# ---- tdc_code_accumulator_flat ----
--- config.mk ---
export PLATFORM = sky130hd
export DESIGN_NAME = tdc_code_accumulator_flat
export DESIGN_NICKNAME = d
export VERILOG_FILES = /design/src/rtl/tdc_code_accumulator_pkg.sv /design/src/rtl/tdc_code_accumulator_if.sv /design/src/rtl/tdc_therm_decode.sv /design/src/rtl/tdc_code_accumulator.sv /design/src/flat_wrapper.sv
export SDC_FILE = /design/constraint.sdc
export NUM_CORES = 1
export LEC_CHECK = 0
export ABC_AREA = 0
export CORE_MARGIN = 5
export CORE_UTILIZATION = 51
export DETAILED_ROUTE_END_ITERATION = 8
export HOLD_SLACK_MARGIN = 0.06
export PLACE_DENSITY = 0.88
export SLEW_MARGIN = 40
export SYNTH_ARGS = -nofsm -noshare
export SYNTH_HDL_FRONTEND = slang
export SYNTH_HIERARCHICAL = 1
export SYNTH_SLANG_ARGS = --single-unit
--- constraint.sdc ---
create_clock -name clk -period 4.29 [get_ports clk]
set_input_delay 0.6435 -clock clk [delete_from_list [all_inputs] [get_ports clk]]
set_output_delay 0.6435 -clock clk [all_outputs]
set_load 0.02 [all_outputs]
--- src/rtl/tdc_code_accumulator_pkg.sv ---
// Shared types and constants for the TDC code accumulator slice.
package tdc_pkg;

  localparam int TAP_W  = 4;
  localparam int CODE_W = 8;

  typedef enum logic [1:0] {
    IDLE,
    ACCUM,
    DONE
  } state_e;

  localparam logic [1:0] SEL_MEAN   = 2'd0;
  localparam logic [1:0] SEL_MINMAX = 2'd1;
  localparam logic [1:0] SEL_BUBBLE = 2'd2;
  localparam logic [1:0] SEL_STATUS = 2'd3;

endpackage

--- src/rtl/tdc_code_accumulator_if.sv ---
// Sample/control/readout bundle between the TDC stage, the container mux and the accumulator.
interface tdc_code_accumulator_if;
  import tdc_pkg::*;

  logic [CODE_W-1:0] sample_i;
  logic              sample_valid_i;
  logic              start_i;
  logic [1:0]        sel_i;
  logic [7:0]        data_o;
  logic              busy_o;
  logic              done_o;

  modport master (
    output sample_i, sample_valid_i, start_i, sel_i,
    input  data_o, busy_o, done_o
  );

  modport slave (
    input  sample_i, sample_valid_i, start_i, sel_i,
    output data_o, busy_o, done_o
  );

endinterface

--- src/rtl/tdc_therm_decode.sv ---
// Combinational thermometer decode: tap count plus a flag for codes that are not a clean run of ones from bit0.
module tdc_therm_decode
  import tdc_pkg::*;
(
  input  logic [CODE_W-1:0] sample_i,
  output logic [TAP_W-1:0]  taps_o,
  output logic              bubble_o
);

  always_comb begin
    taps_o = '0;
    for (int i = 0; i < CODE_W; i++) begin
      taps_o = taps_o + TAP_W'(sample_i[i]);
    end
  end

  // A clean code 2^k-1 has no bit in common with itself plus one.
  assign bubble_o = |(sample_i & (sample_i + CODE_W'(1)));

endmodule

--- src/rtl/tdc_code_accumulator.sv ---
// Accumulates 2^LOG2_N decoded TDC samples into mean/min/max/bubble statistics with a byte-wide readout.
module tdc_code_accumulator
  import tdc_pkg::*;
#(
  parameter int LOG2_N = 4
) (
  input logic                  clk,
  input logic                  rst,
  tdc_code_accumulator_if.slave bus
);

  localparam int SUM_W = LOG2_N + 4;
  localparam int CNT_W = LOG2_N + 1;
  localparam int NSAMP = 1 << LOG2_N;

  generate
    if ((LOG2_N < 4) || (LOG2_N > 8)) begin : g_badLog2N
      $error("tdc_code_accumulator: LOG2_N must be within 4..8");
    end
  endgenerate

  state_e             state_q, state_d;
  logic [SUM_W-1:0]   sum_q, sum_d;
  logic [CNT_W-1:0]   count_q, count_d;
  logic [TAP_W-1:0]   minTap_q, minTap_d;
  logic [TAP_W-1:0]   maxTap_q, maxTap_d;
  logic [7:0]         bubbleCnt_q, bubbleCnt_d;
  logic               doneFlag_q, doneFlag_d;
  logic               donePulse_q, donePulse_d;
  logic [7:0]         data_q, data_d;

  logic [TAP_W-1:0]   taps;
  logic               bubble;
  logic               accept;
  logic               busy;

  tdc_therm_decode u_decode (
    .sample_i (bus.sample_i),
    .taps_o   (taps),
    .bubble_o (bubble)
  );

  assign busy   = (state_q == ACCUM);
  assign accept = busy && bus.sample_valid_i && !bus.start_i;

  always_comb begin
    state_d     = state_q;
    sum_d       = sum_q;
    count_d     = count_q;
    minTap_d    = minTap_q;
    maxTap_d    = maxTap_q;
    bubbleCnt_d = bubbleCnt_q;
    doneFlag_d  = doneFlag_q;
    donePulse_d = 1'b0;
    data_d      = '0;

    // Start from any state (including mid-run) wins over a coincident sample.
    if (bus.start_i) begin
      state_d     = ACCUM;
      sum_d       = '0;
      count_d     = '0;
      minTap_d    = 4'hF;
      maxTap_d    = '0;
      bubbleCnt_d = '0;
      doneFlag_d  = 1'b0;
    end else if (accept) begin
      sum_d   = sum_q + {{LOG2_N{1'b0}}, taps};
      count_d = count_q + CNT_W'(1);
      if (taps < minTap_q) minTap_d = taps;
      if (taps > maxTap_q) maxTap_d = taps;
      if (bubble && (bubbleCnt_q != 8'hFF)) bubbleCnt_d = bubbleCnt_q + 8'd1;
      if (count_q == CNT_W'(NSAMP - 1)) begin
        state_d     = DONE;
        doneFlag_d  = 1'b1;
        donePulse_d = 1'b1;
      end
    end

    // Readout is taken from the current registers, so it lags sel_i by one cycle.
    case (bus.sel_i)
      SEL_MEAN:   data_d = 8'(sum_q >> (LOG2_N - 4));
      SEL_MINMAX: data_d = {minTap_q, maxTap_q};
      SEL_BUBBLE: data_d = bubbleCnt_q;
      SEL_STATUS: data_d = {busy, doneFlag_q, 2'b00, count_q[3:0]};
      default:    data_d = '0;
    endcase
  end

  always_ff @(posedge clk) begin
    if (rst) begin
      state_q     <= IDLE;
      sum_q       <= '0;
      count_q     <= '0;
      minTap_q    <= '0;
      maxTap_q    <= '0;
      bubbleCnt_q <= '0;
      doneFlag_q  <= 1'b0;
      donePulse_q <= 1'b0;
      data_q      <= '0;
    end else begin
      state_q     <= state_d;
      sum_q       <= sum_d;
      count_q     <= count_d;
      minTap_q    <= minTap_d;
      maxTap_q    <= maxTap_d;
      bubbleCnt_q <= bubbleCnt_d;
      doneFlag_q  <= doneFlag_d;
      donePulse_q <= donePulse_d;
      data_q      <= data_d;
    end
  end

  assign bus.busy_o = busy;
  assign bus.done_o = donePulse_q;
  assign bus.data_o = data_q;

endmodule

--- src/flat_wrapper.sv ---
// flat-port wrapper written by rule: the top's interface ports become plain ports
module tdc_code_accumulator_flat import tdc_pkg::*;
#(
  parameter int LOG2_N = 4
)
  (clk, rst, bus_sample_i, bus_sample_valid_i, bus_start_i, bus_sel_i, bus_data_o, bus_busy_o, bus_done_o);
  tdc_code_accumulator_if bus_i ();
  input logic clk;
  input logic rst;
  input wire logic [$bits(bus_i.sample_i)-1:0] bus_sample_i;
  input wire logic [$bits(bus_i.sample_valid_i)-1:0] bus_sample_valid_i;
  input wire logic [$bits(bus_i.start_i)-1:0] bus_start_i;
  input wire logic [$bits(bus_i.sel_i)-1:0] bus_sel_i;
  output wire logic [$bits(bus_i.data_o)-1:0] bus_data_o;
  output wire logic [$bits(bus_i.busy_o)-1:0] bus_busy_o;
  output wire logic [$bits(bus_i.done_o)-1:0] bus_done_o;
  assign bus_i.sample_i = bus_sample_i;
  assign bus_i.sample_valid_i = bus_sample_valid_i;
  assign bus_i.start_i = bus_start_i;
  assign bus_i.sel_i = bus_sel_i;
  assign bus_data_o = bus_i.data_o;
  assign bus_busy_o = bus_i.busy_o;
  assign bus_done_o = bus_i.done_o;
  tdc_code_accumulator #(.LOG2_N(LOG2_N)) u_core (.clk(clk), .rst(rst), .bus(bus_i));
endmodule
Fig. 1: tdc_code_accumulator_flat, routing congestion
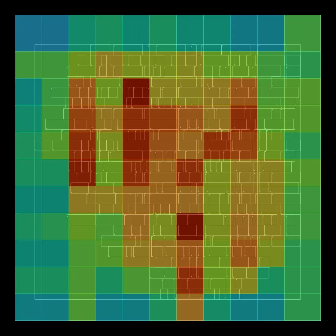
Final Util: 65.9%
grt met1 use: 24.7%
M2 GR Usage: 32.4%

==> flow_summary.ini <==
; yosys + openroad results
[outcome]
run_status = completed

[logic_synthesis]
aoi_share_pct = 15.0
largest_area_cell = dfxtp_1
syn-cell-area_um2 = 2380

[final_timing]
tns_ps = 0

[job]
warning_count = 28

[finish]
fin_area_um2 = 2930
final_common_cell = dfxtp_1

[pwr]
power.share.clock_pct = 28.5
powerClk_mw = 0.302
power_leakage_nw = 1.12

[floorplan]
fp.dieW_um = 78.3
ioPinCount = 24
dieHeight_um = 78.3

[critical_path]
r2r-start = u_core/minTap_q[2]

[route]
wirelength_mm = 5.65

[min_path]
worstHoldPathType = reg2reg

[clocking]
cts_max_path_buffers = 2

[global_routing]
top_usage_layer = met2

# ---- mem_bus_arbiter ----
Fig. 2: mem_bus_arbiter, routing congestion
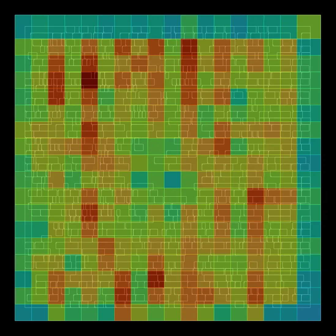
Fig. 3: mem_bus_arbiter, cell sizes after repair
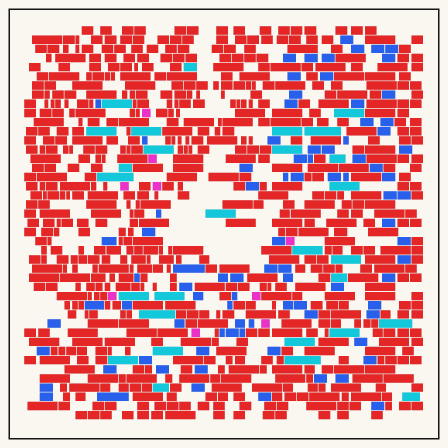
Fig. 4: mem_bus_arbiter, signal metal coverage by tile
Scale bar: 50 um. The die is cut into 25 by 25 equal tiles; dark purple is low, yellow is high, scaled to the fullest tile. Values are wire area over tile area, all layers added.
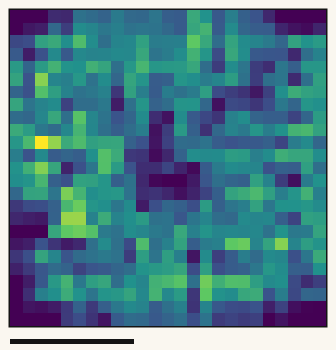
`config.mk`:
```
export PLATFORM = sky130hd
export DESIGN_NAME = mem_bus_arbiter
export DESIGN_NICKNAME = d
export VERILOG_FILES = /design/src/rtl/mem_bus_arbiter.sv
export SDC_FILE = /design/constraint.sdc
export NUM_CORES = 1
export LEC_CHECK = 0
export CAP_MARGIN = 30
export CORE_MARGIN = 4
export CORE_UTILIZATION = 42
export DETAILED_ROUTE_END_ITERATION = 7
export GPL_ROUTABILITY_DRIVEN = 0
export GPL_TIMING_DRIVEN = 0
export PLACE_DENSITY_LB_ADDON = 0.05
export SLEW_MARGIN = 30
export SYNTH_ARGS = -nofsm -noshare
export SYNTH_HDL_FRONTEND = slang
export SYNTH_SLANG_ARGS = --single-unit
```
`constraint.sdc`:
```
create_clock -name clk -period 2.5 [get_ports clk]
set_clock_uncertainty 0.2 [all_clocks]
set_input_delay 0.375 -clock clk [delete_from_list [all_inputs] [get_ports clk]]
set_output_delay 0.375 -clock clk [all_outputs]
set_load 0.02 [all_outputs]
```
`src/rtl/mem_bus_arbiter.sv`:
```
// Round-robin arbiter sharing one memory port between the fetch and data ports.
// Active-low acknowledges on both sides; a watchdog closes transactions that never see m_ack_n.
module mem_bus_arbiter #(
  parameter int                   BIT_WIDTH = 32,
  parameter int                   TIMEOUT   = 16,
  parameter logic [BIT_WIDTH-1:0] NOP_INST  = 32'h0000_0013
) (
  input  logic                 clk,
  input  logic                 rst,
  input  logic                 i_req,
  input  logic [BIT_WIDTH-1:0] i_addr,
  output logic [BIT_WIDTH-1:0] i_rdata,
  output logic                 i_ack_n,
  input  logic                 d_req,
  input  logic                 d_write,
  input  logic [1:0]           d_size,
  input  logic [BIT_WIDTH-1:0] d_addr,
  input  logic [BIT_WIDTH-1:0] d_wdata,
  output logic [BIT_WIDTH-1:0] d_rdata,
  output logic                 d_ack_n,
  output logic                 m_req,
  output logic                 m_write,
  output logic [1:0]           m_size,
  output logic [BIT_WIDTH-1:0] m_addr,
  output logic [BIT_WIDTH-1:0] m_wdata,
  input  logic [BIT_WIDTH-1:0] m_rdata,
  input  logic                 m_ack_n,
  output logic                 bus_err
);

  localparam int CW = (TIMEOUT > 0) ? $clog2(TIMEOUT + 1) : 1;

  typedef enum logic [1:0] {IDLE, GNT_I, GNT_D} state_t;

  state_t                 state_q, state_d;
  logic                   last_d_q, last_d_d;
  logic [CW-1:0]          cnt_q, cnt_d;
  logic [BIT_WIDTH-1:0]   addr_q, addr_d, wdata_q, wdata_d;
  logic [1:0]             size_q, size_d;
  logic                   write_q, write_d;
  logic [BIT_WIDTH-1:0]   i_rdata_q, i_rdata_d, d_rdata_q, d_rdata_d;
  logic                   i_ack_n_q, i_ack_n_d, d_ack_n_q, d_ack_n_d;
  logic                   bus_err_q, bus_err_d;
  logic                   timeout_hit;

  assign timeout_hit = (TIMEOUT != 0) && (cnt_q == CW'(TIMEOUT - 1));

  always_comb begin
    state_d   = state_q;
    last_d_d  = last_d_q;
    cnt_d     = cnt_q;
    addr_d    = addr_q;
    wdata_d   = wdata_q;
    size_d    = size_q;
    write_d   = write_q;
    i_rdata_d = i_rdata_q;
    d_rdata_d = d_rdata_q;
    i_ack_n_d = 1'b1;
    d_ack_n_d = 1'b1;
    bus_err_d = 1'b0;
    case (state_q)
      IDLE: begin
        // D wins a conflict unless it also won the previous grant.
        if (d_req && (!i_req || !last_d_q)) begin
          state_d = GNT_D;
          cnt_d   = '0;
          addr_d  = d_addr;
          wdata_d = d_wdata;
          size_d  = d_size;
          write_d = d_write;
        end else if (i_req) begin
          state_d = GNT_I;
          cnt_d   = '0;
          addr_d  = i_addr;
          size_d  = 2'b00;
          write_d = 1'b0;
        end
      end
      GNT_I: begin
        if (!m_ack_n) begin
          i_ack_n_d = 1'b0;
          i_rdata_d = m_rdata;
          last_d_d  = 1'b0;
          state_d   = IDLE;
        end else if (timeout_hit) begin
          i_ack_n_d = 1'b0;
          bus_err_d = 1'b1;
          i_rdata_d = NOP_INST;
          last_d_d  = 1'b0;
          state_d   = IDLE;
        end else begin
          cnt_d = cnt_q + CW'(1);
        end
      end
      GNT_D: begin
        if (!m_ack_n) begin
          d_ack_n_d = 1'b0;
          if (!write_q) d_rdata_d = m_rdata;
          last_d_d  = 1'b1;
          state_d   = IDLE;
        end else if (timeout_hit) begin
          d_ack_n_d = 1'b0;
          bus_err_d = 1'b1;
          if (!write_q) d_rdata_d = '0;
          last_d_d  = 1'b1;
          state_d   = IDLE;
        end else begin
          cnt_d = cnt_q + CW'(1);
        end
      end
      default: state_d = IDLE;
    endcase
  end

  always_ff @(posedge clk or negedge rst) begin
    if (!rst) begin
      state_q   <= IDLE;
      last_d_q  <= 1'b0;
      cnt_q     <= '0;
      addr_q    <= '0;
      wdata_q   <= '0;
      size_q    <= 2'b00;
      write_q   <= 1'b0;
      i_rdata_q <= '0;
      d_rdata_q <= '0;
      i_ack_n_q <= 1'b1;
      d_ack_n_q <= 1'b1;
      bus_err_q <= 1'b0;
    end else begin
      state_q   <= state_d;
      last_d_q  <= last_d_d;
      cnt_q     <= cnt_d;
      addr_q    <= addr_d;
      wdata_q   <= wdata_d;
      size_q    <= size_d;
      write_q   <= write_d;
      i_rdata_q <= i_rdata_d;
      d_rdata_q <= d_rdata_d;
      i_ack_n_q <= i_ack_n_d;
      d_ack_n_q <= d_ack_n_d;
      bus_err_q <= bus_err_d;
    end
  end

  assign m_req   = (state_q != IDLE);
  assign m_write = write_q;
  assign m_size  = size_q;
  assign m_addr  = addr_q;
  assign m_wdata = wdata_q;
  assign i_rdata = i_rdata_q;
  assign d_rdata = d_rdata_q;
  assign i_ack_n = i_ack_n_q;
  assign d_ack_n = d_ack_n_q;
  assign bus_err = bus_err_q;

endmodule

```
==> flow_summary.ini <==
; yosys + openroad results
[job]
cap_viol_max_count = 0

[global_routing]
top_usage_layer = met2
first_global_vias = 5031
antenna_found_initial = 0

[floorplan]
die-area_um2 = 16200

[final_timing]
finalSetupViolCount = 0

[logic_synthesis]
postSynthSeqShare_pct = 59.6
yosys.cell_count.top_type = dfrtp_1
ys_types = 36

[pwr]
netSwitchingFraction_pct = 35.4

[route]
wl_met3_mm = 1.20
viasPerCell = 4.98

[outcome]
run_status = completed

[finish]
diodes = 0
buf_share_pct = 30.3
Notes on Fig. 2 above:
DR WL/cell: 17.8 um
Total GRT Usage: 20.8%
M2 GR Usage: 36.2%

Notes on Fig. 3 above:
Key: _2 cells = blue [cells 88, share 12%, most used mux2_2]; _3 and _4 cells = magenta [cells 9, share 1.2%, most used clkinvlp_4]; _0 and _1 cells = red [cells 636, share 84%, most used clkdlybuf4s50_1]; _6 and larger = cyan [cells 28, share 3.7%, most used clkbuf_16]

Notes on Fig. 4 above:
27% of the tiles are over half the peak. The fullest tile reaches 0.44. The densest ninth of the die: middle left. 4.3% of the tiles are nearly empty. The mean over all tiles is 0.17.
via count: 4690
overall routed net length: 16.7 mm


# ---- bist_fail_logger ----
**src/rtl/bist_fail_logger_pkg.sv**
```systemverilog
// Shared types and default sizes for the BIST fail logger.
package bist_fail_logger_pkg;

    typedef enum logic [1:0] {
        IDLE   = 2'd0,
        ARMED  = 2'd1,
        REPORT = 2'd2
    } state_t;

    localparam int DEF_DATA_W    = 32;
    localparam int DEF_ADDR_W    = 4;
    localparam int DEF_LOG_DEPTH = 4;

endpackage

```
**src/rtl/bist_fail_logger_fifo.sv**
```systemverilog
// Synchronous fail-log FIFO; a push into a full log is taken only
// when a pop frees a slot on the same edge.
module fail_log_fifo #(
    parameter int W     = 36,
    parameter int DEPTH = 4
) (
    input  logic         clk,
    input  logic         rst,
    input  logic         clr,
    input  logic         push,
    input  logic         pop,
    input  logic [W-1:0] din,
    output logic [W-1:0] dout,
    output logic         full,
    output logic         empty
);

    localparam int PW = (DEPTH > 1) ? $clog2(DEPTH) : 1;
    localparam int CW = $clog2(DEPTH + 1);

    logic [W-1:0]  mem_q [DEPTH];
    logic [PW-1:0] wr_q;
    logic [PW-1:0] rd_q;
    logic [CW-1:0] cnt_q;
    logic          do_push;
    logic          do_pop;

    assign empty   = (cnt_q == '0);
    assign full    = (cnt_q == CW'(DEPTH));
    assign do_pop  = pop && !empty;
    assign do_push = push && (!full || do_pop);
    assign dout    = mem_q[rd_q];

    // Power-of-two depth lets the pointers wrap by plain overflow.
    always_ff @(posedge clk) begin
        if (!rst || clr) begin
            wr_q  <= '0;
            rd_q  <= '0;
            cnt_q <= '0;
        end else begin
            if (do_push)
                wr_q <= wr_q + 1'b1;
            if (do_pop)
                rd_q <= rd_q + 1'b1;
            cnt_q <= cnt_q + CW'(do_push) - CW'(do_pop);
        end
    end

    always_ff @(posedge clk) begin
        if (do_push)
            mem_q[wr_q] <= din;
    end

endmodule

```
**src/rtl/bist_fail_logger.sv**
```systemverilog
// Collects BIST comparator results: fail count, first-fail address,
// a syndrome log and the final pass/fail verdict.
module bist_fail_logger
    import bist_fail_logger_pkg::*;
#(
    parameter int DATA_W    = DEF_DATA_W,
    parameter int ADDR_W    = DEF_ADDR_W,
    parameter int LOG_DEPTH = DEF_LOG_DEPTH
) (
    input  logic              clk,
    input  logic              rst,
    input  logic              start,
    input  logic              cmp_valid,
    input  logic              cmp_fail,
    input  logic [ADDR_W-1:0] cmp_addr,
    input  logic [DATA_W-1:0] cmp_actual,
    input  logic [DATA_W-1:0] cmp_expected,
    input  logic              bist_done,
    input  logic              log_ready,
    output logic              log_valid,
    output logic [ADDR_W-1:0] log_addr,
    output logic [DATA_W-1:0] log_syndrome,
    output logic [7:0]        error_count,
    output logic              first_fail_valid,
    output logic [ADDR_W-1:0] first_fail_addr,
    output logic              log_overflow,
    output logic              result_valid,
    output logic              pass
);

    localparam int EW = ADDR_W + DATA_W;

    state_t            state_q;
    logic [7:0]        err_q;
    logic [7:0]        err_d;
    logic              ffv_q;
    logic [ADDR_W-1:0] ffa_q;
    logic              ovf_q;
    logic              rv_q;
    logic              pass_q;
    logic              fail_ev;
    logic              full;
    logic              empty;
    logic [EW-1:0]     head;

    assign fail_ev = (state_q == ARMED) && cmp_valid && cmp_fail && !start;

    fail_log_fifo #(
        .W     (EW),
        .DEPTH (LOG_DEPTH)
    ) u_log (
        .clk   (clk),
        .rst   (rst),
        .clr   (start),
        .push  (fail_ev),
        .pop   (log_ready),
        .din   ({cmp_addr, cmp_actual ^ cmp_expected}),
        .dout  (head),
        .full  (full),
        .empty (empty)
    );

    always_comb begin
        err_d = err_q;
        if (fail_ev && err_q != 8'hFF)
            err_d = err_q + 8'd1;
    end

    // Start from any state restarts the sweep and wipes all results.
    always_ff @(posedge clk) begin
        if (!rst) begin
            state_q <= IDLE;
            err_q   <= '0;
            ffv_q   <= 1'b0;
            ffa_q   <= '0;
            ovf_q   <= 1'b0;
            rv_q    <= 1'b0;
            pass_q  <= 1'b0;
        end else if (start) begin
            state_q <= ARMED;
            err_q   <= '0;
            ffv_q   <= 1'b0;
            ffa_q   <= '0;
            ovf_q   <= 1'b0;
            rv_q    <= 1'b0;
            pass_q  <= 1'b0;
        end else begin
            case (state_q)
                ARMED: begin
                    err_q <= err_d;
                    if (fail_ev && !ffv_q) begin
                        ffv_q <= 1'b1;
                        ffa_q <= cmp_addr;
                    end
                    if (fail_ev && full && !log_ready)
                        ovf_q <= 1'b1;
                    if (bist_done) begin
                        state_q <= REPORT;
                        rv_q    <= 1'b1;
                        pass_q  <= (err_d == 8'd0);
                    end
                end
                IDLE, REPORT: ;
                default: state_q <= IDLE;
            endcase
        end
    end

    assign log_valid        = !empty;
    assign log_addr         = empty ? '0 : head[EW-1:DATA_W];
    assign log_syndrome     = empty ? '0 : head[DATA_W-1:0];
    assign error_count      = err_q;
    assign first_fail_valid = ffv_q;
    assign first_fail_addr  = ffa_q;
    assign log_overflow     = ovf_q;
    assign result_valid     = rv_q;
    assign pass             = pass_q;

endmodule
```
**config.mk**
```make
export PLATFORM = sky130hd
export DESIGN_NAME = bist_fail_logger
export DESIGN_NICKNAME = d
export VERILOG_FILES = /design/src/rtl/bist_fail_logger_pkg.sv /design/src/rtl/bist_fail_logger_fifo.sv /design/src/rtl/bist_fail_logger.sv
export SDC_FILE = /design/constraint.sdc
export NUM_CORES = 1
export LEC_CHECK = 0
export CORE_MARGIN = 8
export CORE_UTILIZATION = 38
export DETAILED_ROUTE_END_ITERATION = 10
export PLACE_DENSITY = 0.67
export SKIP_CTS_REPAIR_TIMING = 1
export SYNTH_ARGS = -nofsm -noshare
export SYNTH_HDL_FRONTEND = slang
export SYNTH_SLANG_ARGS = --single-unit
```
**constraint.sdc**
```tcl
create_clock -name clk -period 3.8 [get_ports clk]
set_input_delay 0.95 -clock clk [delete_from_list [all_inputs] [get_ports clk]]
set_output_delay 0.95 -clock clk [all_outputs]
set_load 0.01 [all_outputs]
```
Fig. 5: bist_fail_logger, cell sizes after repair
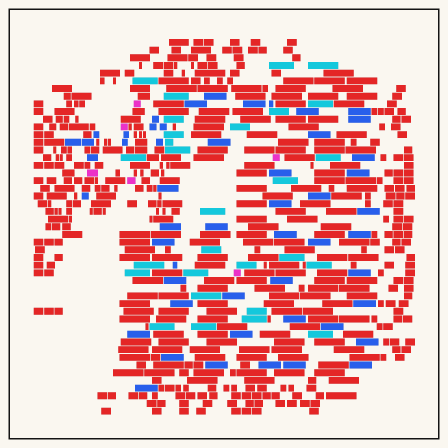
Key: _6 and larger = cyan [cells 28, share 5.1%, most used clkbuf_16]; _3 and _4 cells = magenta [cells 6, share 1.1%]; _0 and _1 cells = red [cells 461, share 84%, most used edfxtp_1]; _2 cells = blue [cells 51, share 9.3%, most used mux4_2]

==> flow_summary.ini <==
; yosys + openroad results
[finish]
sh_seq_area_pct = 52.9
largest_cell_class = registers

[floorplan]
tapCellCount = 229
die-area_um2 = 23000

[route]
drcViolationCount = 0
dr_wl_met2_mm = 6.64

[outcome]
run_status = completed

[final_timing]
fin_crit_sh_pct = 91.0

[logic_synthesis]
largest_area_cell = edfxtp_1
syn-cell-area_um2 = 6980
ys_sh_simple_pct = 7.65
ys_cells = 396

[global_routing]
grt_usage_pct = 12.2

[critical_path]
endpoint = log_addr[0]

[placement]
placed_cell_area_um2 = 8610

[clocking]
cts_root_buf = clkbuf_16

[pwr]
p_seq_mw = 2.07
Fig. 6: bist_fail_logger, wires at chosen ports, followed through buffers
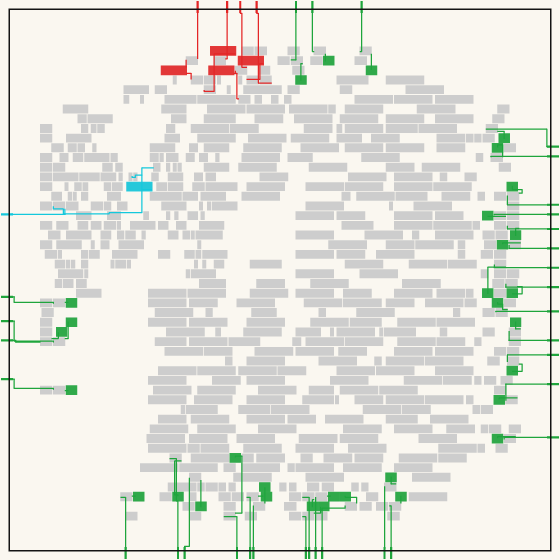
Key: first_fail_valid = cyan [bits 1, direction output, edge left, end cells 1, buffers 1, wire 66.0 um]; first_fail_addr = red [bits 4, direction output, edge top, end cells 4, buffers 4, wire 112 um]; cmp_actual = green [bits 32, direction input, edge 13 right, 12 bottom, 4 left, 3 top, end cells 32, buffers 32, wire 642 um]
number of port buffers: 127
io pins: 128


# ---- axi4_lite_arbiter_2to1 ----
Fig. 7: axi4_lite_arbiter_2to1, signal metal coverage by tile
Scale bar: 50 um. The die is cut into 37 by 37 equal tiles; dark purple is low, yellow is high, scaled to the fullest tile. Values are wire area over tile area, all layers added.
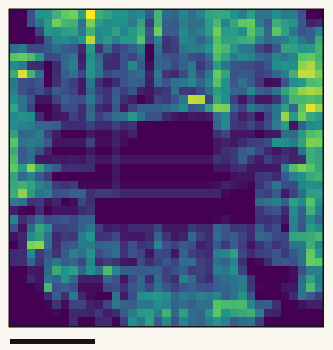
Fig. 8: axi4_lite_arbiter_2to1, cell sizes after repair
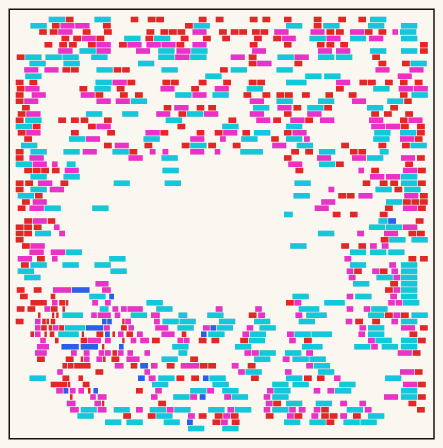
Fig. 9: axi4_lite_arbiter_2to1, cells colored by class
Scale bar: 50 um.
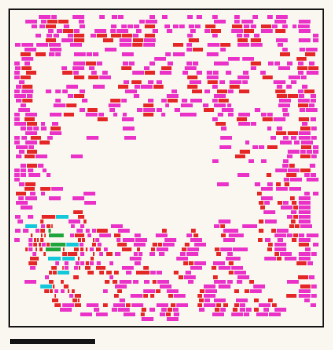
`src/rtl/axi4_lite_arbiter_2to1.sv`:
```
// Two-port AXI4-Lite arbiter onto one manager port. At most one write or read is outstanding on m_,
// ports are arbitrated round-robin, and a port that asks for both a write and a read gets the write first.
module axi4_lite_arbiter_2to1 #(
    parameter int DATA_BYTES = 4,
    parameter int ADDR_BYTES = 4
) (
    input  logic                      aclk,
    input  logic                      areset,
    // subordinate port 0
    input  logic                      s0_awvalid,
    input  logic [ADDR_BYTES*8-1:0]   s0_awaddr,
    input  logic [2:0]                s0_awprot,
    output logic                      s0_awready,
    input  logic                      s0_wvalid,
    input  logic [DATA_BYTES*8-1:0]   s0_wdata,
    input  logic [DATA_BYTES-1:0]     s0_wstrb,
    output logic                      s0_wready,
    output logic                      s0_bvalid,
    output logic [1:0]                s0_bresp,
    input  logic                      s0_bready,
    input  logic                      s0_arvalid,
    input  logic [ADDR_BYTES*8-1:0]   s0_araddr,
    input  logic [2:0]                s0_arprot,
    output logic                      s0_arready,
    output logic                      s0_rvalid,
    output logic [DATA_BYTES*8-1:0]   s0_rdata,
    output logic [1:0]                s0_rresp,
    input  logic                      s0_rready,
    // subordinate port 1
    input  logic                      s1_awvalid,
    input  logic [ADDR_BYTES*8-1:0]   s1_awaddr,
    input  logic [2:0]                s1_awprot,
    output logic                      s1_awready,
    input  logic                      s1_wvalid,
    input  logic [DATA_BYTES*8-1:0]   s1_wdata,
    input  logic [DATA_BYTES-1:0]     s1_wstrb,
    output logic                      s1_wready,
    output logic                      s1_bvalid,
    output logic [1:0]                s1_bresp,
    input  logic                      s1_bready,
    input  logic                      s1_arvalid,
    input  logic [ADDR_BYTES*8-1:0]   s1_araddr,
    input  logic [2:0]                s1_arprot,
    output logic                      s1_arready,
    output logic                      s1_rvalid,
    output logic [DATA_BYTES*8-1:0]   s1_rdata,
    output logic [1:0]                s1_rresp,
    input  logic                      s1_rready,
    // manager port
    output logic                      m_awvalid,
    output logic [ADDR_BYTES*8-1:0]   m_awaddr,
    output logic [2:0]                m_awprot,
    input  logic                      m_awready,
    output logic                      m_wvalid,
    output logic [DATA_BYTES*8-1:0]   m_wdata,
    output logic [DATA_BYTES-1:0]     m_wstrb,
    input  logic                      m_wready,
    input  logic                      m_bvalid,
    input  logic [1:0]                m_bresp,
    output logic                      m_bready,
    output logic                      m_arvalid,
    output logic [ADDR_BYTES*8-1:0]   m_araddr,
    output logic [2:0]                m_arprot,
    input  logic                      m_arready,
    input  logic                      m_rvalid,
    input  logic [DATA_BYTES*8-1:0]   m_rdata,
    input  logic [1:0]                m_rresp,
    output logic                      m_rready,
    output logic [1:0]                grant
);

    localparam int DW = DATA_BYTES * 8;
    localparam int AW = ADDR_BYTES * 8;

    localparam logic [2:0] ST_IDLE    = 3'd0;
    localparam logic [2:0] ST_WR      = 3'd1;
    localparam logic [2:0] ST_WR_RESP = 3'd2;
    localparam logic [2:0] ST_RD_ADDR = 3'd3;
    localparam logic [2:0] ST_RD_DATA = 3'd4;

    logic [2:0] state_q, state_d;
    logic       sel_q, sel_d;
    logic       last_grant_q, last_grant_d;
    logic       aw_done_q, aw_done_d;
    logic       w_done_q, w_done_d;

    logic       act;
    logic       busy;
    logic       wr_req0, wr_req1, req0, req1, pick;

    // Granted port's requests, selected by the registered owner.
    logic          sel_awvalid, sel_wvalid, sel_bready, sel_arvalid, sel_rready;
    logic          up_awready, up_wready, up_bvalid, up_arready, up_rvalid;
    logic [1:0]    up_bresp, up_rresp;
    logic [DW-1:0] up_rdata;

    // Every output is forced low while areset is high, even before the state register clears.
    assign act  = !areset;
    assign busy = act && (state_q != ST_IDLE);

    assign wr_req0 = s0_awvalid && s0_wvalid;
    assign wr_req1 = s1_awvalid && s1_wvalid;
    assign req0    = wr_req0 || s0_arvalid;
    assign req1    = wr_req1 || s1_arvalid;

    assign sel_awvalid = sel_q ? s1_awvalid : s0_awvalid;
    assign sel_wvalid  = sel_q ? s1_wvalid  : s0_wvalid;
    assign sel_bready  = sel_q ? s1_bready  : s0_bready;
    assign sel_arvalid = sel_q ? s1_arvalid : s0_arvalid;
    assign sel_rready  = sel_q ? s1_rready  : s0_rready;

    assign grant = busy ? (sel_q ? 2'b10 : 2'b01) : 2'b00;

    always_comb begin
        state_d      = state_q;
        sel_d        = sel_q;
        last_grant_d = last_grant_q;
        aw_done_d    = aw_done_q;
        w_done_d     = w_done_q;
        pick         = 1'b0;
        m_awvalid    = 1'b0;
        m_wvalid     = 1'b0;
        m_bready     = 1'b0;
        m_arvalid    = 1'b0;
        m_rready     = 1'b0;
        up_awready   = 1'b0;
        up_wready    = 1'b0;
        up_bvalid    = 1'b0;
        up_bresp     = 2'b00;
        up_arready   = 1'b0;
        up_rvalid    = 1'b0;
        up_rdata     = '0;
        up_rresp     = 2'b00;
        unique case (state_q)
            ST_IDLE: begin
                if (req0 || req1) begin
                    pick         = (req0 && req1) ? !last_grant_q : req1;
                    sel_d        = pick;
                    last_grant_d = pick;
                    state_d      = (pick ? wr_req1 : wr_req0) ? ST_WR : ST_RD_ADDR;
                end
            end
            ST_WR: begin
                m_awvalid  = act && sel_awvalid && !aw_done_q;
                up_awready = act && m_awready && !aw_done_q;
                m_wvalid   = act && sel_wvalid && !w_done_q;
                up_wready  = act && m_wready && !w_done_q;
                if (m_awvalid && m_awready) aw_done_d = 1'b1;
                if (m_wvalid && m_wready)   w_done_d  = 1'b1;
                if (aw_done_d && w_done_d)  state_d   = ST_WR_RESP;
            end
            ST_WR_RESP: begin
                m_bready  = act && sel_bready;
                up_bvalid = act && m_bvalid;
                up_bresp  = act ? m_bresp : 2'b00;
                if (m_bvalid && m_bready) begin
                    state_d   = ST_IDLE;
                    aw_done_d = 1'b0;
                    w_done_d  = 1'b0;
                end
            end
            ST_RD_ADDR: begin
                m_arvalid  = act && sel_arvalid;
                up_arready = act && m_arready;
                if (m_arvalid && m_arready) state_d = ST_RD_DATA;
            end
            ST_RD_DATA: begin
                m_rready  = act && sel_rready;
                up_rvalid = act && m_rvalid;
                up_rdata  = act ? m_rdata : '0;
                up_rresp  = act ? m_rresp : 2'b00;
                if (m_rvalid && m_rready) state_d = ST_IDLE;
            end
            default: state_d = ST_IDLE;
        endcase
    end

    always_comb begin
        m_awaddr = '0;
        m_awprot = 3'b000;
        m_wdata  = '0;
        m_wstrb  = '0;
        m_araddr = '0;
        m_arprot = 3'b000;
        if (busy) begin
            m_awaddr = sel_q ? s1_awaddr : s0_awaddr;
            m_awprot = sel_q ? s1_awprot : s0_awprot;
            m_wdata  = sel_q ? s1_wdata  : s0_wdata;
            m_wstrb  = sel_q ? s1_wstrb  : s0_wstrb;
            m_araddr = sel_q ? s1_araddr : s0_araddr;
            m_arprot = sel_q ? s1_arprot : s0_arprot;
        end
    end

    // Responses reach only the owner; the other port sees zeros.
    assign s0_awready = up_awready && !sel_q;
    assign s0_wready  = up_wready  && !sel_q;
    assign s0_bvalid  = up_bvalid  && !sel_q;
    assign s0_bresp   = sel_q ? 2'b00 : up_bresp;
    assign s0_arready = up_arready && !sel_q;
    assign s0_rvalid  = up_rvalid  && !sel_q;
    assign s0_rdata   = sel_q ? {DW{1'b0}} : up_rdata;
    assign s0_rresp   = sel_q ? 2'b00 : up_rresp;

    assign s1_awready = up_awready && sel_q;
    assign s1_wready  = up_wready  && sel_q;
    assign s1_bvalid  = up_bvalid  && sel_q;
    assign s1_bresp   = sel_q ? up_bresp : 2'b00;
    assign s1_arready = up_arready && sel_q;
    assign s1_rvalid  = up_rvalid  && sel_q;
    assign s1_rdata   = sel_q ? up_rdata : {DW{1'b0}};
    assign s1_rresp   = sel_q ? up_rresp : 2'b00;

    always_ff @(posedge aclk) begin
        if (areset) begin
            state_q      <= ST_IDLE;
            sel_q        <= 1'b0;
            last_grant_q <= 1'b1;
            aw_done_q    <= 1'b0;
            w_done_q     <= 1'b0;
        end else begin
            state_q      <= state_d;
            sel_q        <= sel_d;
            last_grant_q <= last_grant_d;
            aw_done_q    <= aw_done_d;
            w_done_q     <= w_done_d;
        end
    end

    logic unused_aw;
    assign unused_aw = ^{AW[0]};

endmodule

```
`config.mk`:
```
export PLATFORM = sky130hd
export DESIGN_NAME = axi4_lite_arbiter_2to1
export DESIGN_NICKNAME = d
export VERILOG_FILES = /design/src/rtl/axi4_lite_arbiter_2to1.sv
export SDC_FILE = /design/constraint.sdc
export NUM_CORES = 1
export LEC_CHECK = 0
export CAP_MARGIN = 40
export CORE_AREA = 2 2 181 183
export CTS_CLUSTER_SIZE = 30
export DETAILED_ROUTE_END_ITERATION = 8
export DIE_AREA = 0 0 183 185
export PLACE_DENSITY_LB_ADDON = 0.08
export SLEW_MARGIN = 30
export SYNTH_ARGS = -nofsm -noshare
export SYNTH_HDL_FRONTEND = slang
export SYNTH_SLANG_ARGS = --single-unit
```
`constraint.sdc`:
```
create_clock -name aclk -period 1.41 [get_ports aclk]
set_clock_uncertainty 0.05 [all_clocks]
set_input_delay 0.141 -clock aclk [delete_from_list [all_inputs] [get_ports aclk]]
set_output_delay 0.141 -clock aclk [all_outputs]
set_load 0.05 [all_outputs]
```
==> flow_summary.ini <==
; yosys + openroad results
[critical_path]
timing.rr.end = state_q[1]
path_depth = 6
worstSetupPathType = reg2out

[logic_synthesis]
synth.area.mux_share_pct = 2.56
ys_cells = 296
aoi_share_pct = 48.6
yosys_area_um2 = 2200

[finish]
comb_cells = 253
fillerInstances = 3111

[final_timing]
setup_ws_ps = -551
worst_pin_slew_ps = 466
finalSetupViolCount = 202

[placement]
dp_cells = 1195
gp_congestion = 0.776

[outcome]
violations = setup timing
run_status = finished, violations left

[clocking]
cts-resized-gates = 13
cts_tree = built

[route]
vias = 4495

[global_routing]
grt_pass1_wl_mm = 32.6
grt_usage_pct = 12.8
top_usage_layer = met2

[pwr]
power_leakage_nw = 4.71

[floorplan]
fp_util_pct = 6.85
About Fig. 7:
The emptiest ninth of the die: center. 17% of the tiles are nearly empty. The mean over all tiles is 0.11. The fullest tile reaches 0.43. 16% of the tiles are over half the peak.

About Fig. 8:
Key: _0 and _1 cells = red [cells 312, share 39%, most used clkdlybuf4s50_1]; _6 and larger = cyan [cells 226, share 28%, most used buf_12]; _3 and _4 cells = magenta [cells 246, share 31%, most used a22o_4]; _2 cells = blue [cells 19, share 2.4%]

About Fig. 9:
Key: flops = cyan [cells 7]; combinational and other logic = red [cells 256]; clock drivers and dummy loads = green [cells 4]; other buffers and delay cells = magenta [cells 536]


# ---- multi_clk_gen ----
<file path="src/rtl/multi_clk_gen_pkg.sv">
// rtl/multi_clk_gen_pkg.sv - default constants and per-channel config type for multi_clk_gen
package multi_clk_gen_pkg;

    localparam int DEF_CHANNELS = 4;
    localparam int DEF_W        = 32;
    localparam int DEF_UNIT_NS  = 2;
    localparam int DEF_HALF_NS  = 1000;

    // Config fields are carried at a fixed maximum width; channels use the low W bits.
    localparam int CFG_MAX_W = 64;

    typedef struct packed {
        logic [CFG_MAX_W-1:0] half;
        logic [CFG_MAX_W-1:0] phase;
    } chan_cfg_t;

    function automatic int chan_sel_width(input int channels);
        return (channels > 1) ? $clog2(channels) : 1;
    endfunction

endpackage

</file>
<file path="src/rtl/clk_gen_chan.sv">
// rtl/clk_gen_chan.sv - one generated clock: remainder-carrying accumulator, shadow config, restart
// Phase registers exist only when MULTI_CLK_GEN_PHASE_EN is defined.
module clk_gen_chan
    import multi_clk_gen_pkg::*;
#(
    parameter int W               = DEF_W,
    parameter int UNIT_NS         = DEF_UNIT_NS,
    parameter int DEFAULT_HALF_NS = DEF_HALF_NS
) (
    input  logic      clk,
    input  logic      reset,
    input  logic      i_active,
    input  logic      i_sync,
    input  logic      i_wr,
    input  chan_cfg_t i_cfg,
    output logic      o_pending,
    output logic      o_clk,
    output logic      o_tick
);

    logic [W-1:0] r_acc;
    logic [W-1:0] r_half;
    logic [W-1:0] r_sh_half;
    logic         r_pending;
    logic         r_prev_active;
    logic         r_clk;
    logic         r_tick;

    logic [W-1:0] w_phase;
    logic [W-1:0] w_new_phase;
    logic [W-1:0] w_new_half;
    logic [W-1:0] w_start_acc;
    logic [W:0]   w_sum;
    logic [W:0]   w_rem;
    logic         w_hit;
    logic         w_restart;
    logic         w_apply;
    logic         w_unused;

    assign w_sum     = {1'b0, r_acc} + (W+1)'(UNIT_NS);
    assign w_rem     = w_sum - {1'b0, r_half};
    assign w_hit     = (w_sum >= {1'b0, r_half});
    assign w_restart = i_sync | (i_active & ~r_prev_active);
    // Shadow config lands only at a period boundary, a restart, or while stopped.
    assign w_apply   = r_pending & (w_restart | ~i_active | w_hit);

`ifdef MULTI_CLK_GEN_PHASE_EN
    logic [W-1:0] r_phase;
    logic [W-1:0] r_sh_phase;

    assign w_phase     = r_phase;
    assign w_new_phase = r_pending ? r_sh_phase : r_phase;

    always_ff @(posedge clk) begin
        if (reset) begin
            r_phase    <= '0;
            r_sh_phase <= '0;
        end else begin
            if (i_wr) begin
                r_sh_phase <= i_cfg.phase[W-1:0];
            end
            if (w_apply) begin
                r_phase <= r_sh_phase;
            end
        end
    end
`else
    assign w_phase     = '0;
    assign w_new_phase = '0;
`endif

    assign w_new_half  = r_pending ? r_sh_half : r_half;
    assign w_start_acc = (w_new_phase < w_new_half) ? w_new_phase : (w_new_half - 1'b1);
    assign w_unused    = ^{i_cfg, w_rem[W]};

    always_ff @(posedge clk) begin
        if (reset) begin
            r_acc         <= '0;
            r_half        <= W'(DEFAULT_HALF_NS);
            r_sh_half     <= W'(DEFAULT_HALF_NS);
            r_pending     <= 1'b0;
            r_prev_active <= 1'b0;
            r_clk         <= 1'b0;
            r_tick        <= 1'b0;
        end else begin
            r_prev_active <= i_active;
            if (i_wr) begin
                r_sh_half <= i_cfg.half[W-1:0];
                r_pending <= 1'b1;
            end else if (w_apply) begin
                r_pending <= 1'b0;
            end
            if (w_apply) begin
                r_half <= r_sh_half;
            end

            if (w_restart) begin
                r_acc  <= w_start_acc;
                r_clk  <= 1'b0;
                r_tick <= 1'b0;
            end else if (!i_active) begin
                r_acc  <= w_phase;
                r_clk  <= 1'b0;
                r_tick <= 1'b0;
            end else if (w_hit) begin
                r_acc  <= w_rem[W-1:0];
                r_clk  <= ~r_clk;
                r_tick <= 1'b1;
            end else begin
                r_acc  <= w_sum[W-1:0];
                r_tick <= 1'b0;
            end
        end
    end

    assign o_pending = r_pending;
    assign o_clk     = r_clk;
    assign o_tick    = r_tick;

endmodule

</file>
<file path="src/rtl/multi_clk_gen.sv">
// rtl/multi_clk_gen.sv - multi-channel fractional clock generator with glitch-free config updates
// Optional phase offsets are enabled by defining MULTI_CLK_GEN_PHASE_EN.
module multi_clk_gen
    import multi_clk_gen_pkg::*;
#(
    parameter int CHANNELS        = DEF_CHANNELS,
    parameter int W               = DEF_W,
    parameter int UNIT_NS         = DEF_UNIT_NS,
    parameter int DEFAULT_HALF_NS = DEF_HALF_NS
) (
    input  logic                                 clk,
    input  logic                                 reset,
    input  logic                                 enable,
    input  logic [CHANNELS-1:0]                  chan_en,
    input  logic                                 sync,
    input  logic                                 cfg_valid,
    output logic                                 cfg_ready,
    input  logic [chan_sel_width(CHANNELS)-1:0]  cfg_chan,
    input  logic [W-1:0]                         cfg_half_ns,
    input  logic [W-1:0]                         cfg_phase_ns,
    output logic [CHANNELS-1:0]                  clk_out,
    output logic [CHANNELS-1:0]                  tick,
    output logic                                 cfg_err
);

    localparam int CW    = chan_sel_width(CHANNELS);
    localparam int SEL_N = 1 << CW;

    logic [CHANNELS-1:0] w_active;
    logic [CHANNELS-1:0] w_pending;
    logic [CHANNELS-1:0] w_wr;
    logic [SEL_N-1:0]    w_pending_pad;
    logic                w_in_range;
    logic                w_bad;
    logic                w_accept;
    chan_cfg_t           w_cfg;
    logic                r_cfg_err;

    assign w_active   = chan_en & {CHANNELS{enable}};
    assign w_in_range = ({1'b0, cfg_chan} < (CW+1)'(CHANNELS));

    // Out-of-range selects see a zero pending bit, so they are accepted and then rejected.
    assign w_pending_pad = SEL_N'(w_pending);
    assign cfg_ready     = ~w_pending_pad[cfg_chan];
    assign w_accept      = cfg_valid & cfg_ready;
    assign w_bad         = ~w_in_range | (cfg_half_ns < W'(UNIT_NS));

`ifdef MULTI_CLK_GEN_PHASE_EN
    assign w_cfg = '{half: CFG_MAX_W'(cfg_half_ns), phase: CFG_MAX_W'(cfg_phase_ns)};
`else
    logic w_unused_phase;
    assign w_unused_phase = ^cfg_phase_ns;
    assign w_cfg = '{half: CFG_MAX_W'(cfg_half_ns), phase: '0};
`endif

    always_ff @(posedge clk) begin
        if (reset) begin
            r_cfg_err <= 1'b0;
        end else begin
            r_cfg_err <= w_accept & w_bad;
        end
    end

    assign cfg_err = r_cfg_err;

    for (genvar gi = 0; gi < CHANNELS; gi++) begin : g_chan
        assign w_wr[gi] = w_accept & ~w_bad & (cfg_chan == CW'(gi));

        clk_gen_chan #(
            .W              (W),
            .UNIT_NS        (UNIT_NS),
            .DEFAULT_HALF_NS(DEFAULT_HALF_NS)
        ) u_chan (
            .clk      (clk),
            .reset    (reset),
            .i_active (w_active[gi]),
            .i_sync   (sync),
            .i_wr     (w_wr[gi]),
            .i_cfg    (w_cfg),
            .o_pending(w_pending[gi]),
            .o_clk    (clk_out[gi]),
            .o_tick   (tick[gi])
        );
    end

endmodule

</file>
<file path="config.mk">
export PLATFORM = sky130hd
export DESIGN_NAME = multi_clk_gen
export DESIGN_NICKNAME = d
export VERILOG_FILES = /design/src/rtl/multi_clk_gen_pkg.sv /design/src/rtl/clk_gen_chan.sv /design/src/rtl/multi_clk_gen.sv
export SDC_FILE = /design/constraint.sdc
export NUM_CORES = 1
export LEC_CHECK = 0
export CAP_MARGIN = 5
export CORE_MARGIN = 4
export CORE_UTILIZATION = 46
export DETAILED_ROUTE_END_ITERATION = 10
export GPL_TIMING_DRIVEN = 0
export PLACE_DENSITY_LB_ADDON = 0.2
export SLEW_MARGIN = 20
export SYNTH_ARGS = -nofsm -noshare
export SYNTH_HDL_FRONTEND = slang
export SYNTH_SLANG_ARGS = --single-unit
</file>
<file path="constraint.sdc">
create_clock -name clk -period 5.25 [get_ports clk]
set_input_delay 1.3125 -clock clk [delete_from_list [all_inputs] [get_ports clk]]
set_output_delay 1.3125 -clock clk [all_outputs]
set_load 0.1 [all_outputs]
</file>
Fig. 10: multi_clk_gen, cell sizes after repair
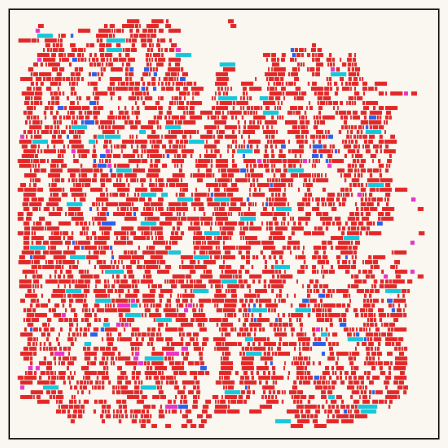
Key: _6 and larger = cyan [cells 62, share 1.9%, most used clkbuf_16]; _0 and _1 cells = red [cells 3016, share 95%, most used dfxtp_1]; _3 and _4 cells = magenta [cells 35, share 1.1%, most used buf_4]; _2 cells = blue [cells 71, share 2.2%, most used buf_2]
fin worst setup slack: 187 ps
Repair and plain buffers: 199
Final Cell Area: 27900 um^2

Fig. 11: multi_clk_gen, cells colored by class
Scale bar: 50 um.
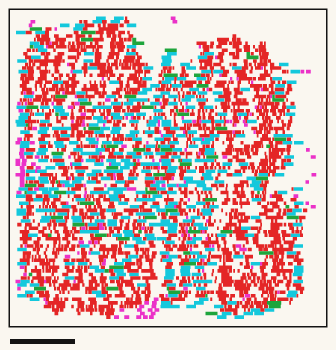
Key: clock drivers and dummy loads = green [cells 79]; other buffers and delay cells = magenta [cells 199]; combinational and other logic = red [cells 2505]; flops = cyan [cells 401]
core area: 53900 um^2
Final Util: 51.8%
# rows: 85
fraction of area in registers: 28.7%

==> flow_summary.ini <==
; yosys + openroad results
[clocking]
htreeDepth = 2
numClockSinks = 401

[pwr]
netSwitchingFraction_pct = 24.2
power_mw = 6.70
p_seq_mw = 3.13
ir_drop_mv = 0.261
internal_power_mw = 5.08

[logic_synthesis]
synth.avg_cell_area_um2 = 8.22
ys_types = 90
logic_family = simple AND/OR/NAND/NOR gates

[final_timing]
rsz0062_at_grt = false
worst_pin_slew_ps = 1060
fin_crit_sh_pct = 96.4

[min_path]
hold_end = g_chan[1].u_chan.r_acc[0]

[floorplan]
fp_util_pct = 46.6
ioPinCount = 85

[finish]
clkCellAreaFrac_pct = 5.21
largest_cell_class = logic gates

[outcome]
run_status = completed

[critical_path]
slowest_delay_ps = 1150

# ---- up_master ----
--- src/rtl/up_master.sv ---
// up_master: single-outstanding register-bus initiator for the CPU-side up_* port.
// Accepts one read/write command on a valid/ready port, runs one up_cs/up_wr/up_rd
// transaction, waits out up_busy, and returns the result on a valid/ready port.
// Optional feature macro: UP_MASTER_TIMEOUT_EN (enables the WAIT timeout/abort path).
module up_master #(
  parameter int ADDR_W      = 32,
  parameter int DATA_W      = 32,
  parameter int TIMEOUT_CYC = 256
) (
  input  logic              up_clk,
  input  logic              rst,
  input  logic              cmd_valid,
  output logic              cmd_ready,
  input  logic              cmd_wr,
  input  logic [ADDR_W-1:0] cmd_addr,
  input  logic [DATA_W-1:0] cmd_wdata,
  output logic              rsp_valid,
  input  logic              rsp_ready,
  output logic [DATA_W-1:0] rsp_rdata,
  output logic              rsp_err,
  output logic              up_cs,
  output logic              up_wr,
  output logic              up_rd,
  output logic [ADDR_W-1:0] up_addr,
  output logic [DATA_W-1:0] up_data_wr,
  input  logic [DATA_W-1:0] up_data_rd,
  input  logic              up_busy
);

  localparam int unsigned WCW = $clog2(TIMEOUT_CYC);
`ifdef UP_MASTER_TIMEOUT_EN
  localparam logic [WCW-1:0] W_CNT_LAST = WCW'(TIMEOUT_CYC - 1);
`endif

  typedef enum logic [1:0] {
    S_IDLE,
    S_STROBE,
    S_WAIT,
    S_RSP
  } state_t;

  state_t            r_state;
  state_t            w_next_state;
  logic [WCW-1:0]    r_wait_cnt;
  logic [WCW-1:0]    w_wait_cnt;
  logic              r_cmd_wr;
  logic              w_cmd_wr;
  logic              r_up_cs;
  logic              w_up_cs;
  logic              r_up_wr;
  logic              w_up_wr;
  logic              r_up_rd;
  logic              w_up_rd;
  logic [ADDR_W-1:0] r_up_addr;
  logic [ADDR_W-1:0] w_up_addr;
  logic [DATA_W-1:0] r_up_data_wr;
  logic [DATA_W-1:0] w_up_data_wr;
  logic              r_rsp_valid;
  logic              w_rsp_valid;
  logic [DATA_W-1:0] r_rsp_rdata;
  logic [DATA_W-1:0] w_rsp_rdata;
  logic              r_rsp_err;
  logic              w_rsp_err;

  // State and registered outputs; reset returns everything to idle at once.
  always_ff @(posedge up_clk or negedge rst) begin
    if (!rst) begin
      r_state      <= S_IDLE;
      r_wait_cnt   <= '0;
      r_cmd_wr     <= 1'b0;
      r_up_cs      <= 1'b0;
      r_up_wr      <= 1'b0;
      r_up_rd      <= 1'b0;
      r_up_addr    <= '0;
      r_up_data_wr <= '0;
      r_rsp_valid  <= 1'b0;
      r_rsp_rdata  <= '0;
      r_rsp_err    <= 1'b0;
    end else begin
      r_state      <= w_next_state;
      r_wait_cnt   <= w_wait_cnt;
      r_cmd_wr     <= w_cmd_wr;
      r_up_cs      <= w_up_cs;
      r_up_wr      <= w_up_wr;
      r_up_rd      <= w_up_rd;
      r_up_addr    <= w_up_addr;
      r_up_data_wr <= w_up_data_wr;
      r_rsp_valid  <= w_rsp_valid;
      r_rsp_rdata  <= w_rsp_rdata;
      r_rsp_err    <= w_rsp_err;
    end
  end

  // Next-state and next-output decode; outputs are computed one cycle ahead so
  // every up_*/rsp_* output comes straight from a flop.
  always_comb begin
    w_next_state = r_state;
    w_wait_cnt   = r_wait_cnt;
    w_cmd_wr     = r_cmd_wr;
    w_up_cs      = r_up_cs;
    w_up_wr      = 1'b0;
    w_up_rd      = 1'b0;
    w_up_addr    = r_up_addr;
    w_up_data_wr = r_up_data_wr;
    w_rsp_valid  = r_rsp_valid;
    w_rsp_rdata  = r_rsp_rdata;
    w_rsp_err    = r_rsp_err;

    unique case (r_state)
      S_IDLE: begin
        if (cmd_valid) begin
          w_next_state = S_STROBE;
          w_cmd_wr     = cmd_wr;
          w_up_cs      = 1'b1;
          w_up_wr      = cmd_wr;
          w_up_rd      = !cmd_wr;
          w_up_addr    = cmd_addr;
          w_up_data_wr = cmd_wdata;
        end
      end

      S_STROBE: begin
        w_next_state = S_WAIT;
        w_wait_cnt   = '0;
      end

      S_WAIT: begin
`ifdef UP_MASTER_TIMEOUT_EN
        if (r_wait_cnt != W_CNT_LAST) begin
          w_wait_cnt = r_wait_cnt + WCW'(1);
        end
`else
        if (r_wait_cnt == '0) begin
          w_wait_cnt = WCW'(1);
        end
`endif
        // First WAIT cycle (count 0) gives the target time to raise up_busy.
        if ((r_wait_cnt != '0) && !up_busy) begin
          w_next_state = S_RSP;
          w_up_cs      = 1'b0;
          w_rsp_valid  = 1'b1;
          w_rsp_rdata  = r_cmd_wr ? '0 : up_data_rd;
          w_rsp_err    = 1'b0;
        end
`ifdef UP_MASTER_TIMEOUT_EN
        else if (r_wait_cnt == W_CNT_LAST) begin
          w_next_state = S_RSP;
          w_up_cs      = 1'b0;
          w_rsp_valid  = 1'b1;
          w_rsp_rdata  = '0;
          w_rsp_err    = 1'b1;
        end
`endif
      end

      S_RSP: begin
        if (rsp_ready) begin
          w_next_state = S_IDLE;
          w_rsp_valid  = 1'b0;
        end
      end

      default: begin
        w_next_state = S_IDLE;
      end
    endcase
  end

  assign cmd_ready  = (r_state == S_IDLE);
  assign rsp_valid  = r_rsp_valid;
  assign rsp_rdata  = r_rsp_rdata;
  assign rsp_err    = r_rsp_err;
  assign up_cs      = r_up_cs;
  assign up_wr      = r_up_wr;
  assign up_rd      = r_up_rd;
  assign up_addr    = r_up_addr;
  assign up_data_wr = r_up_data_wr;

endmodule

--- config.mk ---
export PLATFORM = sky130hd
export DESIGN_NAME = up_master
export DESIGN_NICKNAME = d
export VERILOG_FILES = /design/src/rtl/up_master.sv
export SDC_FILE = /design/constraint.sdc
export NUM_CORES = 1
export LEC_CHECK = 0
export ABC_AREA = 1
export CAP_MARGIN = 20
export CORE_ASPECT_RATIO = 0.7
export CORE_UTILIZATION = 44
export DETAILED_ROUTE_END_ITERATION = 12
export HOLD_SLACK_MARGIN = 0.05
export PLACE_DENSITY_LB_ADDON = 0.05
export SLEW_MARGIN = 20
export SYNTH_ARGS = -nofsm -noshare
export SYNTH_HDL_FRONTEND = slang
export SYNTH_SLANG_ARGS = --single-unit
--- constraint.sdc ---
create_clock -name up_clk -period 2.9 [get_ports up_clk]
set_clock_uncertainty 0.1 [all_clocks]
set_input_delay 0.87 -clock up_clk [delete_from_list [all_inputs] [get_ports up_clk]]
set_output_delay 0.87 -clock up_clk [all_outputs]
set_load 0.02 [all_outputs]
==> flow_summary.ini <==
; yosys + openroad results
[logic_synthesis]
ys_ff = 104
synth-main-ff-cell = dfrtp_1
largest_area_cell = dfrtp_1
ys_top_cells_by_count = 176 x nand2_1, 104 x dfrtp_1, 100 x nand3_1
syn_inst = 474
ys_async_sr_fraction_pct = 100
syn-num-nets = 582
top_area_share_pct = 60.7

[finish]
drive_above_1_share_pct = 4.50
diodes = 0
final-instance-count-excl-fill = 790
ff_count = 104
final_layout_top_logic_cells = 200 x clkdlybuf4s50_1, 175 x nand2_1, 104 x dfrtp_1

[route]
wirelength_mm = 12.2
dr.pass1.iters = 6
drt_iter0_markers = 244

[min_path]
hold_depth = 2
hold_end = up_addr[30]

[final_timing]
finalSetupViolCount = 0
post-route-min-period_ps = 2680
drv_slew = 0
max_clock_freq_ghz = 0.373
hold_viol = 0
slew_headroom_pct = 29.5

[critical_path]
cp-end-kind = primary output
endpoint = cmd_ready
critical_path_buf_inv_count = 2
slowest_delay_ps = 600
r2r_slack_ps = 640
critPathArrivalTime_ps = 1710
critPathTopFamily = buffers and inverters
critPathSlowestCell = clkdlybuf4s50_1

[pwr]
power_density_nw_per_um2 = 1130
powerClk_mw = 1.12
power_leader = combinational cells

[floorplan]
die-area_um2 = 10200

[clocking]
cts-resized-gates = 0
cts_tree = built
path_clk_slew_ps = 70
cts_max_path_buffers = 2

[global_routing]
met1_usage_pct = 31.9

[outcome]
run_status = completed
Fig. 12: up_master, routing congestion
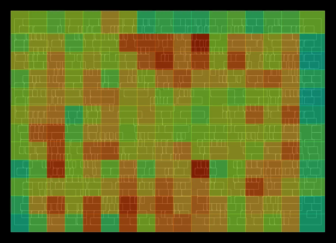
global routing's busiest layer: met2
DR WL/cell: 15.4 um

Fig. 13: up_master, cells colored by class
Scale bar: 20 um.
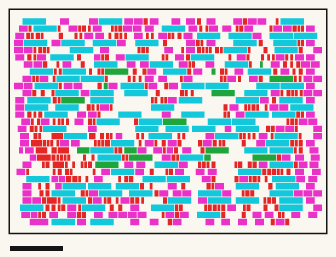
Key: other buffers and delay cells = magenta [cells 211]; flops = cyan [cells 104]; clock drivers and dummy loads = green [cells 15]; combinational and other logic = red [cells 336]
# rows: 29
Final Util: 71.7%

Fig. 14: up_master, cell sizes after repair
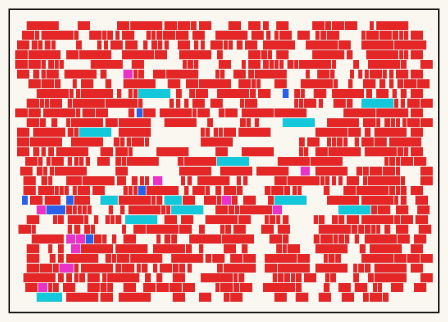
Key: _2 cells = blue [cells 7, share 1.1%]; _6 and larger = cyan [cells 12, share 1.8%, most used clkbuf_16]; _0 and _1 cells = red [cells 636, share 95%, most used clkdlybuf4s50_1]; _3 and _4 cells = magenta [cells 11, share 1.7%, most used buf_4]


# ---- vga_sync_decoder ----
Fig. 15: vga_sync_decoder, cell sizes after repair
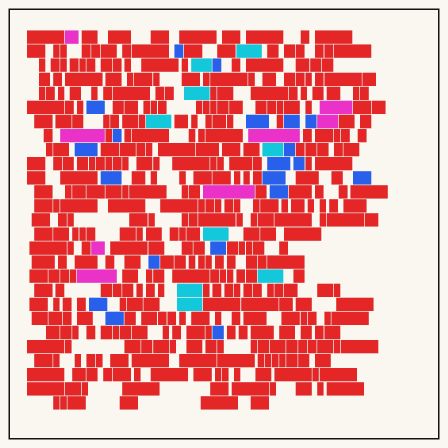
Fig. 16: vga_sync_decoder, wires at chosen ports, followed through buffers
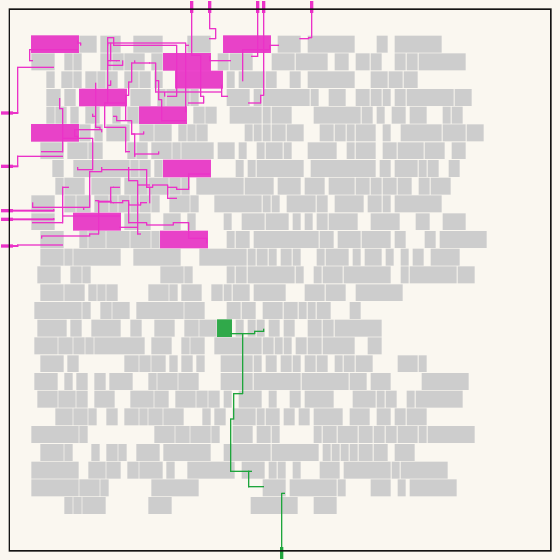
--- src/rtl/vga_sync_decoder.sv ---
// VGA timing receiver: recovers pixel X/Y from active-low hsync/vsync and reports lock.
// Optional VGA_DEC_ERR_CNT_EN adds err_cnt_o, a saturating count of lock losses.
//   state   | meaning
//   SEARCH  | waiting for any hsync falling edge
//   H_TRACK | counting consecutive good lines
//   V_TRACK | lines good; measuring one vsync-to-vsync frame
//   LOCKED  | line and frame periods verified
module vga_sync_decoder #(
  parameter int H_TOTAL     = 800,
  parameter int V_TOTAL     = 525,
  parameter int H_VISIBLE   = 640,
  parameter int V_VISIBLE   = 480,
  parameter int HSYNC_START = 656,
  parameter int VSYNC_START = 490,
  parameter int LOCK_LINES  = 4,
  parameter int X_POS_W     = $clog2(H_TOTAL),
  parameter int Y_POS_W     = $clog2(V_TOTAL)
) (
  input  logic               clk_i,
  input  logic               rst_i,
  input  logic               px_en_i,
  input  logic               hsync_i,
  input  logic               vsync_i,
  output logic [X_POS_W-1:0] pixel_x_o,
  output logic [Y_POS_W-1:0] pixel_y_o,
  output logic               visible_range_o,
  output logic               frame_start_o,
  output logic               locked_o,
  output logic               err_o
`ifdef VGA_DEC_ERR_CNT_EN
  ,
  output logic [15:0]        err_cnt_o
`endif
);

  localparam int LW = $clog2(H_TOTAL + 2);
  localparam int FW = $clog2(V_TOTAL + 2);
  localparam int GW = $clog2(LOCK_LINES + 1);

  localparam logic [X_POS_W-1:0] X_LAST = X_POS_W'(H_TOTAL - 1);
  localparam logic [X_POS_W-1:0] X_HS   = X_POS_W'(HSYNC_START);
  localparam logic [X_POS_W-1:0] X_VIS  = X_POS_W'(H_VISIBLE);
  localparam logic [Y_POS_W-1:0] Y_LAST = Y_POS_W'(V_TOTAL - 1);
  localparam logic [Y_POS_W-1:0] Y_VS   = Y_POS_W'(VSYNC_START);
  localparam logic [Y_POS_W-1:0] Y_VIS  = Y_POS_W'(V_VISIBLE);
  localparam logic [LW-1:0]      L_TOT  = LW'(H_TOTAL);
  localparam logic [LW-1:0]      L_TMO  = LW'(H_TOTAL + 1);
  localparam logic [FW-1:0]      F_TOT  = FW'(V_TOTAL);
  localparam logic [GW-1:0]      G_LAST = GW'(LOCK_LINES - 1);

  typedef enum logic [1:0] {SEARCH, H_TRACK, V_TRACK, LOCKED} state_e;

  state_e             state_q, state_d;
  logic               hs_q, hs_d, vs_q, vs_d;
  logic [X_POS_W-1:0] x_q, x_d;
  logic [Y_POS_W-1:0] y_q, y_d;
  logic [LW-1:0]      line_q, line_d, line_inc;
  logic [FW-1:0]      frame_q, frame_d;
  logic [GW-1:0]      good_q, good_d;
  logic               armed_q, armed_d;
  logic               vis_q, vis_d, fs_q, fs_d, err_q, err_d;
  logic               h_edge, v_edge, line_good, line_bad, frame_good, frame_bad;

  always_comb begin
    state_d    = state_q;
    hs_d       = hs_q;
    vs_d       = vs_q;
    x_d        = x_q;
    y_d        = y_q;
    line_d     = line_q;
    frame_d    = frame_q;
    good_d     = good_q;
    armed_d    = armed_q;
    vis_d      = vis_q;
    fs_d       = 1'b0;
    err_d      = 1'b0;
    h_edge     = px_en_i & hs_q & ~hsync_i;
    v_edge     = px_en_i & vs_q & ~vsync_i;
    line_inc   = line_q + 1'b1;
    line_good  = 1'b0;
    line_bad   = 1'b0;
    frame_good = 1'b0;
    frame_bad  = 1'b0;

    if (px_en_i) begin
      hs_d = hsync_i;
      vs_d = vsync_i;

      if (h_edge)              x_d = X_HS;
      else if (x_q == X_LAST)  x_d = '0;
      else                     x_d = x_q + 1'b1;

      if (v_edge)                          y_d = Y_VS;
      else if (!h_edge && x_q == X_LAST)   y_d = (y_q == Y_LAST) ? '0 : y_q + 1'b1;

      if (h_edge) begin
        line_good = (line_inc == L_TOT);
        line_bad  = ~line_good;
        line_d    = '0;
      end else if (line_inc == L_TMO) begin
        line_bad = 1'b1;
        line_d   = '0;
      end else begin
        line_d = line_inc;
      end

      // frame_q counts hsync edges since the last vsync edge
      if (v_edge) begin
        frame_good = (frame_q == F_TOT);
        frame_bad  = ~frame_good;
        frame_d    = FW'(h_edge);
      end else if (h_edge) begin
        if (frame_q == F_TOT) begin
          frame_bad = 1'b1;
          frame_d   = '0;
        end else begin
          frame_d = frame_q + 1'b1;
        end
      end

      case (state_q)
        SEARCH: begin
          if (h_edge) begin
            state_d = H_TRACK;
            good_d  = '0;
          end
        end
        H_TRACK: begin
          if (line_bad) state_d = SEARCH;
          else if (line_good) begin
            if (good_q == G_LAST) begin
              state_d = V_TRACK;
              armed_d = 1'b0;
            end else begin
              good_d = good_q + 1'b1;
            end
          end
        end
        V_TRACK: begin
          if (line_bad) state_d = SEARCH;
          else if (v_edge) begin
            if (armed_q && frame_good) state_d = LOCKED;
            else                       armed_d = 1'b1;
          end else if (frame_bad) begin
            armed_d = 1'b0;
          end
        end
        LOCKED: begin
          if (line_bad || frame_bad) state_d = SEARCH;
        end
        default: state_d = SEARCH;
      endcase

      vis_d = (state_d == LOCKED) && (x_d < X_VIS) && (y_d < Y_VIS);
      fs_d  = (state_d == LOCKED) && (x_d == '0) && (y_d == '0);
      err_d = (state_q == LOCKED) && (state_d != LOCKED);
    end
  end

  always_ff @(posedge clk_i) begin
    if (rst_i) begin
      state_q <= SEARCH;
      hs_q    <= 1'b1;
      vs_q    <= 1'b1;
      x_q     <= '0;
      y_q     <= '0;
      line_q  <= '0;
      frame_q <= '0;
      good_q  <= '0;
      armed_q <= 1'b0;
      vis_q   <= 1'b0;
      fs_q    <= 1'b0;
      err_q   <= 1'b0;
    end else begin
      state_q <= state_d;
      hs_q    <= hs_d;
      vs_q    <= vs_d;
      x_q     <= x_d;
      y_q     <= y_d;
      line_q  <= line_d;
      frame_q <= frame_d;
      good_q  <= good_d;
      armed_q <= armed_d;
      vis_q   <= vis_d;
      fs_q    <= fs_d;
      err_q   <= err_d;
    end
  end

  assign pixel_x_o       = x_q;
  assign pixel_y_o       = y_q;
  assign visible_range_o = vis_q;
  assign frame_start_o   = fs_q;
  assign locked_o        = (state_q == LOCKED);
  assign err_o           = err_q;

`ifdef VGA_DEC_ERR_CNT_EN
  logic [15:0] err_cnt_q, err_cnt_d;

  always_comb begin
    err_cnt_d = err_cnt_q;
    if (err_d && err_cnt_q != 16'hFFFF) err_cnt_d = err_cnt_q + 16'd1;
  end

  always_ff @(posedge clk_i) begin
    if (rst_i) err_cnt_q <= '0;
    else       err_cnt_q <= err_cnt_d;
  end

  assign err_cnt_o = err_cnt_q;
`endif

endmodule

--- config.mk ---
export PLATFORM = sky130hd
export DESIGN_NAME = vga_sync_decoder
export DESIGN_NICKNAME = d
export VERILOG_FILES = /design/src/rtl/vga_sync_decoder.sv
export SDC_FILE = /design/constraint.sdc
export NUM_CORES = 1
export LEC_CHECK = 0
export CAP_MARGIN = 20
export CORE_MARGIN = 3
export CORE_UTILIZATION = 55
export CTS_CLUSTER_DIAMETER = 120
export DETAILED_ROUTE_END_ITERATION = 16
export GPL_TIMING_DRIVEN = 0
export PLACE_DENSITY = 0.86
export SLEW_MARGIN = 40
export SYNTH_ARGS = -nofsm -noshare
export SYNTH_HDL_FRONTEND = slang
export SYNTH_SLANG_ARGS = --single-unit
--- constraint.sdc ---
create_clock -name clk_i -period 4 [get_ports clk_i]
set_input_delay 0.6 -clock clk_i [delete_from_list [all_inputs] [get_ports clk_i]]
set_output_delay 0.6 -clock clk_i [all_outputs]
set_load 0.05 [all_outputs]
==> flow_summary.ini <==
; yosys + openroad results
[logic_synthesis]
topCellsByArea = dfxtp_1 32%, nor2_1 6.3%, nand2_1 4.4%, a21oi_1 4.3%, ha_1 3.9%
yosys.cell_count.top_type = nor2_1

[global_routing]
top_usage_layer = met2
first_global_vias = 2969
grt_start_max_net_pins = 15
antenna_found_initial = 0

[min_path]
hold_end = armed_q

[floorplan]
rows = 27
tapCellCount = 72

[final_timing]
setup_ws_ps = 1270
worst_pin_slew_ps = 661

[outcome]
run_status = completed

[finish]
regArea_um2 = 1020

[pwr]
p_comb_mw = 0.153

[critical_path]
worstPathMaxFanout = 10
Notes on Fig. 15 above:
Key: _0 and _1 cells = red [cells 404, share 92%, most used nor2_1]; _6 and larger = cyan [cells 9, share 2.0%, most used clkbuf_8]; _2 cells = blue [cells 20, share 4.5%, most used or2_2]; _3 and _4 cells = magenta [cells 8, share 1.8%, most used buf_4]

Notes on Fig. 16 above:
Key: pixel_x_o = magenta [bits 10, direction output, edge 5 top, 5 left, end cells 10, buffers 10, wire 428 um]; locked_o = green [bits 1, direction output, edge bottom, end cells 1, buffers 1, wire 45.4 um]


# ---- instr_fetch ----
<file path="src/rtl/fetch_pkg.sv">
// rtl/fetch_pkg.sv - shared fetch-stage types and constants
package fetch_pkg;

  typedef enum logic [1:0] {
    REQ,
    WAIT,
    HOLD,
    ERR
  } fetch_state_e;

  typedef enum logic [1:0] {
    PCSRC_SEQ  = 2'b00,
    PCSRC_TGT  = 2'b01,
    PCSRC_JALR = 2'b10,
    PCSRC_ILL  = 2'b11
  } pcsrc_e;

  localparam logic [31:0] NOP_INSTR = 32'h0000_0013;

endpackage

</file>
<file path="src/rtl/pc_next_sel.sv">
// rtl/pc_next_sel.sv - next-PC mux with illegal-select and misalignment detection
module pc_next_sel
  import fetch_pkg::*;
(
  input  logic [31:0] pc_i,
  input  logic [1:0]  pcsrc_i,
  input  logic [31:0] pc_target_i,
  input  logic [31:0] alu_result_i,
  output logic [31:0] next_pc_o,
  output logic        illegal_o,
  output logic        misaligned_o
);

  always_comb begin
    next_pc_o = pc_i + 32'd4;
    illegal_o = 1'b0;
    case (pcsrc_i)
      PCSRC_SEQ:  next_pc_o = pc_i + 32'd4;
      PCSRC_TGT:  next_pc_o = pc_target_i;
      PCSRC_JALR: next_pc_o = alu_result_i & 32'hFFFF_FFFE;
      default: begin
        next_pc_o = pc_i;
        illegal_o = 1'b1;
      end
    endcase
  end

  // Alignment only matters for a legal select; an illegal one already faults.
  assign misaligned_o = !illegal_o && (next_pc_o[1:0] != 2'b00);

endmodule

</file>
<file path="src/rtl/instr_fetch.sv">
// rtl/instr_fetch.sv - RV32 fetch stage: PC register, one-outstanding imem request, held instruction
module instr_fetch
  import fetch_pkg::*;
#(
  parameter logic [31:0] RESET_PC = 32'h0000_0000
) (
  input  logic        clk,
  input  logic        rst_n,
  output logic        imem_req,
  output logic [31:0] imem_addr,
  input  logic        imem_gnt,
  input  logic        imem_rvalid,
  input  logic [31:0] imem_rdata,
  output logic [31:0] instr,
  output logic        instr_valid,
  input  logic        instr_ready,
  output logic [31:0] pc_out,
  output logic [31:0] pc_plus4,
  input  logic [1:0]  PCSrc,
  input  logic [31:0] PCTarget,
  input  logic [31:0] ALUResult,
  output logic        fetch_err
);

  fetch_state_e state_q;
  logic [31:0]  pc_q;
  logic [31:0]  pc_d;
  logic [31:0]  instr_q;
  logic         req_q;
  logic         valid_q;
  logic         err_q;
  logic         illegal;
  logic         misaligned;

  pc_next_sel u_pc_next_sel (
    .pc_i         (pc_q),
    .pcsrc_i      (PCSrc),
    .pc_target_i  (PCTarget),
    .alu_result_i (ALUResult),
    .next_pc_o    (pc_d),
    .illegal_o    (illegal),
    .misaligned_o (misaligned)
  );

  always_ff @(posedge clk) begin
    if (!rst_n) begin
      state_q <= REQ;
      pc_q    <= RESET_PC;
      instr_q <= NOP_INSTR;
      req_q   <= 1'b1;
      valid_q <= 1'b0;
      err_q   <= 1'b0;
    end else begin
      case (state_q)
        REQ: begin
          if (imem_gnt) begin
            state_q <= WAIT;
            req_q   <= 1'b0;
          end
        end
        WAIT: begin
          if (imem_rvalid) begin
            state_q <= HOLD;
            instr_q <= imem_rdata;
            valid_q <= 1'b1;
          end
        end
        HOLD: begin
          if (instr_ready) begin
            valid_q <= 1'b0;
            // A faulting redirect leaves pc_q on the instruction that caused it.
            if (illegal || misaligned) begin
              state_q <= ERR;
              err_q   <= 1'b1;
            end else begin
              state_q <= REQ;
              pc_q    <= pc_d;
              req_q   <= 1'b1;
            end
          end
        end
        default: begin
          state_q <= ERR;
        end
      endcase
    end
  end

  assign imem_req    = req_q;
  assign imem_addr   = pc_q;
  assign instr       = instr_q;
  assign instr_valid = valid_q;
  assign pc_out      = pc_q;
  assign pc_plus4    = pc_q + 32'd4;
  assign fetch_err   = err_q;

endmodule
</file>
<file path="config.mk">
export PLATFORM = sky130hd
export DESIGN_NAME = instr_fetch
export DESIGN_NICKNAME = d
export VERILOG_FILES = /design/src/rtl/fetch_pkg.sv /design/src/rtl/pc_next_sel.sv /design/src/rtl/instr_fetch.sv
export SDC_FILE = /design/constraint.sdc
export NUM_CORES = 1
export LEC_CHECK = 0
export CAP_MARGIN = 20
export CORE_MARGIN = 4
export CORE_UTILIZATION = 41
export DETAILED_ROUTE_END_ITERATION = 6
export GPL_TIMING_DRIVEN = 0
export HOLD_SLACK_MARGIN = 0.1
export PLACE_DENSITY = 0.95
export REMOVE_ABC_BUFFERS = 1
export SETUP_SLACK_MARGIN = 0.2
export SYNTH_ARGS = -nofsm -noshare
export SYNTH_HDL_FRONTEND = slang
export SYNTH_SLANG_ARGS = --single-unit
export TNS_END_PERCENT = 20
</file>
<file path="constraint.sdc">
create_clock -name clk -period 4.34 [get_ports clk]
set_clock_uncertainty 0.1 [all_clocks]
set_input_delay 0.868 -clock clk [delete_from_list [all_inputs] [get_ports clk]]
set_output_delay 0.868 -clock clk [all_outputs]
set_load 0.02 [all_outputs]
</file>
==> flow_summary.ini <==
; yosys + openroad results
[final_timing]
drv_slew = 0

[placement]
portBuffers = 232
place_ws_ps = 344

[logic_synthesis]
ys_types = 50
ys_top_cells_by_count = 89 x nand2_1, 69 x dfxtp_1, 58 x a21oi_1
syn-cell-area_um2 = 4000
largest_area_cell = dfxtp_1
edf_count = 0
postSynthSeqShare_pct = 34.6

[critical_path]
endpoint = pc_plus4[31]
critPathTopFamily = simple AND/OR/NAND/NOR gates
critPathSlowestCell = nor4_4
slowest_delay_ps = 650

[floorplan]
fp_util_pct = 42.7
fp.dieW_um = 107
tapCellCount = 129
die-area_um2 = 11400
rows = 35
core_um2 = 9370

[clocking]
postCtsSetupBuffers = 6
cts_max_path_buffers = 2

[global_routing]
met1_usage_pct = 27.0
top_usage_layer = met2
grt_use_met2_pct = 47.8

[finish]
regArea_um2 = 1380
ff_count = 69
logic_area_um2 = 2190
final_core_util_pct = 68.7

[route]
antenna_left = 0

[outcome]
run_status = completed

[pwr]
power_density_nw_per_um2 = 239
combPwrFrac_pct = 20.2
power_mw = 1.54

[min_path]
hold_end = instr[18]
Fig. 17: instr_fetch, wires at chosen ports, followed through buffers
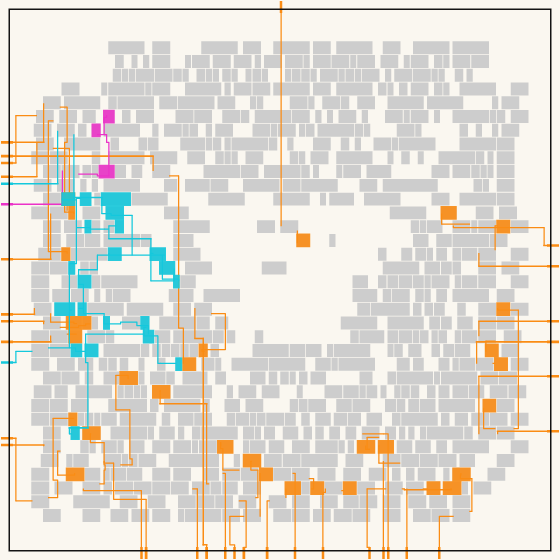
Key: PCTarget = orange [bits 32, direction input, edge 15 bottom, 10 left, 6 right, 1 top, end cells 31, buffers 32, wire 913 um]; PCSrc = cyan [bits 2, direction input, edge left, end cells 21, buffers 2, wire 246 um]; instr_ready = magenta [bits 1, direction input, edge left, end cells 3, buffers 1, wire 38.0 um]

Fig. 18: instr_fetch, signal metal coverage by tile
Scale bar: 20 um. The die is cut into 21 by 21 equal tiles; dark purple is low, yellow is high, scaled to the fullest tile. Values are wire area over tile area, all layers added.
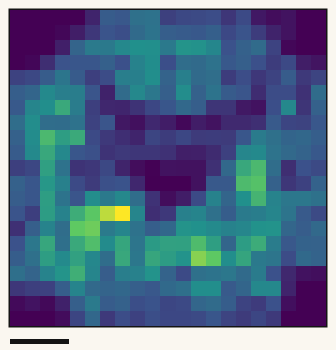
The mean over all tiles is 0.22. 7.9% of the tiles are nearly empty. The fullest tile reaches 0.74.


# ---- op_scheduler ----
Fig. 19: op_scheduler, cell sizes after repair
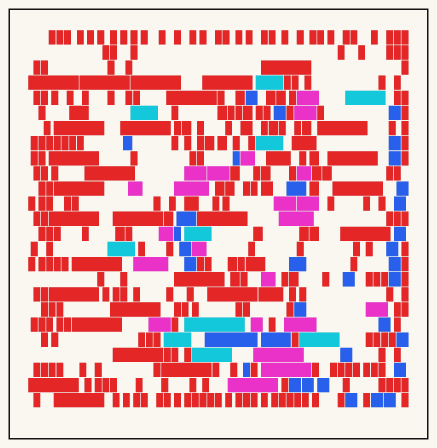
Fig. 20: op_scheduler, cells colored by class
Scale bar: 20 um.
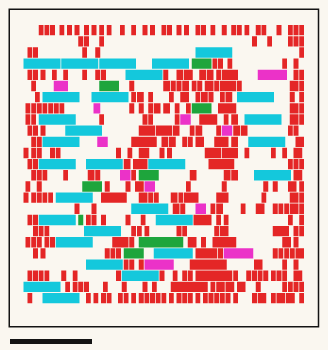
<file path="src/rtl/op_sched_pkg.sv">
// op_sched_pkg: shared encodings for the op_scheduler block.
// Holds the FSM state encoding, command mode values, command field positions
// and a small sizing helper used for the shared sequencing counter.
package op_sched_pkg;

    typedef enum logic [1:0] {
        ST_IDLE    = 2'd0,
        ST_WRITE   = 2'd1,
        ST_COMPUTE = 2'd2,
        ST_DRAIN   = 2'd3
    } state_e;

    localparam logic [3:0] MODE_CALC  = 4'd1;
    localparam logic [3:0] MODE_WRITE = 4'd2;

    // Command word layout: [3:0] mode, [7:4] a, [11:8] b, [15:12] c,
    // [16] relu, [17] store B.
    localparam int CMD_W           = 18;
    localparam int CMD_MODE_LSB    = 0;
    localparam int CMD_A_LSB       = 4;
    localparam int CMD_B_LSB       = 8;
    localparam int CMD_C_LSB       = 12;
    localparam int CMD_RELU_BIT    = 16;
    localparam int CMD_STORE_B_BIT = 17;

    // a[3] selects the W bank (short burst) instead of the X bank.
    localparam int W_SEL_BIT = CMD_A_LSB + 3;

    function automatic int max3(input int a, input int b, input int c);
        int m;
        m = (a > b) ? a : b;
        return (m > c) ? m : c;
    endfunction

endpackage

</file>
<file path="src/rtl/op_scheduler_sched_cnt.sv">
// sched_cnt: loadable down-counter with a terminal-count flag.
// One instance is shared by the WRITE, COMPUTE and DRAIN phases; each phase
// loads (length - 1) on entry and tc_o marks the final cycle/beat.
module sched_cnt #(
    parameter int WIDTH = 7
) (
    input  logic             clk,
    input  logic             rst_ni,
    input  logic             load_i,
    input  logic [WIDTH-1:0] load_val_i,
    input  logic             dec_i,
    output logic             tc_o
);

    logic [WIDTH-1:0] cnt_q;

    // Count register: load has priority; decrement holds at zero.
    // NOTE: sequential state uses non-blocking (<=) so every flop samples pre-edge values.
    always_ff @(posedge clk or negedge rst_ni) begin
        if (!rst_ni) begin
            cnt_q <= '0;
        end else if (load_i) begin
            cnt_q <= load_val_i;
        end else if (dec_i && (cnt_q != '0)) begin
            cnt_q <= cnt_q - WIDTH'(1);
        end
    end

    assign tc_o = (cnt_q == '0);

endmodule

</file>
<file path="src/rtl/op_scheduler.sv">
// op_scheduler: accepts host commands and sequences the DNN controller.
// WRITE streams a W/X burst, COMPUTE holds the mode-1 word for the full
// iteration count, DRAIN drives mode 0 to flush the multiplier pipeline.
// Optional macro OP_SCHED_PERF_CNT_EN adds saturating busy/stall counters;
// without it perf_busy and perf_stall are tied to zero.
module op_scheduler
    import op_sched_pkg::*;
#(
    parameter int W_WORDS      = 32,
    parameter int X_WORDS      = 80,
    parameter int X_BLOCKS     = 2,
    parameter int DRAIN_CYCLES = 15
) (
    input  logic        clk,
    input  logic        reset,
    input  logic        cmd_valid,
    output logic        cmd_ready,
    input  logic [17:0] cmd_data,
    input  logic        wr_valid,
    output logic        wr_ready,
    input  logic [31:0] wr_data,
    output logic [31:0] op_out,
    output logic [31:0] data_out,
    output logic        ctl_enable,
    output logic        busy,
    output logic        done,
    output logic        err,
    output logic [31:0] perf_busy,
    output logic [31:0] perf_stall
);

    localparam int CALC_CYCLES = W_WORDS * X_BLOCKS;
    localparam int CNT_MAX     = max3(X_WORDS, CALC_CYCLES, DRAIN_CYCLES);
    localparam int CNT_W       = $clog2(CNT_MAX + 1);

    localparam logic [CNT_W-1:0] W_LAST     = CNT_W'(W_WORDS - 1);
    localparam logic [CNT_W-1:0] X_LAST     = CNT_W'(X_WORDS - 1);
    localparam logic [CNT_W-1:0] CALC_LAST  = CNT_W'(CALC_CYCLES - 1);
    localparam logic [CNT_W-1:0] DRAIN_LAST = CNT_W'(DRAIN_CYCLES - 1);

    state_e           state_q, state_d;
    logic [CMD_W-1:0] cmd_q, cmd_d;
    logic             err_q, err_d;
    logic             done_q, done_d;
    logic             idle_ready;
    logic             cnt_load, cnt_dec, cnt_tc;
    logic [CNT_W-1:0] cnt_load_val;
    logic [3:0]       cmd_mode;

    assign cmd_mode = cmd_data[CMD_MODE_LSB +: 4];

    sched_cnt #(.WIDTH(CNT_W)) u_cnt (
        .clk        (clk),
        .rst_ni     (reset),
        .load_i     (cnt_load),
        .load_val_i (cnt_load_val),
        .dec_i      (cnt_dec),
        .tc_o       (cnt_tc)
    );

    // State, latched command, sticky error and completion pulse registers.
    // NOTE: only control state is reset; no memories live here, so every flop gets a reset value.
    always_ff @(posedge clk or negedge reset) begin
        if (!reset) begin
            state_q <= ST_IDLE;
            cmd_q   <= '0;
            err_q   <= 1'b0;
            done_q  <= 1'b0;
        end else begin
            state_q <= state_d;
            cmd_q   <= cmd_d;
            err_q   <= err_d;
            done_q  <= done_d;
        end
    end

    // Next-state decode and controller-facing outputs.
    // NOTE: every signal driven here gets a default first so no latch is inferred.
    always_comb begin
        state_d      = state_q;
        cmd_d        = cmd_q;
        err_d        = err_q;
        done_d       = 1'b0;
        cnt_load     = 1'b0;
        cnt_load_val = '0;
        cnt_dec      = 1'b0;
        idle_ready   = 1'b0;
        wr_ready     = 1'b0;
        ctl_enable   = 1'b0;
        op_out       = '0;
        data_out     = '0;
        unique case (state_q)
            ST_IDLE: begin
                idle_ready = 1'b1;
                if (cmd_valid) begin
                    cmd_d = cmd_data;
                    if (cmd_mode == MODE_WRITE) begin
                        state_d      = ST_WRITE;
                        cnt_load     = 1'b1;
                        cnt_load_val = cmd_data[W_SEL_BIT] ? W_LAST : X_LAST;
                    end else if (cmd_mode == MODE_CALC) begin
                        state_d      = ST_COMPUTE;
                        cnt_load     = 1'b1;
                        cnt_load_val = CALC_LAST;
                    end else begin
                        err_d  = 1'b1;
                        done_d = 1'b1;
                    end
                end
            end
            ST_WRITE: begin
                op_out   = {{(32-CMD_W){1'b0}}, cmd_q};
                wr_ready = 1'b1;
                if (wr_valid) begin
                    ctl_enable = 1'b1;
                    data_out   = wr_data;
                    cnt_dec    = 1'b1;
                    if (cnt_tc) begin
                        state_d = ST_IDLE;
                        done_d  = 1'b1;
                    end
                end
            end
            ST_COMPUTE: begin
                op_out     = {{(32-CMD_W){1'b0}}, cmd_q};
                ctl_enable = 1'b1;
                cnt_dec    = 1'b1;
                if (cnt_tc) begin
                    state_d      = ST_DRAIN;
                    cnt_load     = 1'b1;
                    cnt_load_val = DRAIN_LAST;
                end
            end
            ST_DRAIN: begin
                ctl_enable = 1'b1;
                cnt_dec    = 1'b1;
                if (cnt_tc) begin
                    state_d = ST_IDLE;
                    done_d  = 1'b1;
                end
            end
        endcase
    end

    // Reset state is IDLE, so ready is masked by reset to stay low while held.
    assign cmd_ready = idle_ready & reset;
    assign busy      = (state_q != ST_IDLE);
    assign done      = done_q;
    assign err       = err_q;

`ifdef OP_SCHED_PERF_CNT_EN
    logic [31:0] perf_busy_q, perf_stall_q;

    // Saturating busy-cycle and write-stall counters.
    always_ff @(posedge clk or negedge reset) begin
        if (!reset) begin
            perf_busy_q  <= '0;
            perf_stall_q <= '0;
        end else begin
            if (busy && (perf_busy_q != '1)) begin
                perf_busy_q <= perf_busy_q + 32'd1;
            end
            if ((state_q == ST_WRITE) && !wr_valid && (perf_stall_q != '1)) begin
                perf_stall_q <= perf_stall_q + 32'd1;
            end
        end
    end

    assign perf_busy  = perf_busy_q;
    assign perf_stall = perf_stall_q;
`else
    assign perf_busy  = '0;
    assign perf_stall = '0;
`endif

endmodule

</file>
<file path="config.mk">
export PLATFORM = sky130hd
export DESIGN_NAME = op_scheduler
export DESIGN_NICKNAME = d
export VERILOG_FILES = /design/src/rtl/op_sched_pkg.sv /design/src/rtl/op_scheduler_sched_cnt.sv /design/src/rtl/op_scheduler.sv
export SDC_FILE = /design/constraint.sdc
export NUM_CORES = 1
export LEC_CHECK = 0
export ABC_AREA = 1
export CORE_AREA = 3 3 72 74
export DETAILED_ROUTE_END_ITERATION = 8
export DIE_AREA = 0 0 75 77
export DONT_BUFFER_PORTS = 1
export MAX_ROUTING_LAYER = met4
export PLACE_DENSITY_LB_ADDON = 0.08
export RECOVER_POWER = 25
export SYNTH_ARGS = -nofsm -noshare
export SYNTH_HDL_FRONTEND = slang
export SYNTH_SLANG_ARGS = --single-unit
</file>
<file path="constraint.sdc">
create_clock -name clk -period 1.8 [get_ports clk]
set_input_delay 0.36 -clock clk [delete_from_list [all_inputs] [get_ports clk]]
set_output_delay 0.36 -clock clk [all_outputs]
set_load 0.005 [all_outputs]
</file>
==> flow_summary.ini <==
; yosys + openroad results
[pwr]
internal_power_mw = 2.13
power_leader = combinational cells
combPwrFrac_pct = 50.8

[logic_synthesis]
yosys_warnings = 0
logic_family = buffers and inverters
synth-main-ff-cell = dfrtp_1
largest_area_cell = dfrtp_1
top_area_share_pct = 27.8
synth-xor-area-share_pct = 0

[finish]
fillerInstances = 462
largest_register_ff_count = 18
ff_count = 29

[min_path]
min_from = cmd_data[16]

[clocking]
cts-resized-gates = 15
cts_root_buf = clkbuf_8

[route]
top_layer = met4
dr.pass1.iters = 4
antenna_left = 0
wirelength_mm = 5.82

[floorplan]
fp_util_pct = 56.0
fp.dieW_um = 75

[critical_path]
path_cells = inv_2 -> ha_4 -> nand2_2 -> a21oi_4 -> buf_12
required_ps = 1440
cp-end-kind = primary output

[job]
cap_viol_max_count = 0

[outcome]
run_status = completed

[placement]
dp_cells = 435
hpwl_mm = 4.70

[final_timing]
rsz0062_at_grt = true
slew_headroom_pct = 52.2

[global_routing]
grt_use_met2_pct = 33.7
About Fig. 19:
Key: _6 and larger = cyan [cells 10, share 2.5%, most used clkbuf_8]; _3 and _4 cells = magenta [cells 22, share 5.6%, most used buf_4]; _2 cells = blue [cells 34, share 8.7%, most used nor2_2]; _0 and _1 cells = red [cells 327, share 83%, most used nand2_1]

About Fig. 20:
Key: other buffers and delay cells = magenta [cells 11]; combinational and other logic = red [cells 345]; clock drivers and dummy loads = green [cells 8]; flops = cyan [cells 29]
fraction of area in registers: 27.2%
core area: 4660 um^2
Final Util: 57.3%
# rows: 25
Final Cell Area: 2670 um^2


# ---- alu_issue_stage ----
Fig. 21: alu_issue_stage, signal metal coverage by tile
Scale bar: 50 um. The die is cut into 32 by 32 equal tiles; dark purple is low, yellow is high, scaled to the fullest tile. Values are wire area over tile area, all layers added.
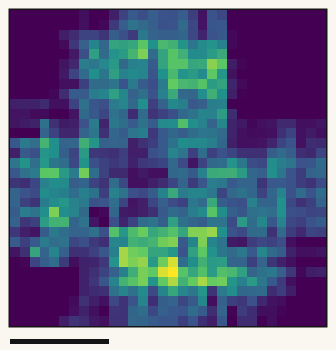
==> src/rtl/alu_issue_stage.sv <==
// alu_issue_stage: execute-stage front end. Decodes MIPS opcode/funct into an
// ALU operation, selects the A/B operands, and buffers the result in a
// 2-entry skid queue presented to the ALU/EX register under valid/ready.
// Ports:
//   CLK, nRST            clock, asynchronous active-low reset
//   flush                synchronous flush (drops queue and same-cycle push)
//   in_valid/in_ready    upstream handshake from ID
//   opcode,funct,shamt,imm16,rs_data,rt_data,tag_in   decoded instruction
//   out_valid/out_ready  downstream handshake to the ALU
//   aluop,port_a,port_b,tag_out,illegal               head queue entry

package cpu_types_pkg;
    typedef enum logic [3:0] {
        ALU_ADD  = 4'h0,
        ALU_SUB  = 4'h1,
        ALU_AND  = 4'h2,
        ALU_OR   = 4'h3,
        ALU_XOR  = 4'h4,
        ALU_NOR  = 4'h5,
        ALU_SLT  = 4'h6,
        ALU_SLTU = 4'h7,
        ALU_SLL  = 4'h8,
        ALU_SRL  = 4'h9
    } aluop_t;
endpackage

module alu_issue_stage
    import cpu_types_pkg::*;
#(
    parameter int unsigned DW    = 32,
    parameter int unsigned TAG_W = 5
) (
    input  logic             CLK,
    input  logic             nRST,
    input  logic             flush,
    input  logic             in_valid,
    output logic             in_ready,
    input  logic [5:0]       opcode,
    input  logic [5:0]       funct,
    input  logic [4:0]       shamt,
    input  logic [15:0]      imm16,
    input  logic [DW-1:0]    rs_data,
    input  logic [DW-1:0]    rt_data,
    input  logic [TAG_W-1:0] tag_in,
    output logic             out_valid,
    input  logic             out_ready,
    output logic [3:0]       aluop,
    output logic [DW-1:0]    port_a,
    output logic [DW-1:0]    port_b,
    output logic [TAG_W-1:0] tag_out,
    output logic             illegal
);

    localparam int unsigned DEPTH = 2;
    localparam int unsigned CNT_W = 2;

    aluop_t            w_aluop;
    logic [DW-1:0]     w_a;
    logic [DW-1:0]     w_b;
    logic              w_ill;
    logic [DW-1:0]     w_se;
    logic [DW-1:0]     w_ze;
    logic              w_push;
    logic              w_pop;

    aluop_t            r_aluop [DEPTH];
    logic [DW-1:0]     r_a     [DEPTH];
    logic [DW-1:0]     r_b     [DEPTH];
    logic [TAG_W-1:0]  r_tag   [DEPTH];
    logic              r_ill   [DEPTH];
    logic [CNT_W-1:0]  r_count;

    assign w_se = {{(DW-16){imm16[15]}}, imm16};
    assign w_ze = {{(DW-16){1'b0}}, imm16};

    // Opcode/funct decode; unsupported encodings fall back to ADD with zero operands.
    always_comb begin
        w_aluop = ALU_ADD;
        w_a     = '0;
        w_b     = '0;
        w_ill   = 1'b0;
        case (opcode)
            6'h00: begin
                w_a = rs_data;
                w_b = rt_data;
                case (funct)
                    6'h00: begin
                        w_aluop = ALU_SLL;
                        w_a     = rt_data;
                        w_b     = {{(DW-5){1'b0}}, shamt};
                    end
                    6'h02: begin
                        w_aluop = ALU_SRL;
                        w_a     = rt_data;
                        w_b     = {{(DW-5){1'b0}}, shamt};
                    end
                    6'h20, 6'h21: w_aluop = ALU_ADD;
                    6'h22, 6'h23: w_aluop = ALU_SUB;
                    6'h24:        w_aluop = ALU_AND;
                    6'h25:        w_aluop = ALU_OR;
                    6'h26:        w_aluop = ALU_XOR;
                    6'h27:        w_aluop = ALU_NOR;
                    6'h2A:        w_aluop = ALU_SLT;
                    6'h2B:        w_aluop = ALU_SLTU;
                    default: begin
                        w_ill = 1'b1;
                        w_a   = '0;
                        w_b   = '0;
                    end
                endcase
            end
            6'h08, 6'h09, 6'h23, 6'h2B: begin
                w_aluop = ALU_ADD;  w_a = rs_data; w_b = w_se;
            end
            6'h0A: begin w_aluop = ALU_SLT;  w_a = rs_data; w_b = w_se; end
            6'h0B: begin w_aluop = ALU_SLTU; w_a = rs_data; w_b = w_se; end
            6'h0C: begin w_aluop = ALU_AND;  w_a = rs_data; w_b = w_ze; end
            6'h0D: begin w_aluop = ALU_OR;   w_a = rs_data; w_b = w_ze; end
            6'h0E: begin w_aluop = ALU_XOR;  w_a = rs_data; w_b = w_ze; end
            6'h0F: begin w_aluop = ALU_SLL;  w_a = w_ze;    w_b = DW'(16); end
            6'h04, 6'h05: begin
                w_aluop = ALU_SUB;  w_a = rs_data; w_b = rt_data;
            end
            default: w_ill = 1'b1;
        endcase
    end

    assign in_ready  = (r_count != CNT_W'(DEPTH));
    assign out_valid = (r_count != '0);
    assign w_push    = in_valid && in_ready;
    assign w_pop     = out_ready && out_valid;

    // Entry 0 is always the head; a pop shifts entry 1 down.
    always_ff @(posedge CLK or negedge nRST) begin
        if (!nRST) begin
            r_count <= '0;
            for (int i = 0; i < int'(DEPTH); i++) begin
                r_aluop[i] <= ALU_ADD;
                r_a[i]     <= '0;
                r_b[i]     <= '0;
                r_tag[i]   <= '0;
                r_ill[i]   <= 1'b0;
            end
        end else if (flush) begin
            r_count <= '0;
        end else begin
            if (w_pop) begin
                r_aluop[0] <= r_aluop[1];
                r_a[0]     <= r_a[1];
                r_b[0]     <= r_b[1];
                r_tag[0]   <= r_tag[1];
                r_ill[0]   <= r_ill[1];
            end
            if (w_push) begin
                // New entry lands in the first slot left free after any pop.
                if ((r_count == CNT_W'(0)) || ((r_count == CNT_W'(1)) && w_pop)) begin
                    r_aluop[0] <= w_aluop;
                    r_a[0]     <= w_a;
                    r_b[0]     <= w_b;
                    r_tag[0]   <= tag_in;
                    r_ill[0]   <= w_ill;
                end else begin
                    r_aluop[1] <= w_aluop;
                    r_a[1]     <= w_a;
                    r_b[1]     <= w_b;
                    r_tag[1]   <= tag_in;
                    r_ill[1]   <= w_ill;
                end
            end
            if (w_push && !w_pop) begin
                r_count <= r_count + CNT_W'(1);
            end else if (!w_push && w_pop) begin
                r_count <= r_count - CNT_W'(1);
            end
        end
    end

    assign aluop   = r_aluop[0];
    assign port_a  = r_a[0];
    assign port_b  = r_b[0];
    assign tag_out = r_tag[0];
    assign illegal = r_ill[0];

endmodule
==> config.mk <==
export PLATFORM = sky130hd
export DESIGN_NAME = alu_issue_stage
export DESIGN_NICKNAME = d
export VERILOG_FILES = /design/src/rtl/alu_issue_stage.sv
export SDC_FILE = /design/constraint.sdc
export NUM_CORES = 1
export LEC_CHECK = 0
export CORE_MARGIN = 5
export CORE_UTILIZATION = 35
export CTS_CLUSTER_SIZE = 10
export DETAILED_ROUTE_END_ITERATION = 8
export PLACE_DENSITY = 0.69
export SYNTH_ARGS = -nofsm -noshare
export SYNTH_HDL_FRONTEND = slang
export SYNTH_SLANG_ARGS = --single-unit
==> constraint.sdc <==
create_clock -name CLK -period 4.3 [get_ports CLK]
set_input_delay 0.86 -clock CLK [delete_from_list [all_inputs] [get_ports CLK]]
set_output_delay 0.86 -clock CLK [all_outputs]
set_load 0.05 [all_outputs]
==> flow_summary.ini <==
; yosys + openroad results
[outcome]
run_status = completed

[critical_path]
required_ps = 4650
r2r_slack_ps = 1600

[final_timing]
worst_pin_slew_ps = 1070
tns_ps = 0
max_clock_freq_ghz = 0.311
fin_crit_sh_pct = 74.8

[logic_synthesis]
yosys.cell_count.top_type = dfrtp_1
aoi_share_pct = 22.3
largest_area_cell = dfrtp_1
topCellsByArea = dfrtp_1 48%, buf_4 7.4%, nand2_1 5.1%, a22oi_1 4.4%, nor2_1 3.4%
synth.avg_cell_area_um2 = 9.40
yosys_warnings = 0

[finish]
final_common_cell = clkdlybuf4s50_1
logic_area_um2 = 3230
sh_seq_area_pct = 37.7
n_all_inverters = 5

[global_routing]
grt_overflow = 0
antenna_found_initial = 0
use_met3_pct = 4.20
first_global_vias = 6538
grt_start_max_net_pins = 99

[clocking]
path_clk_slew_ps = 60
htreeDepth = 4

[floorplan]
fp_util_pct = 35.8
dieHeight_um = 160

[placement]
dp_cells = 1181
portBuffers = 182
hpwl_mm = 16.5

[min_path]
hold_depth = 2

[pwr]
power_mw = 7.39

[route]
met1Wirelength_mm = 10.5
Notes on Fig. 21 above:
The fullest tile reaches 0.59. The emptiest ninth of the die: upper right. The densest ninth of the die: bottom center.


# ---- asat_pipe_adder_tree_flat ----
Fig. 22: asat_pipe_adder_tree_flat, cell sizes after repair
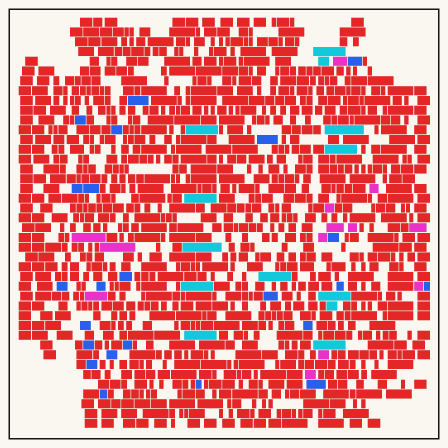
Fig. 23: asat_pipe_adder_tree_flat, routing congestion
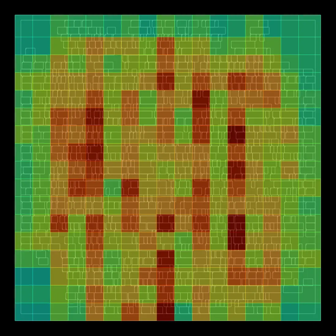
## src/rtl/asat_pipe_adder_tree_pkg.sv

```systemverilog
// Shared helpers for the ASAT adder tree: level sizing, signed clamp and overflow mode.
package asat_pkg;

    typedef enum logic {WRAP = 1'b0, SAT = 1'b1} asat_ovf_mode_e;

    function automatic int clog2_min1(input int n);
        int r;
        r = 0;
        for (int i = 0; i < 31; i++)
            if ((1 << r) < n) r++;
        return (r < 1) ? 1 : r;
    endfunction

    // Number of elements present at tree level k (level 0 = the raw operands).
    function automatic int level_count(input int n, input int k);
        return (n + (1 << k) - 1) >> k;
    endfunction

    function automatic int lvl_off(input int n, input int k, input int w);
        int s;
        s = 0;
        for (int j = 0; j < k; j++) s += level_count(n, j) * w;
        return s;
    endfunction

    function automatic logic signed [63:0] sat_signed(input logic signed [63:0] value,
                                                      input int width);
        logic signed [63:0] hi;
        logic signed [63:0] lo;
        hi = (64'sd1 <<< (width - 1)) - 64'sd1;
        lo = -hi - 64'sd1;
        if (value > hi) return hi;
        if (value < lo) return lo;
        return value;
    endfunction

endpackage

```

## src/rtl/asat_pipe_adder_tree_if.sv

```systemverilog
// Operand-vector in / result out handshake bundle for the ASAT adder tree.
interface asat_pipe_adder_tree_if #(
    parameter int DATA_W = 32,
    parameter int NUM_IN = 3
);
    logic                     in_valid;
    logic                     in_ready;
    logic [NUM_IN*DATA_W-1:0] in_data;
    logic                     out_valid;
    logic                     out_ready;
    logic [DATA_W-1:0]        out_data;
    logic                     out_ovf;

    modport master (
        output in_valid, in_data, out_ready,
        input  in_ready, out_valid, out_data, out_ovf
    );

    modport slave (
        input  in_valid, in_data, out_ready,
        output in_ready, out_valid, out_data, out_ovf
    );
endinterface

```

## src/rtl/asat_pipe_adder_tree_add_level.sv

```systemverilog
// One registered tree level: adds adjacent pairs, passes an odd last element through.
// The final level also converts to DATA_W (wrap or clamp) and stores the overflow bit as MSB.
module asat_add_level
    import asat_pkg::*;
#(
    parameter int W        = 34,
    parameter int NUM_EL   = 3,
    parameter int FINAL    = 0,
    parameter int DATA_W   = 32,
    parameter int SATURATE = 0,
    localparam int NUM_OUT = (NUM_EL + 1) / 2,
    localparam int OW      = (FINAL != 0) ? DATA_W + 1 : W
) (
    input  logic                  clk,
    input  logic                  rst,
    input  logic                  hold,
    input  logic                  in_vld,
    input  logic [NUM_EL*W-1:0]   in_dat,
    output logic                  out_vld,
    output logic [NUM_OUT*OW-1:0] out_dat
);
    localparam asat_ovf_mode_e MODE = (SATURATE != 0) ? SAT : WRAP;

    logic [NUM_OUT*W-1:0]  sum_c;
    logic [NUM_OUT*OW-1:0] nxt;

    for (genvar i = 0; i < NUM_OUT; i++) begin : g_pair
        if (2*i + 1 < NUM_EL) begin : g_add
            assign sum_c[i*W +: W] = in_dat[2*i*W +: W] + in_dat[(2*i+1)*W +: W];
        end else begin : g_pass
            assign sum_c[i*W +: W] = in_dat[2*i*W +: W];
        end
    end

    if (FINAL != 0) begin : g_conv
        logic signed [63:0] full;
        logic [DATA_W-1:0]  res;
        assign full = 64'(signed'(sum_c));
        assign res  = (MODE == SAT) ? DATA_W'(sat_signed(full, DATA_W)) : DATA_W'(full);
        assign nxt  = {sat_signed(full, DATA_W) != full, res};
    end else begin : g_mid
        assign nxt = sum_c;
    end

    // Data only loads on a valid beat so bubbles never disturb held values.
    always_ff @(posedge clk) begin
        if (!rst) begin
            out_vld <= 1'b0;
            out_dat <= '0;
        end else if (!hold) begin
            out_vld <= in_vld;
            if (in_vld) out_dat <= nxt;
        end
    end
endmodule

```

## src/rtl/asat_pipe_adder_tree.sv

```systemverilog
// Sums NUM_IN signed operands in a registered binary tree: LVL-cycle latency, one result per cycle.
// All stages hold and in_ready drops while out_valid & ~out_ready; ASAT_ADDER_DEBUG_EN adds level-1 taps.
module asat_pipe_adder_tree
    import asat_pkg::*;
#(
    parameter int DATA_W   = 32,
    parameter int NUM_IN   = 3,
    parameter int SATURATE = 0,
    localparam int LVL     = clog2_min1(NUM_IN),
    localparam int INT_W   = DATA_W + LVL
) (
    input  logic clk,
    input  logic rst,
    asat_pipe_adder_tree_if.slave bus
`ifdef ASAT_ADDER_DEBUG_EN
    ,
    output logic [INT_W-1:0] dbg_sum_stage1,
    output logic [INT_W-1:0] dbg_pass_stage1
`endif
);
    localparam int TREE_W = lvl_off(NUM_IN, LVL, INT_W);

    logic              stall;
    logic              accept;
    logic [LVL:0]      vld;
    logic [TREE_W-1:0] tree;
    logic [DATA_W:0]   res;

    assign stall        = bus.out_valid & ~bus.out_ready;
    assign bus.in_ready = ~stall & rst;
    assign accept       = bus.in_valid & bus.in_ready;
    assign vld[0]       = accept;

    for (genvar i = 0; i < NUM_IN; i++) begin : g_op
        assign tree[i*INT_W +: INT_W] = INT_W'(signed'(bus.in_data[i*DATA_W +: DATA_W]));
    end

    // Each level's elements occupy a contiguous slice of tree; the last level feeds res.
    for (genvar k = 1; k <= LVL; k++) begin : g_lvl
        localparam int NE = level_count(NUM_IN, k - 1);
        localparam int NO = level_count(NUM_IN, k);
        localparam int FN = (k == LVL) ? 1 : 0;
        localparam int OW = (FN != 0) ? DATA_W + 1 : INT_W;

        logic [NO*OW-1:0] q;

        asat_add_level #(
            .W        (INT_W),
            .NUM_EL   (NE),
            .FINAL    (FN),
            .DATA_W   (DATA_W),
            .SATURATE (SATURATE)
        ) u_level (
            .clk     (clk),
            .rst     (rst),
            .hold    (stall),
            .in_vld  (vld[k-1]),
            .in_dat  (tree[lvl_off(NUM_IN, k - 1, INT_W) +: NE*INT_W]),
            .out_vld (vld[k]),
            .out_dat (q)
        );

        if (FN != 0) begin : g_out
            assign res = q;
        end else begin : g_next
            assign tree[lvl_off(NUM_IN, k, INT_W) +: NO*INT_W] = q;
        end
    end

    assign bus.out_valid = vld[LVL];
    assign bus.out_data  = res[DATA_W-1:0];
    assign bus.out_ovf   = res[DATA_W];

`ifdef ASAT_ADDER_DEBUG_EN
    localparam int HI = ((NUM_IN % 2) != 0) ? NUM_IN - 1 : NUM_IN - 2;

    logic [INT_W-1:0] pass_c;

    if ((NUM_IN % 2) != 0) begin : g_dbg_odd
        assign pass_c = tree[HI*INT_W +: INT_W];
    end else begin : g_dbg_even
        assign pass_c = tree[HI*INT_W +: INT_W] + tree[(HI+1)*INT_W +: INT_W];
    end

    always_ff @(posedge clk) begin
        if (!rst) begin
            dbg_sum_stage1  <= '0;
            dbg_pass_stage1 <= '0;
        end else if (!stall && accept) begin
            dbg_sum_stage1  <= tree[0 +: INT_W] + tree[INT_W +: INT_W];
            dbg_pass_stage1 <= pass_c;
        end
    end
`endif
endmodule

```

## src/flat_wrapper.sv

```systemverilog
// flat-port wrapper written by rule: the top's interface ports become plain ports
module asat_pipe_adder_tree_flat import asat_pkg::*;
#(
    parameter int DATA_W   = 32,
    parameter int NUM_IN   = 3,
    parameter int SATURATE = 0,
    localparam int LVL     = clog2_min1(NUM_IN),
    localparam int INT_W   = DATA_W + LVL
)
  (clk, rst, bus_in_valid, bus_in_data, bus_out_ready, bus_in_ready, bus_out_valid, bus_out_data, bus_out_ovf);
  asat_pipe_adder_tree_if #(.DATA_W(DATA_W), .NUM_IN(NUM_IN)) bus_i ();
  input  logic clk;
  input  logic rst;
  input wire logic [$bits(bus_i.in_valid)-1:0] bus_in_valid;
  input wire logic [$bits(bus_i.in_data)-1:0] bus_in_data;
  input wire logic [$bits(bus_i.out_ready)-1:0] bus_out_ready;
  output wire logic [$bits(bus_i.in_ready)-1:0] bus_in_ready;
  output wire logic [$bits(bus_i.out_valid)-1:0] bus_out_valid;
  output wire logic [$bits(bus_i.out_data)-1:0] bus_out_data;
  output wire logic [$bits(bus_i.out_ovf)-1:0] bus_out_ovf;
  assign bus_i.in_valid = bus_in_valid;
  assign bus_i.in_data = bus_in_data;
  assign bus_i.out_ready = bus_out_ready;
  assign bus_in_ready = bus_i.in_ready;
  assign bus_out_valid = bus_i.out_valid;
  assign bus_out_data = bus_i.out_data;
  assign bus_out_ovf = bus_i.out_ovf;
  asat_pipe_adder_tree #(.DATA_W(DATA_W), .NUM_IN(NUM_IN), .SATURATE(SATURATE)) u_core (.clk(clk), .rst(rst), .bus(bus_i));
endmodule
```

## config.mk

```make
export PLATFORM = sky130hd
export DESIGN_NAME = asat_pipe_adder_tree_flat
export DESIGN_NICKNAME = d
export VERILOG_FILES = /design/src/rtl/asat_pipe_adder_tree_pkg.sv /design/src/rtl/asat_pipe_adder_tree_if.sv /design/src/rtl/asat_pipe_adder_tree_add_level.sv /design/src/rtl/asat_pipe_adder_tree.sv /design/src/flat_wrapper.sv
export SDC_FILE = /design/constraint.sdc
export NUM_CORES = 1
export LEC_CHECK = 0
export ABC_CLOCK_PERIOD_IN_PS = 7980
export CAP_MARGIN = 20
export CORE_MARGIN = 2
export CORE_UTILIZATION = 58
export CTS_CLUSTER_DIAMETER = 30
export DETAILED_ROUTE_END_ITERATION = 10
export PLACE_DENSITY = 0.87
export SLEW_MARGIN = 20
export SYNTH_ARGS = -nofsm -noshare
export SYNTH_HDL_FRONTEND = slang
export SYNTH_HIERARCHICAL = 1
export SYNTH_SLANG_ARGS = --single-unit
```

## constraint.sdc

```tcl
create_clock -name clk -period 7.98 [get_ports clk]
set_input_delay 2.394 -clock clk [delete_from_list [all_inputs] [get_ports clk]]
set_output_delay 2.394 -clock clk [all_outputs]
set_load 0.005 [all_outputs]
```

==> flow_summary.ini <==
; yosys + openroad results
[finish]
final_layout_top_logic_cells = 192 x nand2_1, 133 x clkdlybuf4s50_1, 103 x dfxtp_1
comb_cells = 816
final-instance-count-excl-fill = 1265
nNonClkBuffers = 139
largest_cell_class = logic gates
fillerInstances = 1021
area_growth_syn_to_layout_pct = 22.0
largest_register_ff_count = 101
logic_area_um2 = 5320
final_common_cell = nand2_1
comb_share_pct = 56.9

[logic_synthesis]
ys_types = 82
syn_inst = 982
ys_cells = 982
yosys.cell_count.top_type = nand2_1
ys_top_cells_by_count = 192 x nand2_1, 103 x dfxtp_1, 67 x ha_1

[outcome]
run_status = completed

[critical_path]
r2r_slack_ps = 4110
r2r-start = u_core/g_lvl[1].u_level/out_dat[4]
reg2reg_depth = 14
critical_path_buf_inv_count = 2
cp-start-kind = input pin
path_depth = 4

[pwr]
powerClk_mw = 0.469
netSwitchingFraction_pct = 29.6
seqPwrFrac_pct = 39.2
power_leakage_nw = 3.84

[global_routing]
antenna_found_initial = 0
grt_start_max_net_pins = 101

[final_timing]
rsz0062_at_grt = false
setup_ws_ps = 2020
clock_skew_ps = 8.57

[placement]
placed_cell_area_um2 = 9030

[route]
dr.pass1.iters = 5
top_layer = met4

[clocking]
postCtsSetupBuffers = 0

[min_path]
hold_end = u_core/g_lvl[2].u_level/out_dat[12]

[floorplan]
ioPinCount = 135
## Picture notes: Fig. 22
Key: _6 and larger = cyan [cells 13, share 1.2%, most used clkbuf_16]; _2 cells = blue [cells 23, share 2.1%, most used a21o_2]; _3 and _4 cells = magenta [cells 13, share 1.2%, most used buf_4]; _0 and _1 cells = red [cells 1040, share 96%, most used nand2_1]

## Picture notes: Fig. 23
grt met1 use: 37.1%
Total GRT Usage: 25.9%
Final Util: 71.5%
M2 GR Usage: 40.7%
global routing's busiest layer: met2


# ---- dual_gate_sweeper ----
Fig. 24: dual_gate_sweeper, signal metal coverage by tile
Scale bar: 20 um. The die is cut into 15 by 15 equal tiles; dark purple is low, yellow is high, scaled to the fullest tile. Values are wire area over tile area, all layers added.
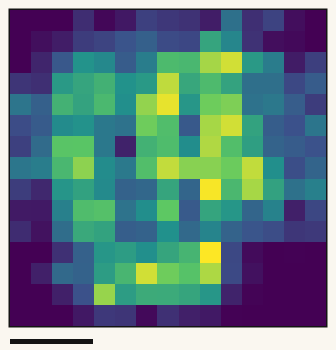
Fig. 25: dual_gate_sweeper, cells colored by class
Scale bar: 20 um.
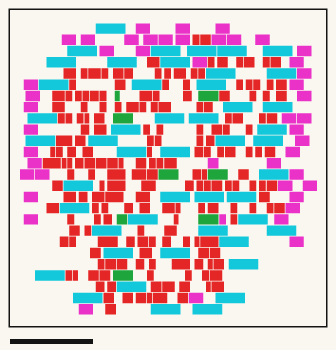
`config.mk`:
```
export PLATFORM = sky130hd
export DESIGN_NAME = dual_gate_sweeper
export DESIGN_NICKNAME = d
export VERILOG_FILES = /design/src/rtl/dual_gate_sweeper.sv
export SDC_FILE = /design/constraint.sdc
export NUM_CORES = 1
export LEC_CHECK = 0
export CORE_MARGIN = 2
export CORE_UTILIZATION = 45
export CTS_BUF_LIST = sky130_fd_sc_hd__clkbuf_8 sky130_fd_sc_hd__clkbuf_16
export DETAILED_ROUTE_END_ITERATION = 16
export PLACE_DENSITY = 0.71
export SLEW_MARGIN = 40
export SYNTH_ARGS = -nofsm -noshare
export SYNTH_HDL_FRONTEND = slang
export SYNTH_SLANG_ARGS = --single-unit
```
`constraint.sdc`:
```
create_clock -name clk -period 4 [get_ports clk]
set_input_delay 0.6 -clock clk [delete_from_list [all_inputs] [get_ports clk]]
set_output_delay 0.6 -clock clk [all_outputs]
set_load 0.03 [all_outputs]
```
`src/rtl/dual_gate_sweeper.sv`:
```
`default_nettype none
// ============================================================================
// Module   : dual_gate_sweeper
// Brief    : Drives all 16 input vectors into two 4-input gates, waits for the
//            outputs to settle, and captures one 16-bit truth table per gate.
//            Optional macro SWEEP_CHECK_EN adds a compare against expected tables.
// Revision : 1.0 - initial release
// ============================================================================
module dual_gate_sweeper #(
  parameter int unsigned SETTLE_CYCLES = 1,
  parameter logic [3:0]  P2_MASK       = 4'h0
`ifdef SWEEP_CHECK_EN
  ,
  parameter logic [15:0] EXP_TT1       = 16'h7FFF,
  parameter logic [15:0] EXP_TT2       = 16'h7FFF
`endif
) (
  input  logic        clk,
  input  logic        reset,
  input  logic        start,
  input  logic        p1y,
  input  logic        p2y,
  output logic        p1a,
  output logic        p1b,
  output logic        p1c,
  output logic        p1d,
  output logic        p2a,
  output logic        p2b,
  output logic        p2c,
  output logic        p2d,
  output logic        busy,
  output logic        done,
  output logic [15:0] tt1,
  output logic [15:0] tt2
`ifdef SWEEP_CHECK_EN
  ,
  output logic        pass,
  output logic [4:0]  err_cnt
`endif
);

  localparam logic [7:0] C_SETTLE_LAST = 8'(SETTLE_CYCLES - 1);

  typedef enum logic [1:0] {
    S_IDLE    = 2'd0,
    S_SETTLE  = 2'd1,
    S_CAPTURE = 2'd2,
    S_DONE    = 2'd3
  } state_t;

  state_t      r_state;
  state_t      w_state_nxt;
  logic [3:0]  r_idx;
  logic [7:0]  r_cnt;
  logic [3:0]  r_p1;
  logic [3:0]  r_p2;
  logic        r_busy;
  logic        r_done;
  logic [15:0] r_tt1;
  logic [15:0] r_tt2;
  logic [15:0] w_tt1_nxt;
  logic [15:0] w_tt2_nxt;
  logic [3:0]  w_idx_inc;

  assign w_idx_inc = r_idx + 4'd1;

  always_ff @(posedge clk) begin
    if (reset) begin
      r_state <= S_IDLE;
    end else begin
      r_state <= w_state_nxt;
    end
  end

  always_comb begin
    w_state_nxt = r_state;
    case (r_state)
      S_IDLE:    if (start) w_state_nxt = S_SETTLE;
      S_SETTLE:  if (r_cnt == C_SETTLE_LAST) w_state_nxt = S_CAPTURE;
      S_CAPTURE: w_state_nxt = (r_idx == 4'hF) ? S_DONE : S_SETTLE;
      S_DONE:    w_state_nxt = S_IDLE;
      default:   w_state_nxt = S_IDLE;
    endcase
  end

  // Tables including the bit captured this cycle; the compare logic needs the
  // final bit on the same edge that enters DONE.
  always_comb begin
    w_tt1_nxt = r_tt1;
    w_tt2_nxt = r_tt2;
    if (r_state == S_CAPTURE) begin
      w_tt1_nxt[r_idx] = p1y;
      w_tt2_nxt[r_idx] = p2y;
    end
  end

  always_ff @(posedge clk) begin
    if (reset) begin
      r_idx  <= 4'd0;
      r_cnt  <= 8'd0;
      r_p1   <= 4'd0;
      r_p2   <= 4'd0;
      r_busy <= 1'b0;
      r_done <= 1'b0;
      r_tt1  <= 16'h0000;
      r_tt2  <= 16'h0000;
    end else begin
      case (r_state)
        S_IDLE: begin
          if (start) begin
            r_idx  <= 4'd0;
            r_cnt  <= 8'd0;
            r_p1   <= 4'd0;
            r_p2   <= P2_MASK;
            r_busy <= 1'b1;
            r_tt1  <= 16'h0000;
            r_tt2  <= 16'h0000;
          end
        end
        S_SETTLE: begin
          r_cnt <= r_cnt + 8'd1;
        end
        S_CAPTURE: begin
          r_tt1 <= w_tt1_nxt;
          r_tt2 <= w_tt2_nxt;
          if (r_idx == 4'hF) begin
            r_busy <= 1'b0;
            r_done <= 1'b1;
          end else begin
            r_idx <= w_idx_inc;
            r_p1  <= w_idx_inc;
            r_p2  <= w_idx_inc ^ P2_MASK;
            r_cnt <= 8'd0;
          end
        end
        S_DONE: begin
          r_done <= 1'b0;
        end
        default: begin
          r_done <= 1'b0;
        end
      endcase
    end
  end

`ifdef SWEEP_CHECK_EN
  logic       r_pass;
  logic [4:0] r_err_cnt;
  logic [4:0] w_err_nxt;

  assign w_err_nxt = 5'($countones(w_tt1_nxt ^ EXP_TT1))
                   + 5'($countones(w_tt2_nxt ^ EXP_TT2));

  always_ff @(posedge clk) begin
    if (reset) begin
      r_pass    <= 1'b0;
      r_err_cnt <= 5'd0;
    end else if ((r_state == S_IDLE) && start) begin
      r_pass    <= 1'b0;
      r_err_cnt <= 5'd0;
    end else if ((r_state == S_CAPTURE) && (r_idx == 4'hF)) begin
      r_pass    <= (w_tt1_nxt == EXP_TT1) && (w_tt2_nxt == EXP_TT2);
      r_err_cnt <= w_err_nxt;
    end
  end

  assign pass    = r_pass;
  assign err_cnt = r_err_cnt;
`endif

  assign {p1a, p1b, p1c, p1d} = r_p1;
  assign {p2a, p2b, p2c, p2d} = r_p2;
  assign busy                 = r_busy;
  assign done                 = r_done;
  assign tt1                  = r_tt1;
  assign tt2                  = r_tt2;

endmodule
`default_nettype wire

```
==> flow_summary.ini <==
; yosys + openroad results
[logic_synthesis]
logic_family = AND-OR/OR-AND gates
synth.avg_cell_area_um2 = 8.69
postSynthSeqShare_pct = 40.5
synth.area.mux_share_pct = 0
yosys_warnings = 0
syn-cell-area_um2 = 2370
largest_area_cell = dfxtp_1

[critical_path]
worstSetupPathType = reg2out
path_cells = clkdlybuf4s50_1
critPathSlowestCell = dfxtp_1
cp-start-kind = flop
endpoint = p2b

[final_timing]
finalSetupViolCount = 0
worst_pin_slew_ps = 811
post-route-min-period_ps = 2580

[pwr]
powerClk_mw = 0.303
switchingPower_mw = 0.224
power_density_nw_per_um2 = 304
power_mw = 0.868
combPwrFrac_pct = 8.2

[finish]
comb_share_pct = 42.8
drive_above_1_share_pct = 5.07
area_growth_syn_to_layout_pct = 20.3
fillerInstances = 487
final-instance-count-excl-fill = 366

[route]
drcViolationCount = 0
dr_wl_met2_mm = 2.53
viasPerCell = 5.96
top_layer = met4
dr.pass1.iters = 4

[floorplan]
die-area_um2 = 5870
ioPinCount = 47

[global_routing]
met1_usage_pct = 28.5
top_usage_layer = met2

[clocking]
path_clk_slew_ps = 90
htreeDepth = 2

[job]
cap_viol_max_count = 0
warning_count = 30

[placement]
place_ws_ps = 1610

[outcome]
run_status = completed

[min_path]
min_from = tt2[6]
About Fig. 24:
The emptiest ninth of the die: lower right. The fullest tile reaches 0.42. 14% of the tiles are nearly empty.

About Fig. 25:
Key: flops = cyan [cells 48]; clock drivers and dummy loads = green [cells 8]; combinational and other logic = red [cells 193]; other buffers and delay cells = magenta [cells 47]
fraction of area in registers: 33.7%
# rows: 26
Final Cell Area: 2850 um^2
Final Util: 55.8%



==> gallery <==
Wires at chosen ports, followed through buffers.
picture 1
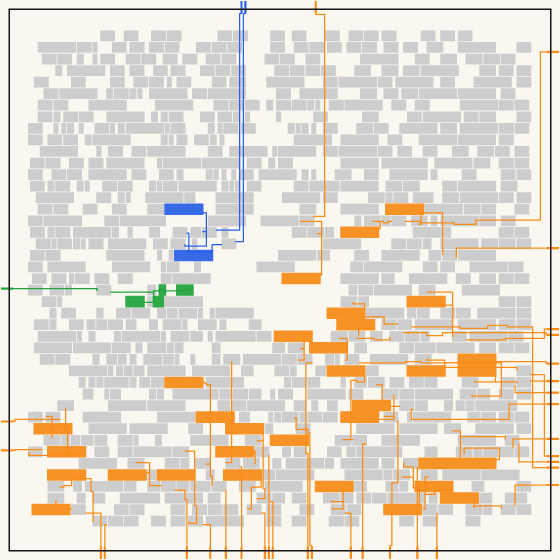
picture 2
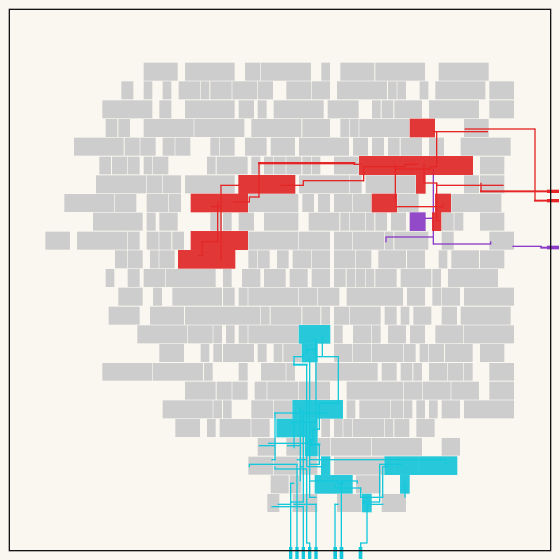
picture 3
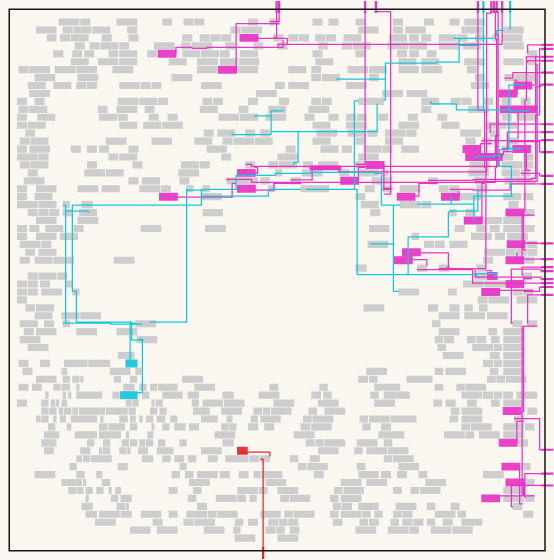
picture 4
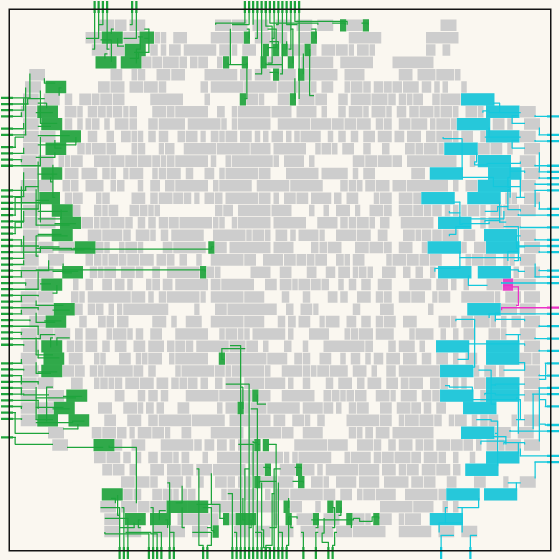
picture 5
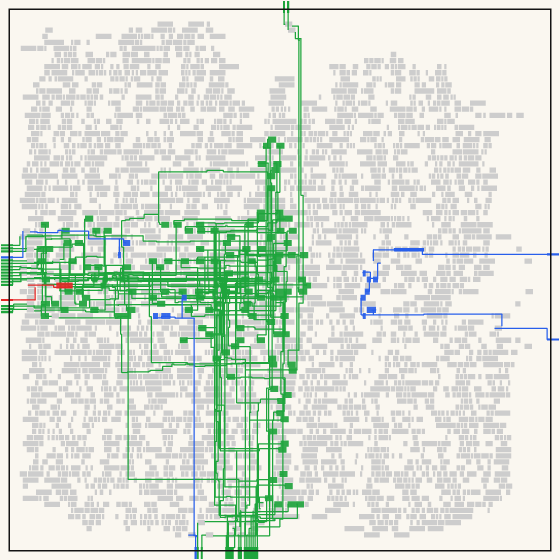
picture 6
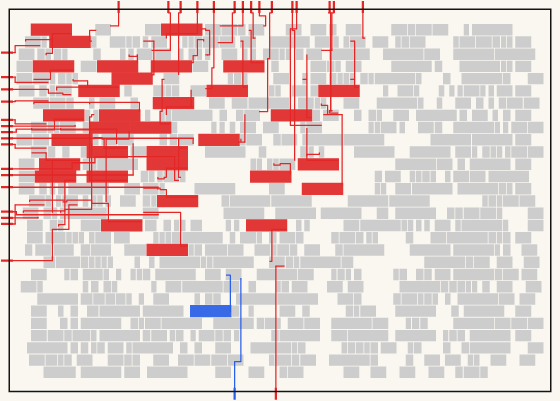
| picture | from |
|---|---|
| picture 6 | up_master |
| picture 3 | axi4_lite_arbiter_2to1 |
| picture 4 | asat_pipe_adder_tree_flat |
| picture 1 | mem_bus_arbiter |
| picture 2 | tdc_code_accumulator_flat |
| picture 5 | multi_clk_gen |
The one with the fewest cells is picture 2.
The one with the most cells is picture 5.

Key to picture 2:
Key: bus_sample_i = cyan [bits 8, direction input, edge bottom, end cells 13, buffers 11, wire 297 um]; bus_busy_o = purple [bits 1, direction output, edge right, end cells 1, buffers 1, wire 33.5 um]; bus_sel_i = red [bits 2, direction input, edge right, end cells 11, buffers 2, wire 158 um]


==> screenshots <==
Cells colored by class.
Plate I
Scale bar: 50 um.
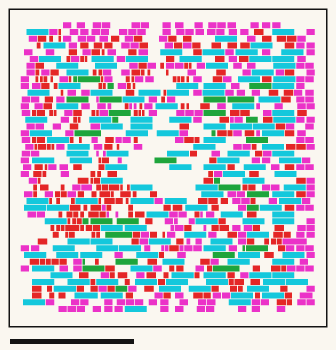
Plate II
Scale bar: 50 um.
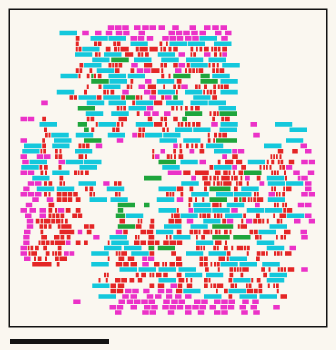
Plate III
Scale bar: 20 um.
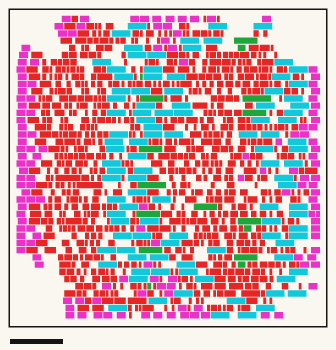
Plate IV
Scale bar: 50 um.
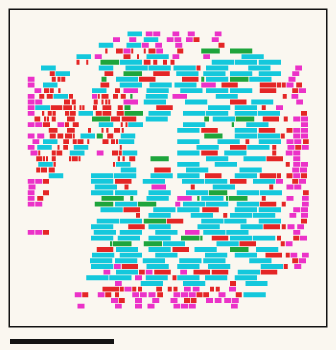
Plate V
Scale bar: 20 um.
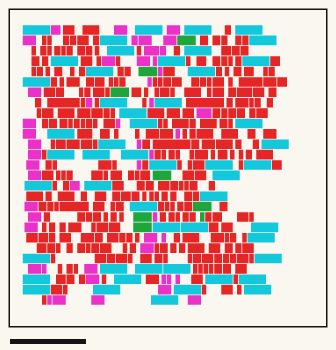
Plate VI
Scale bar: 20 um.
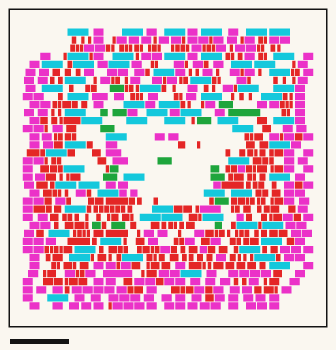
Plate I is mem_bus_arbiter.
Plate III is asat_pipe_adder_tree_flat.
Plate V is vga_sync_decoder.
Plate II is alu_issue_stage.
Plate IV is bist_fail_logger.
Plate VI is instr_fetch.

Key to Plate I:
Key: other buffers and delay cells = magenta [cells 300]; clock drivers and dummy loads = green [cells 32]; combinational and other logic = red [cells 287]; flops = cyan [cells 142]

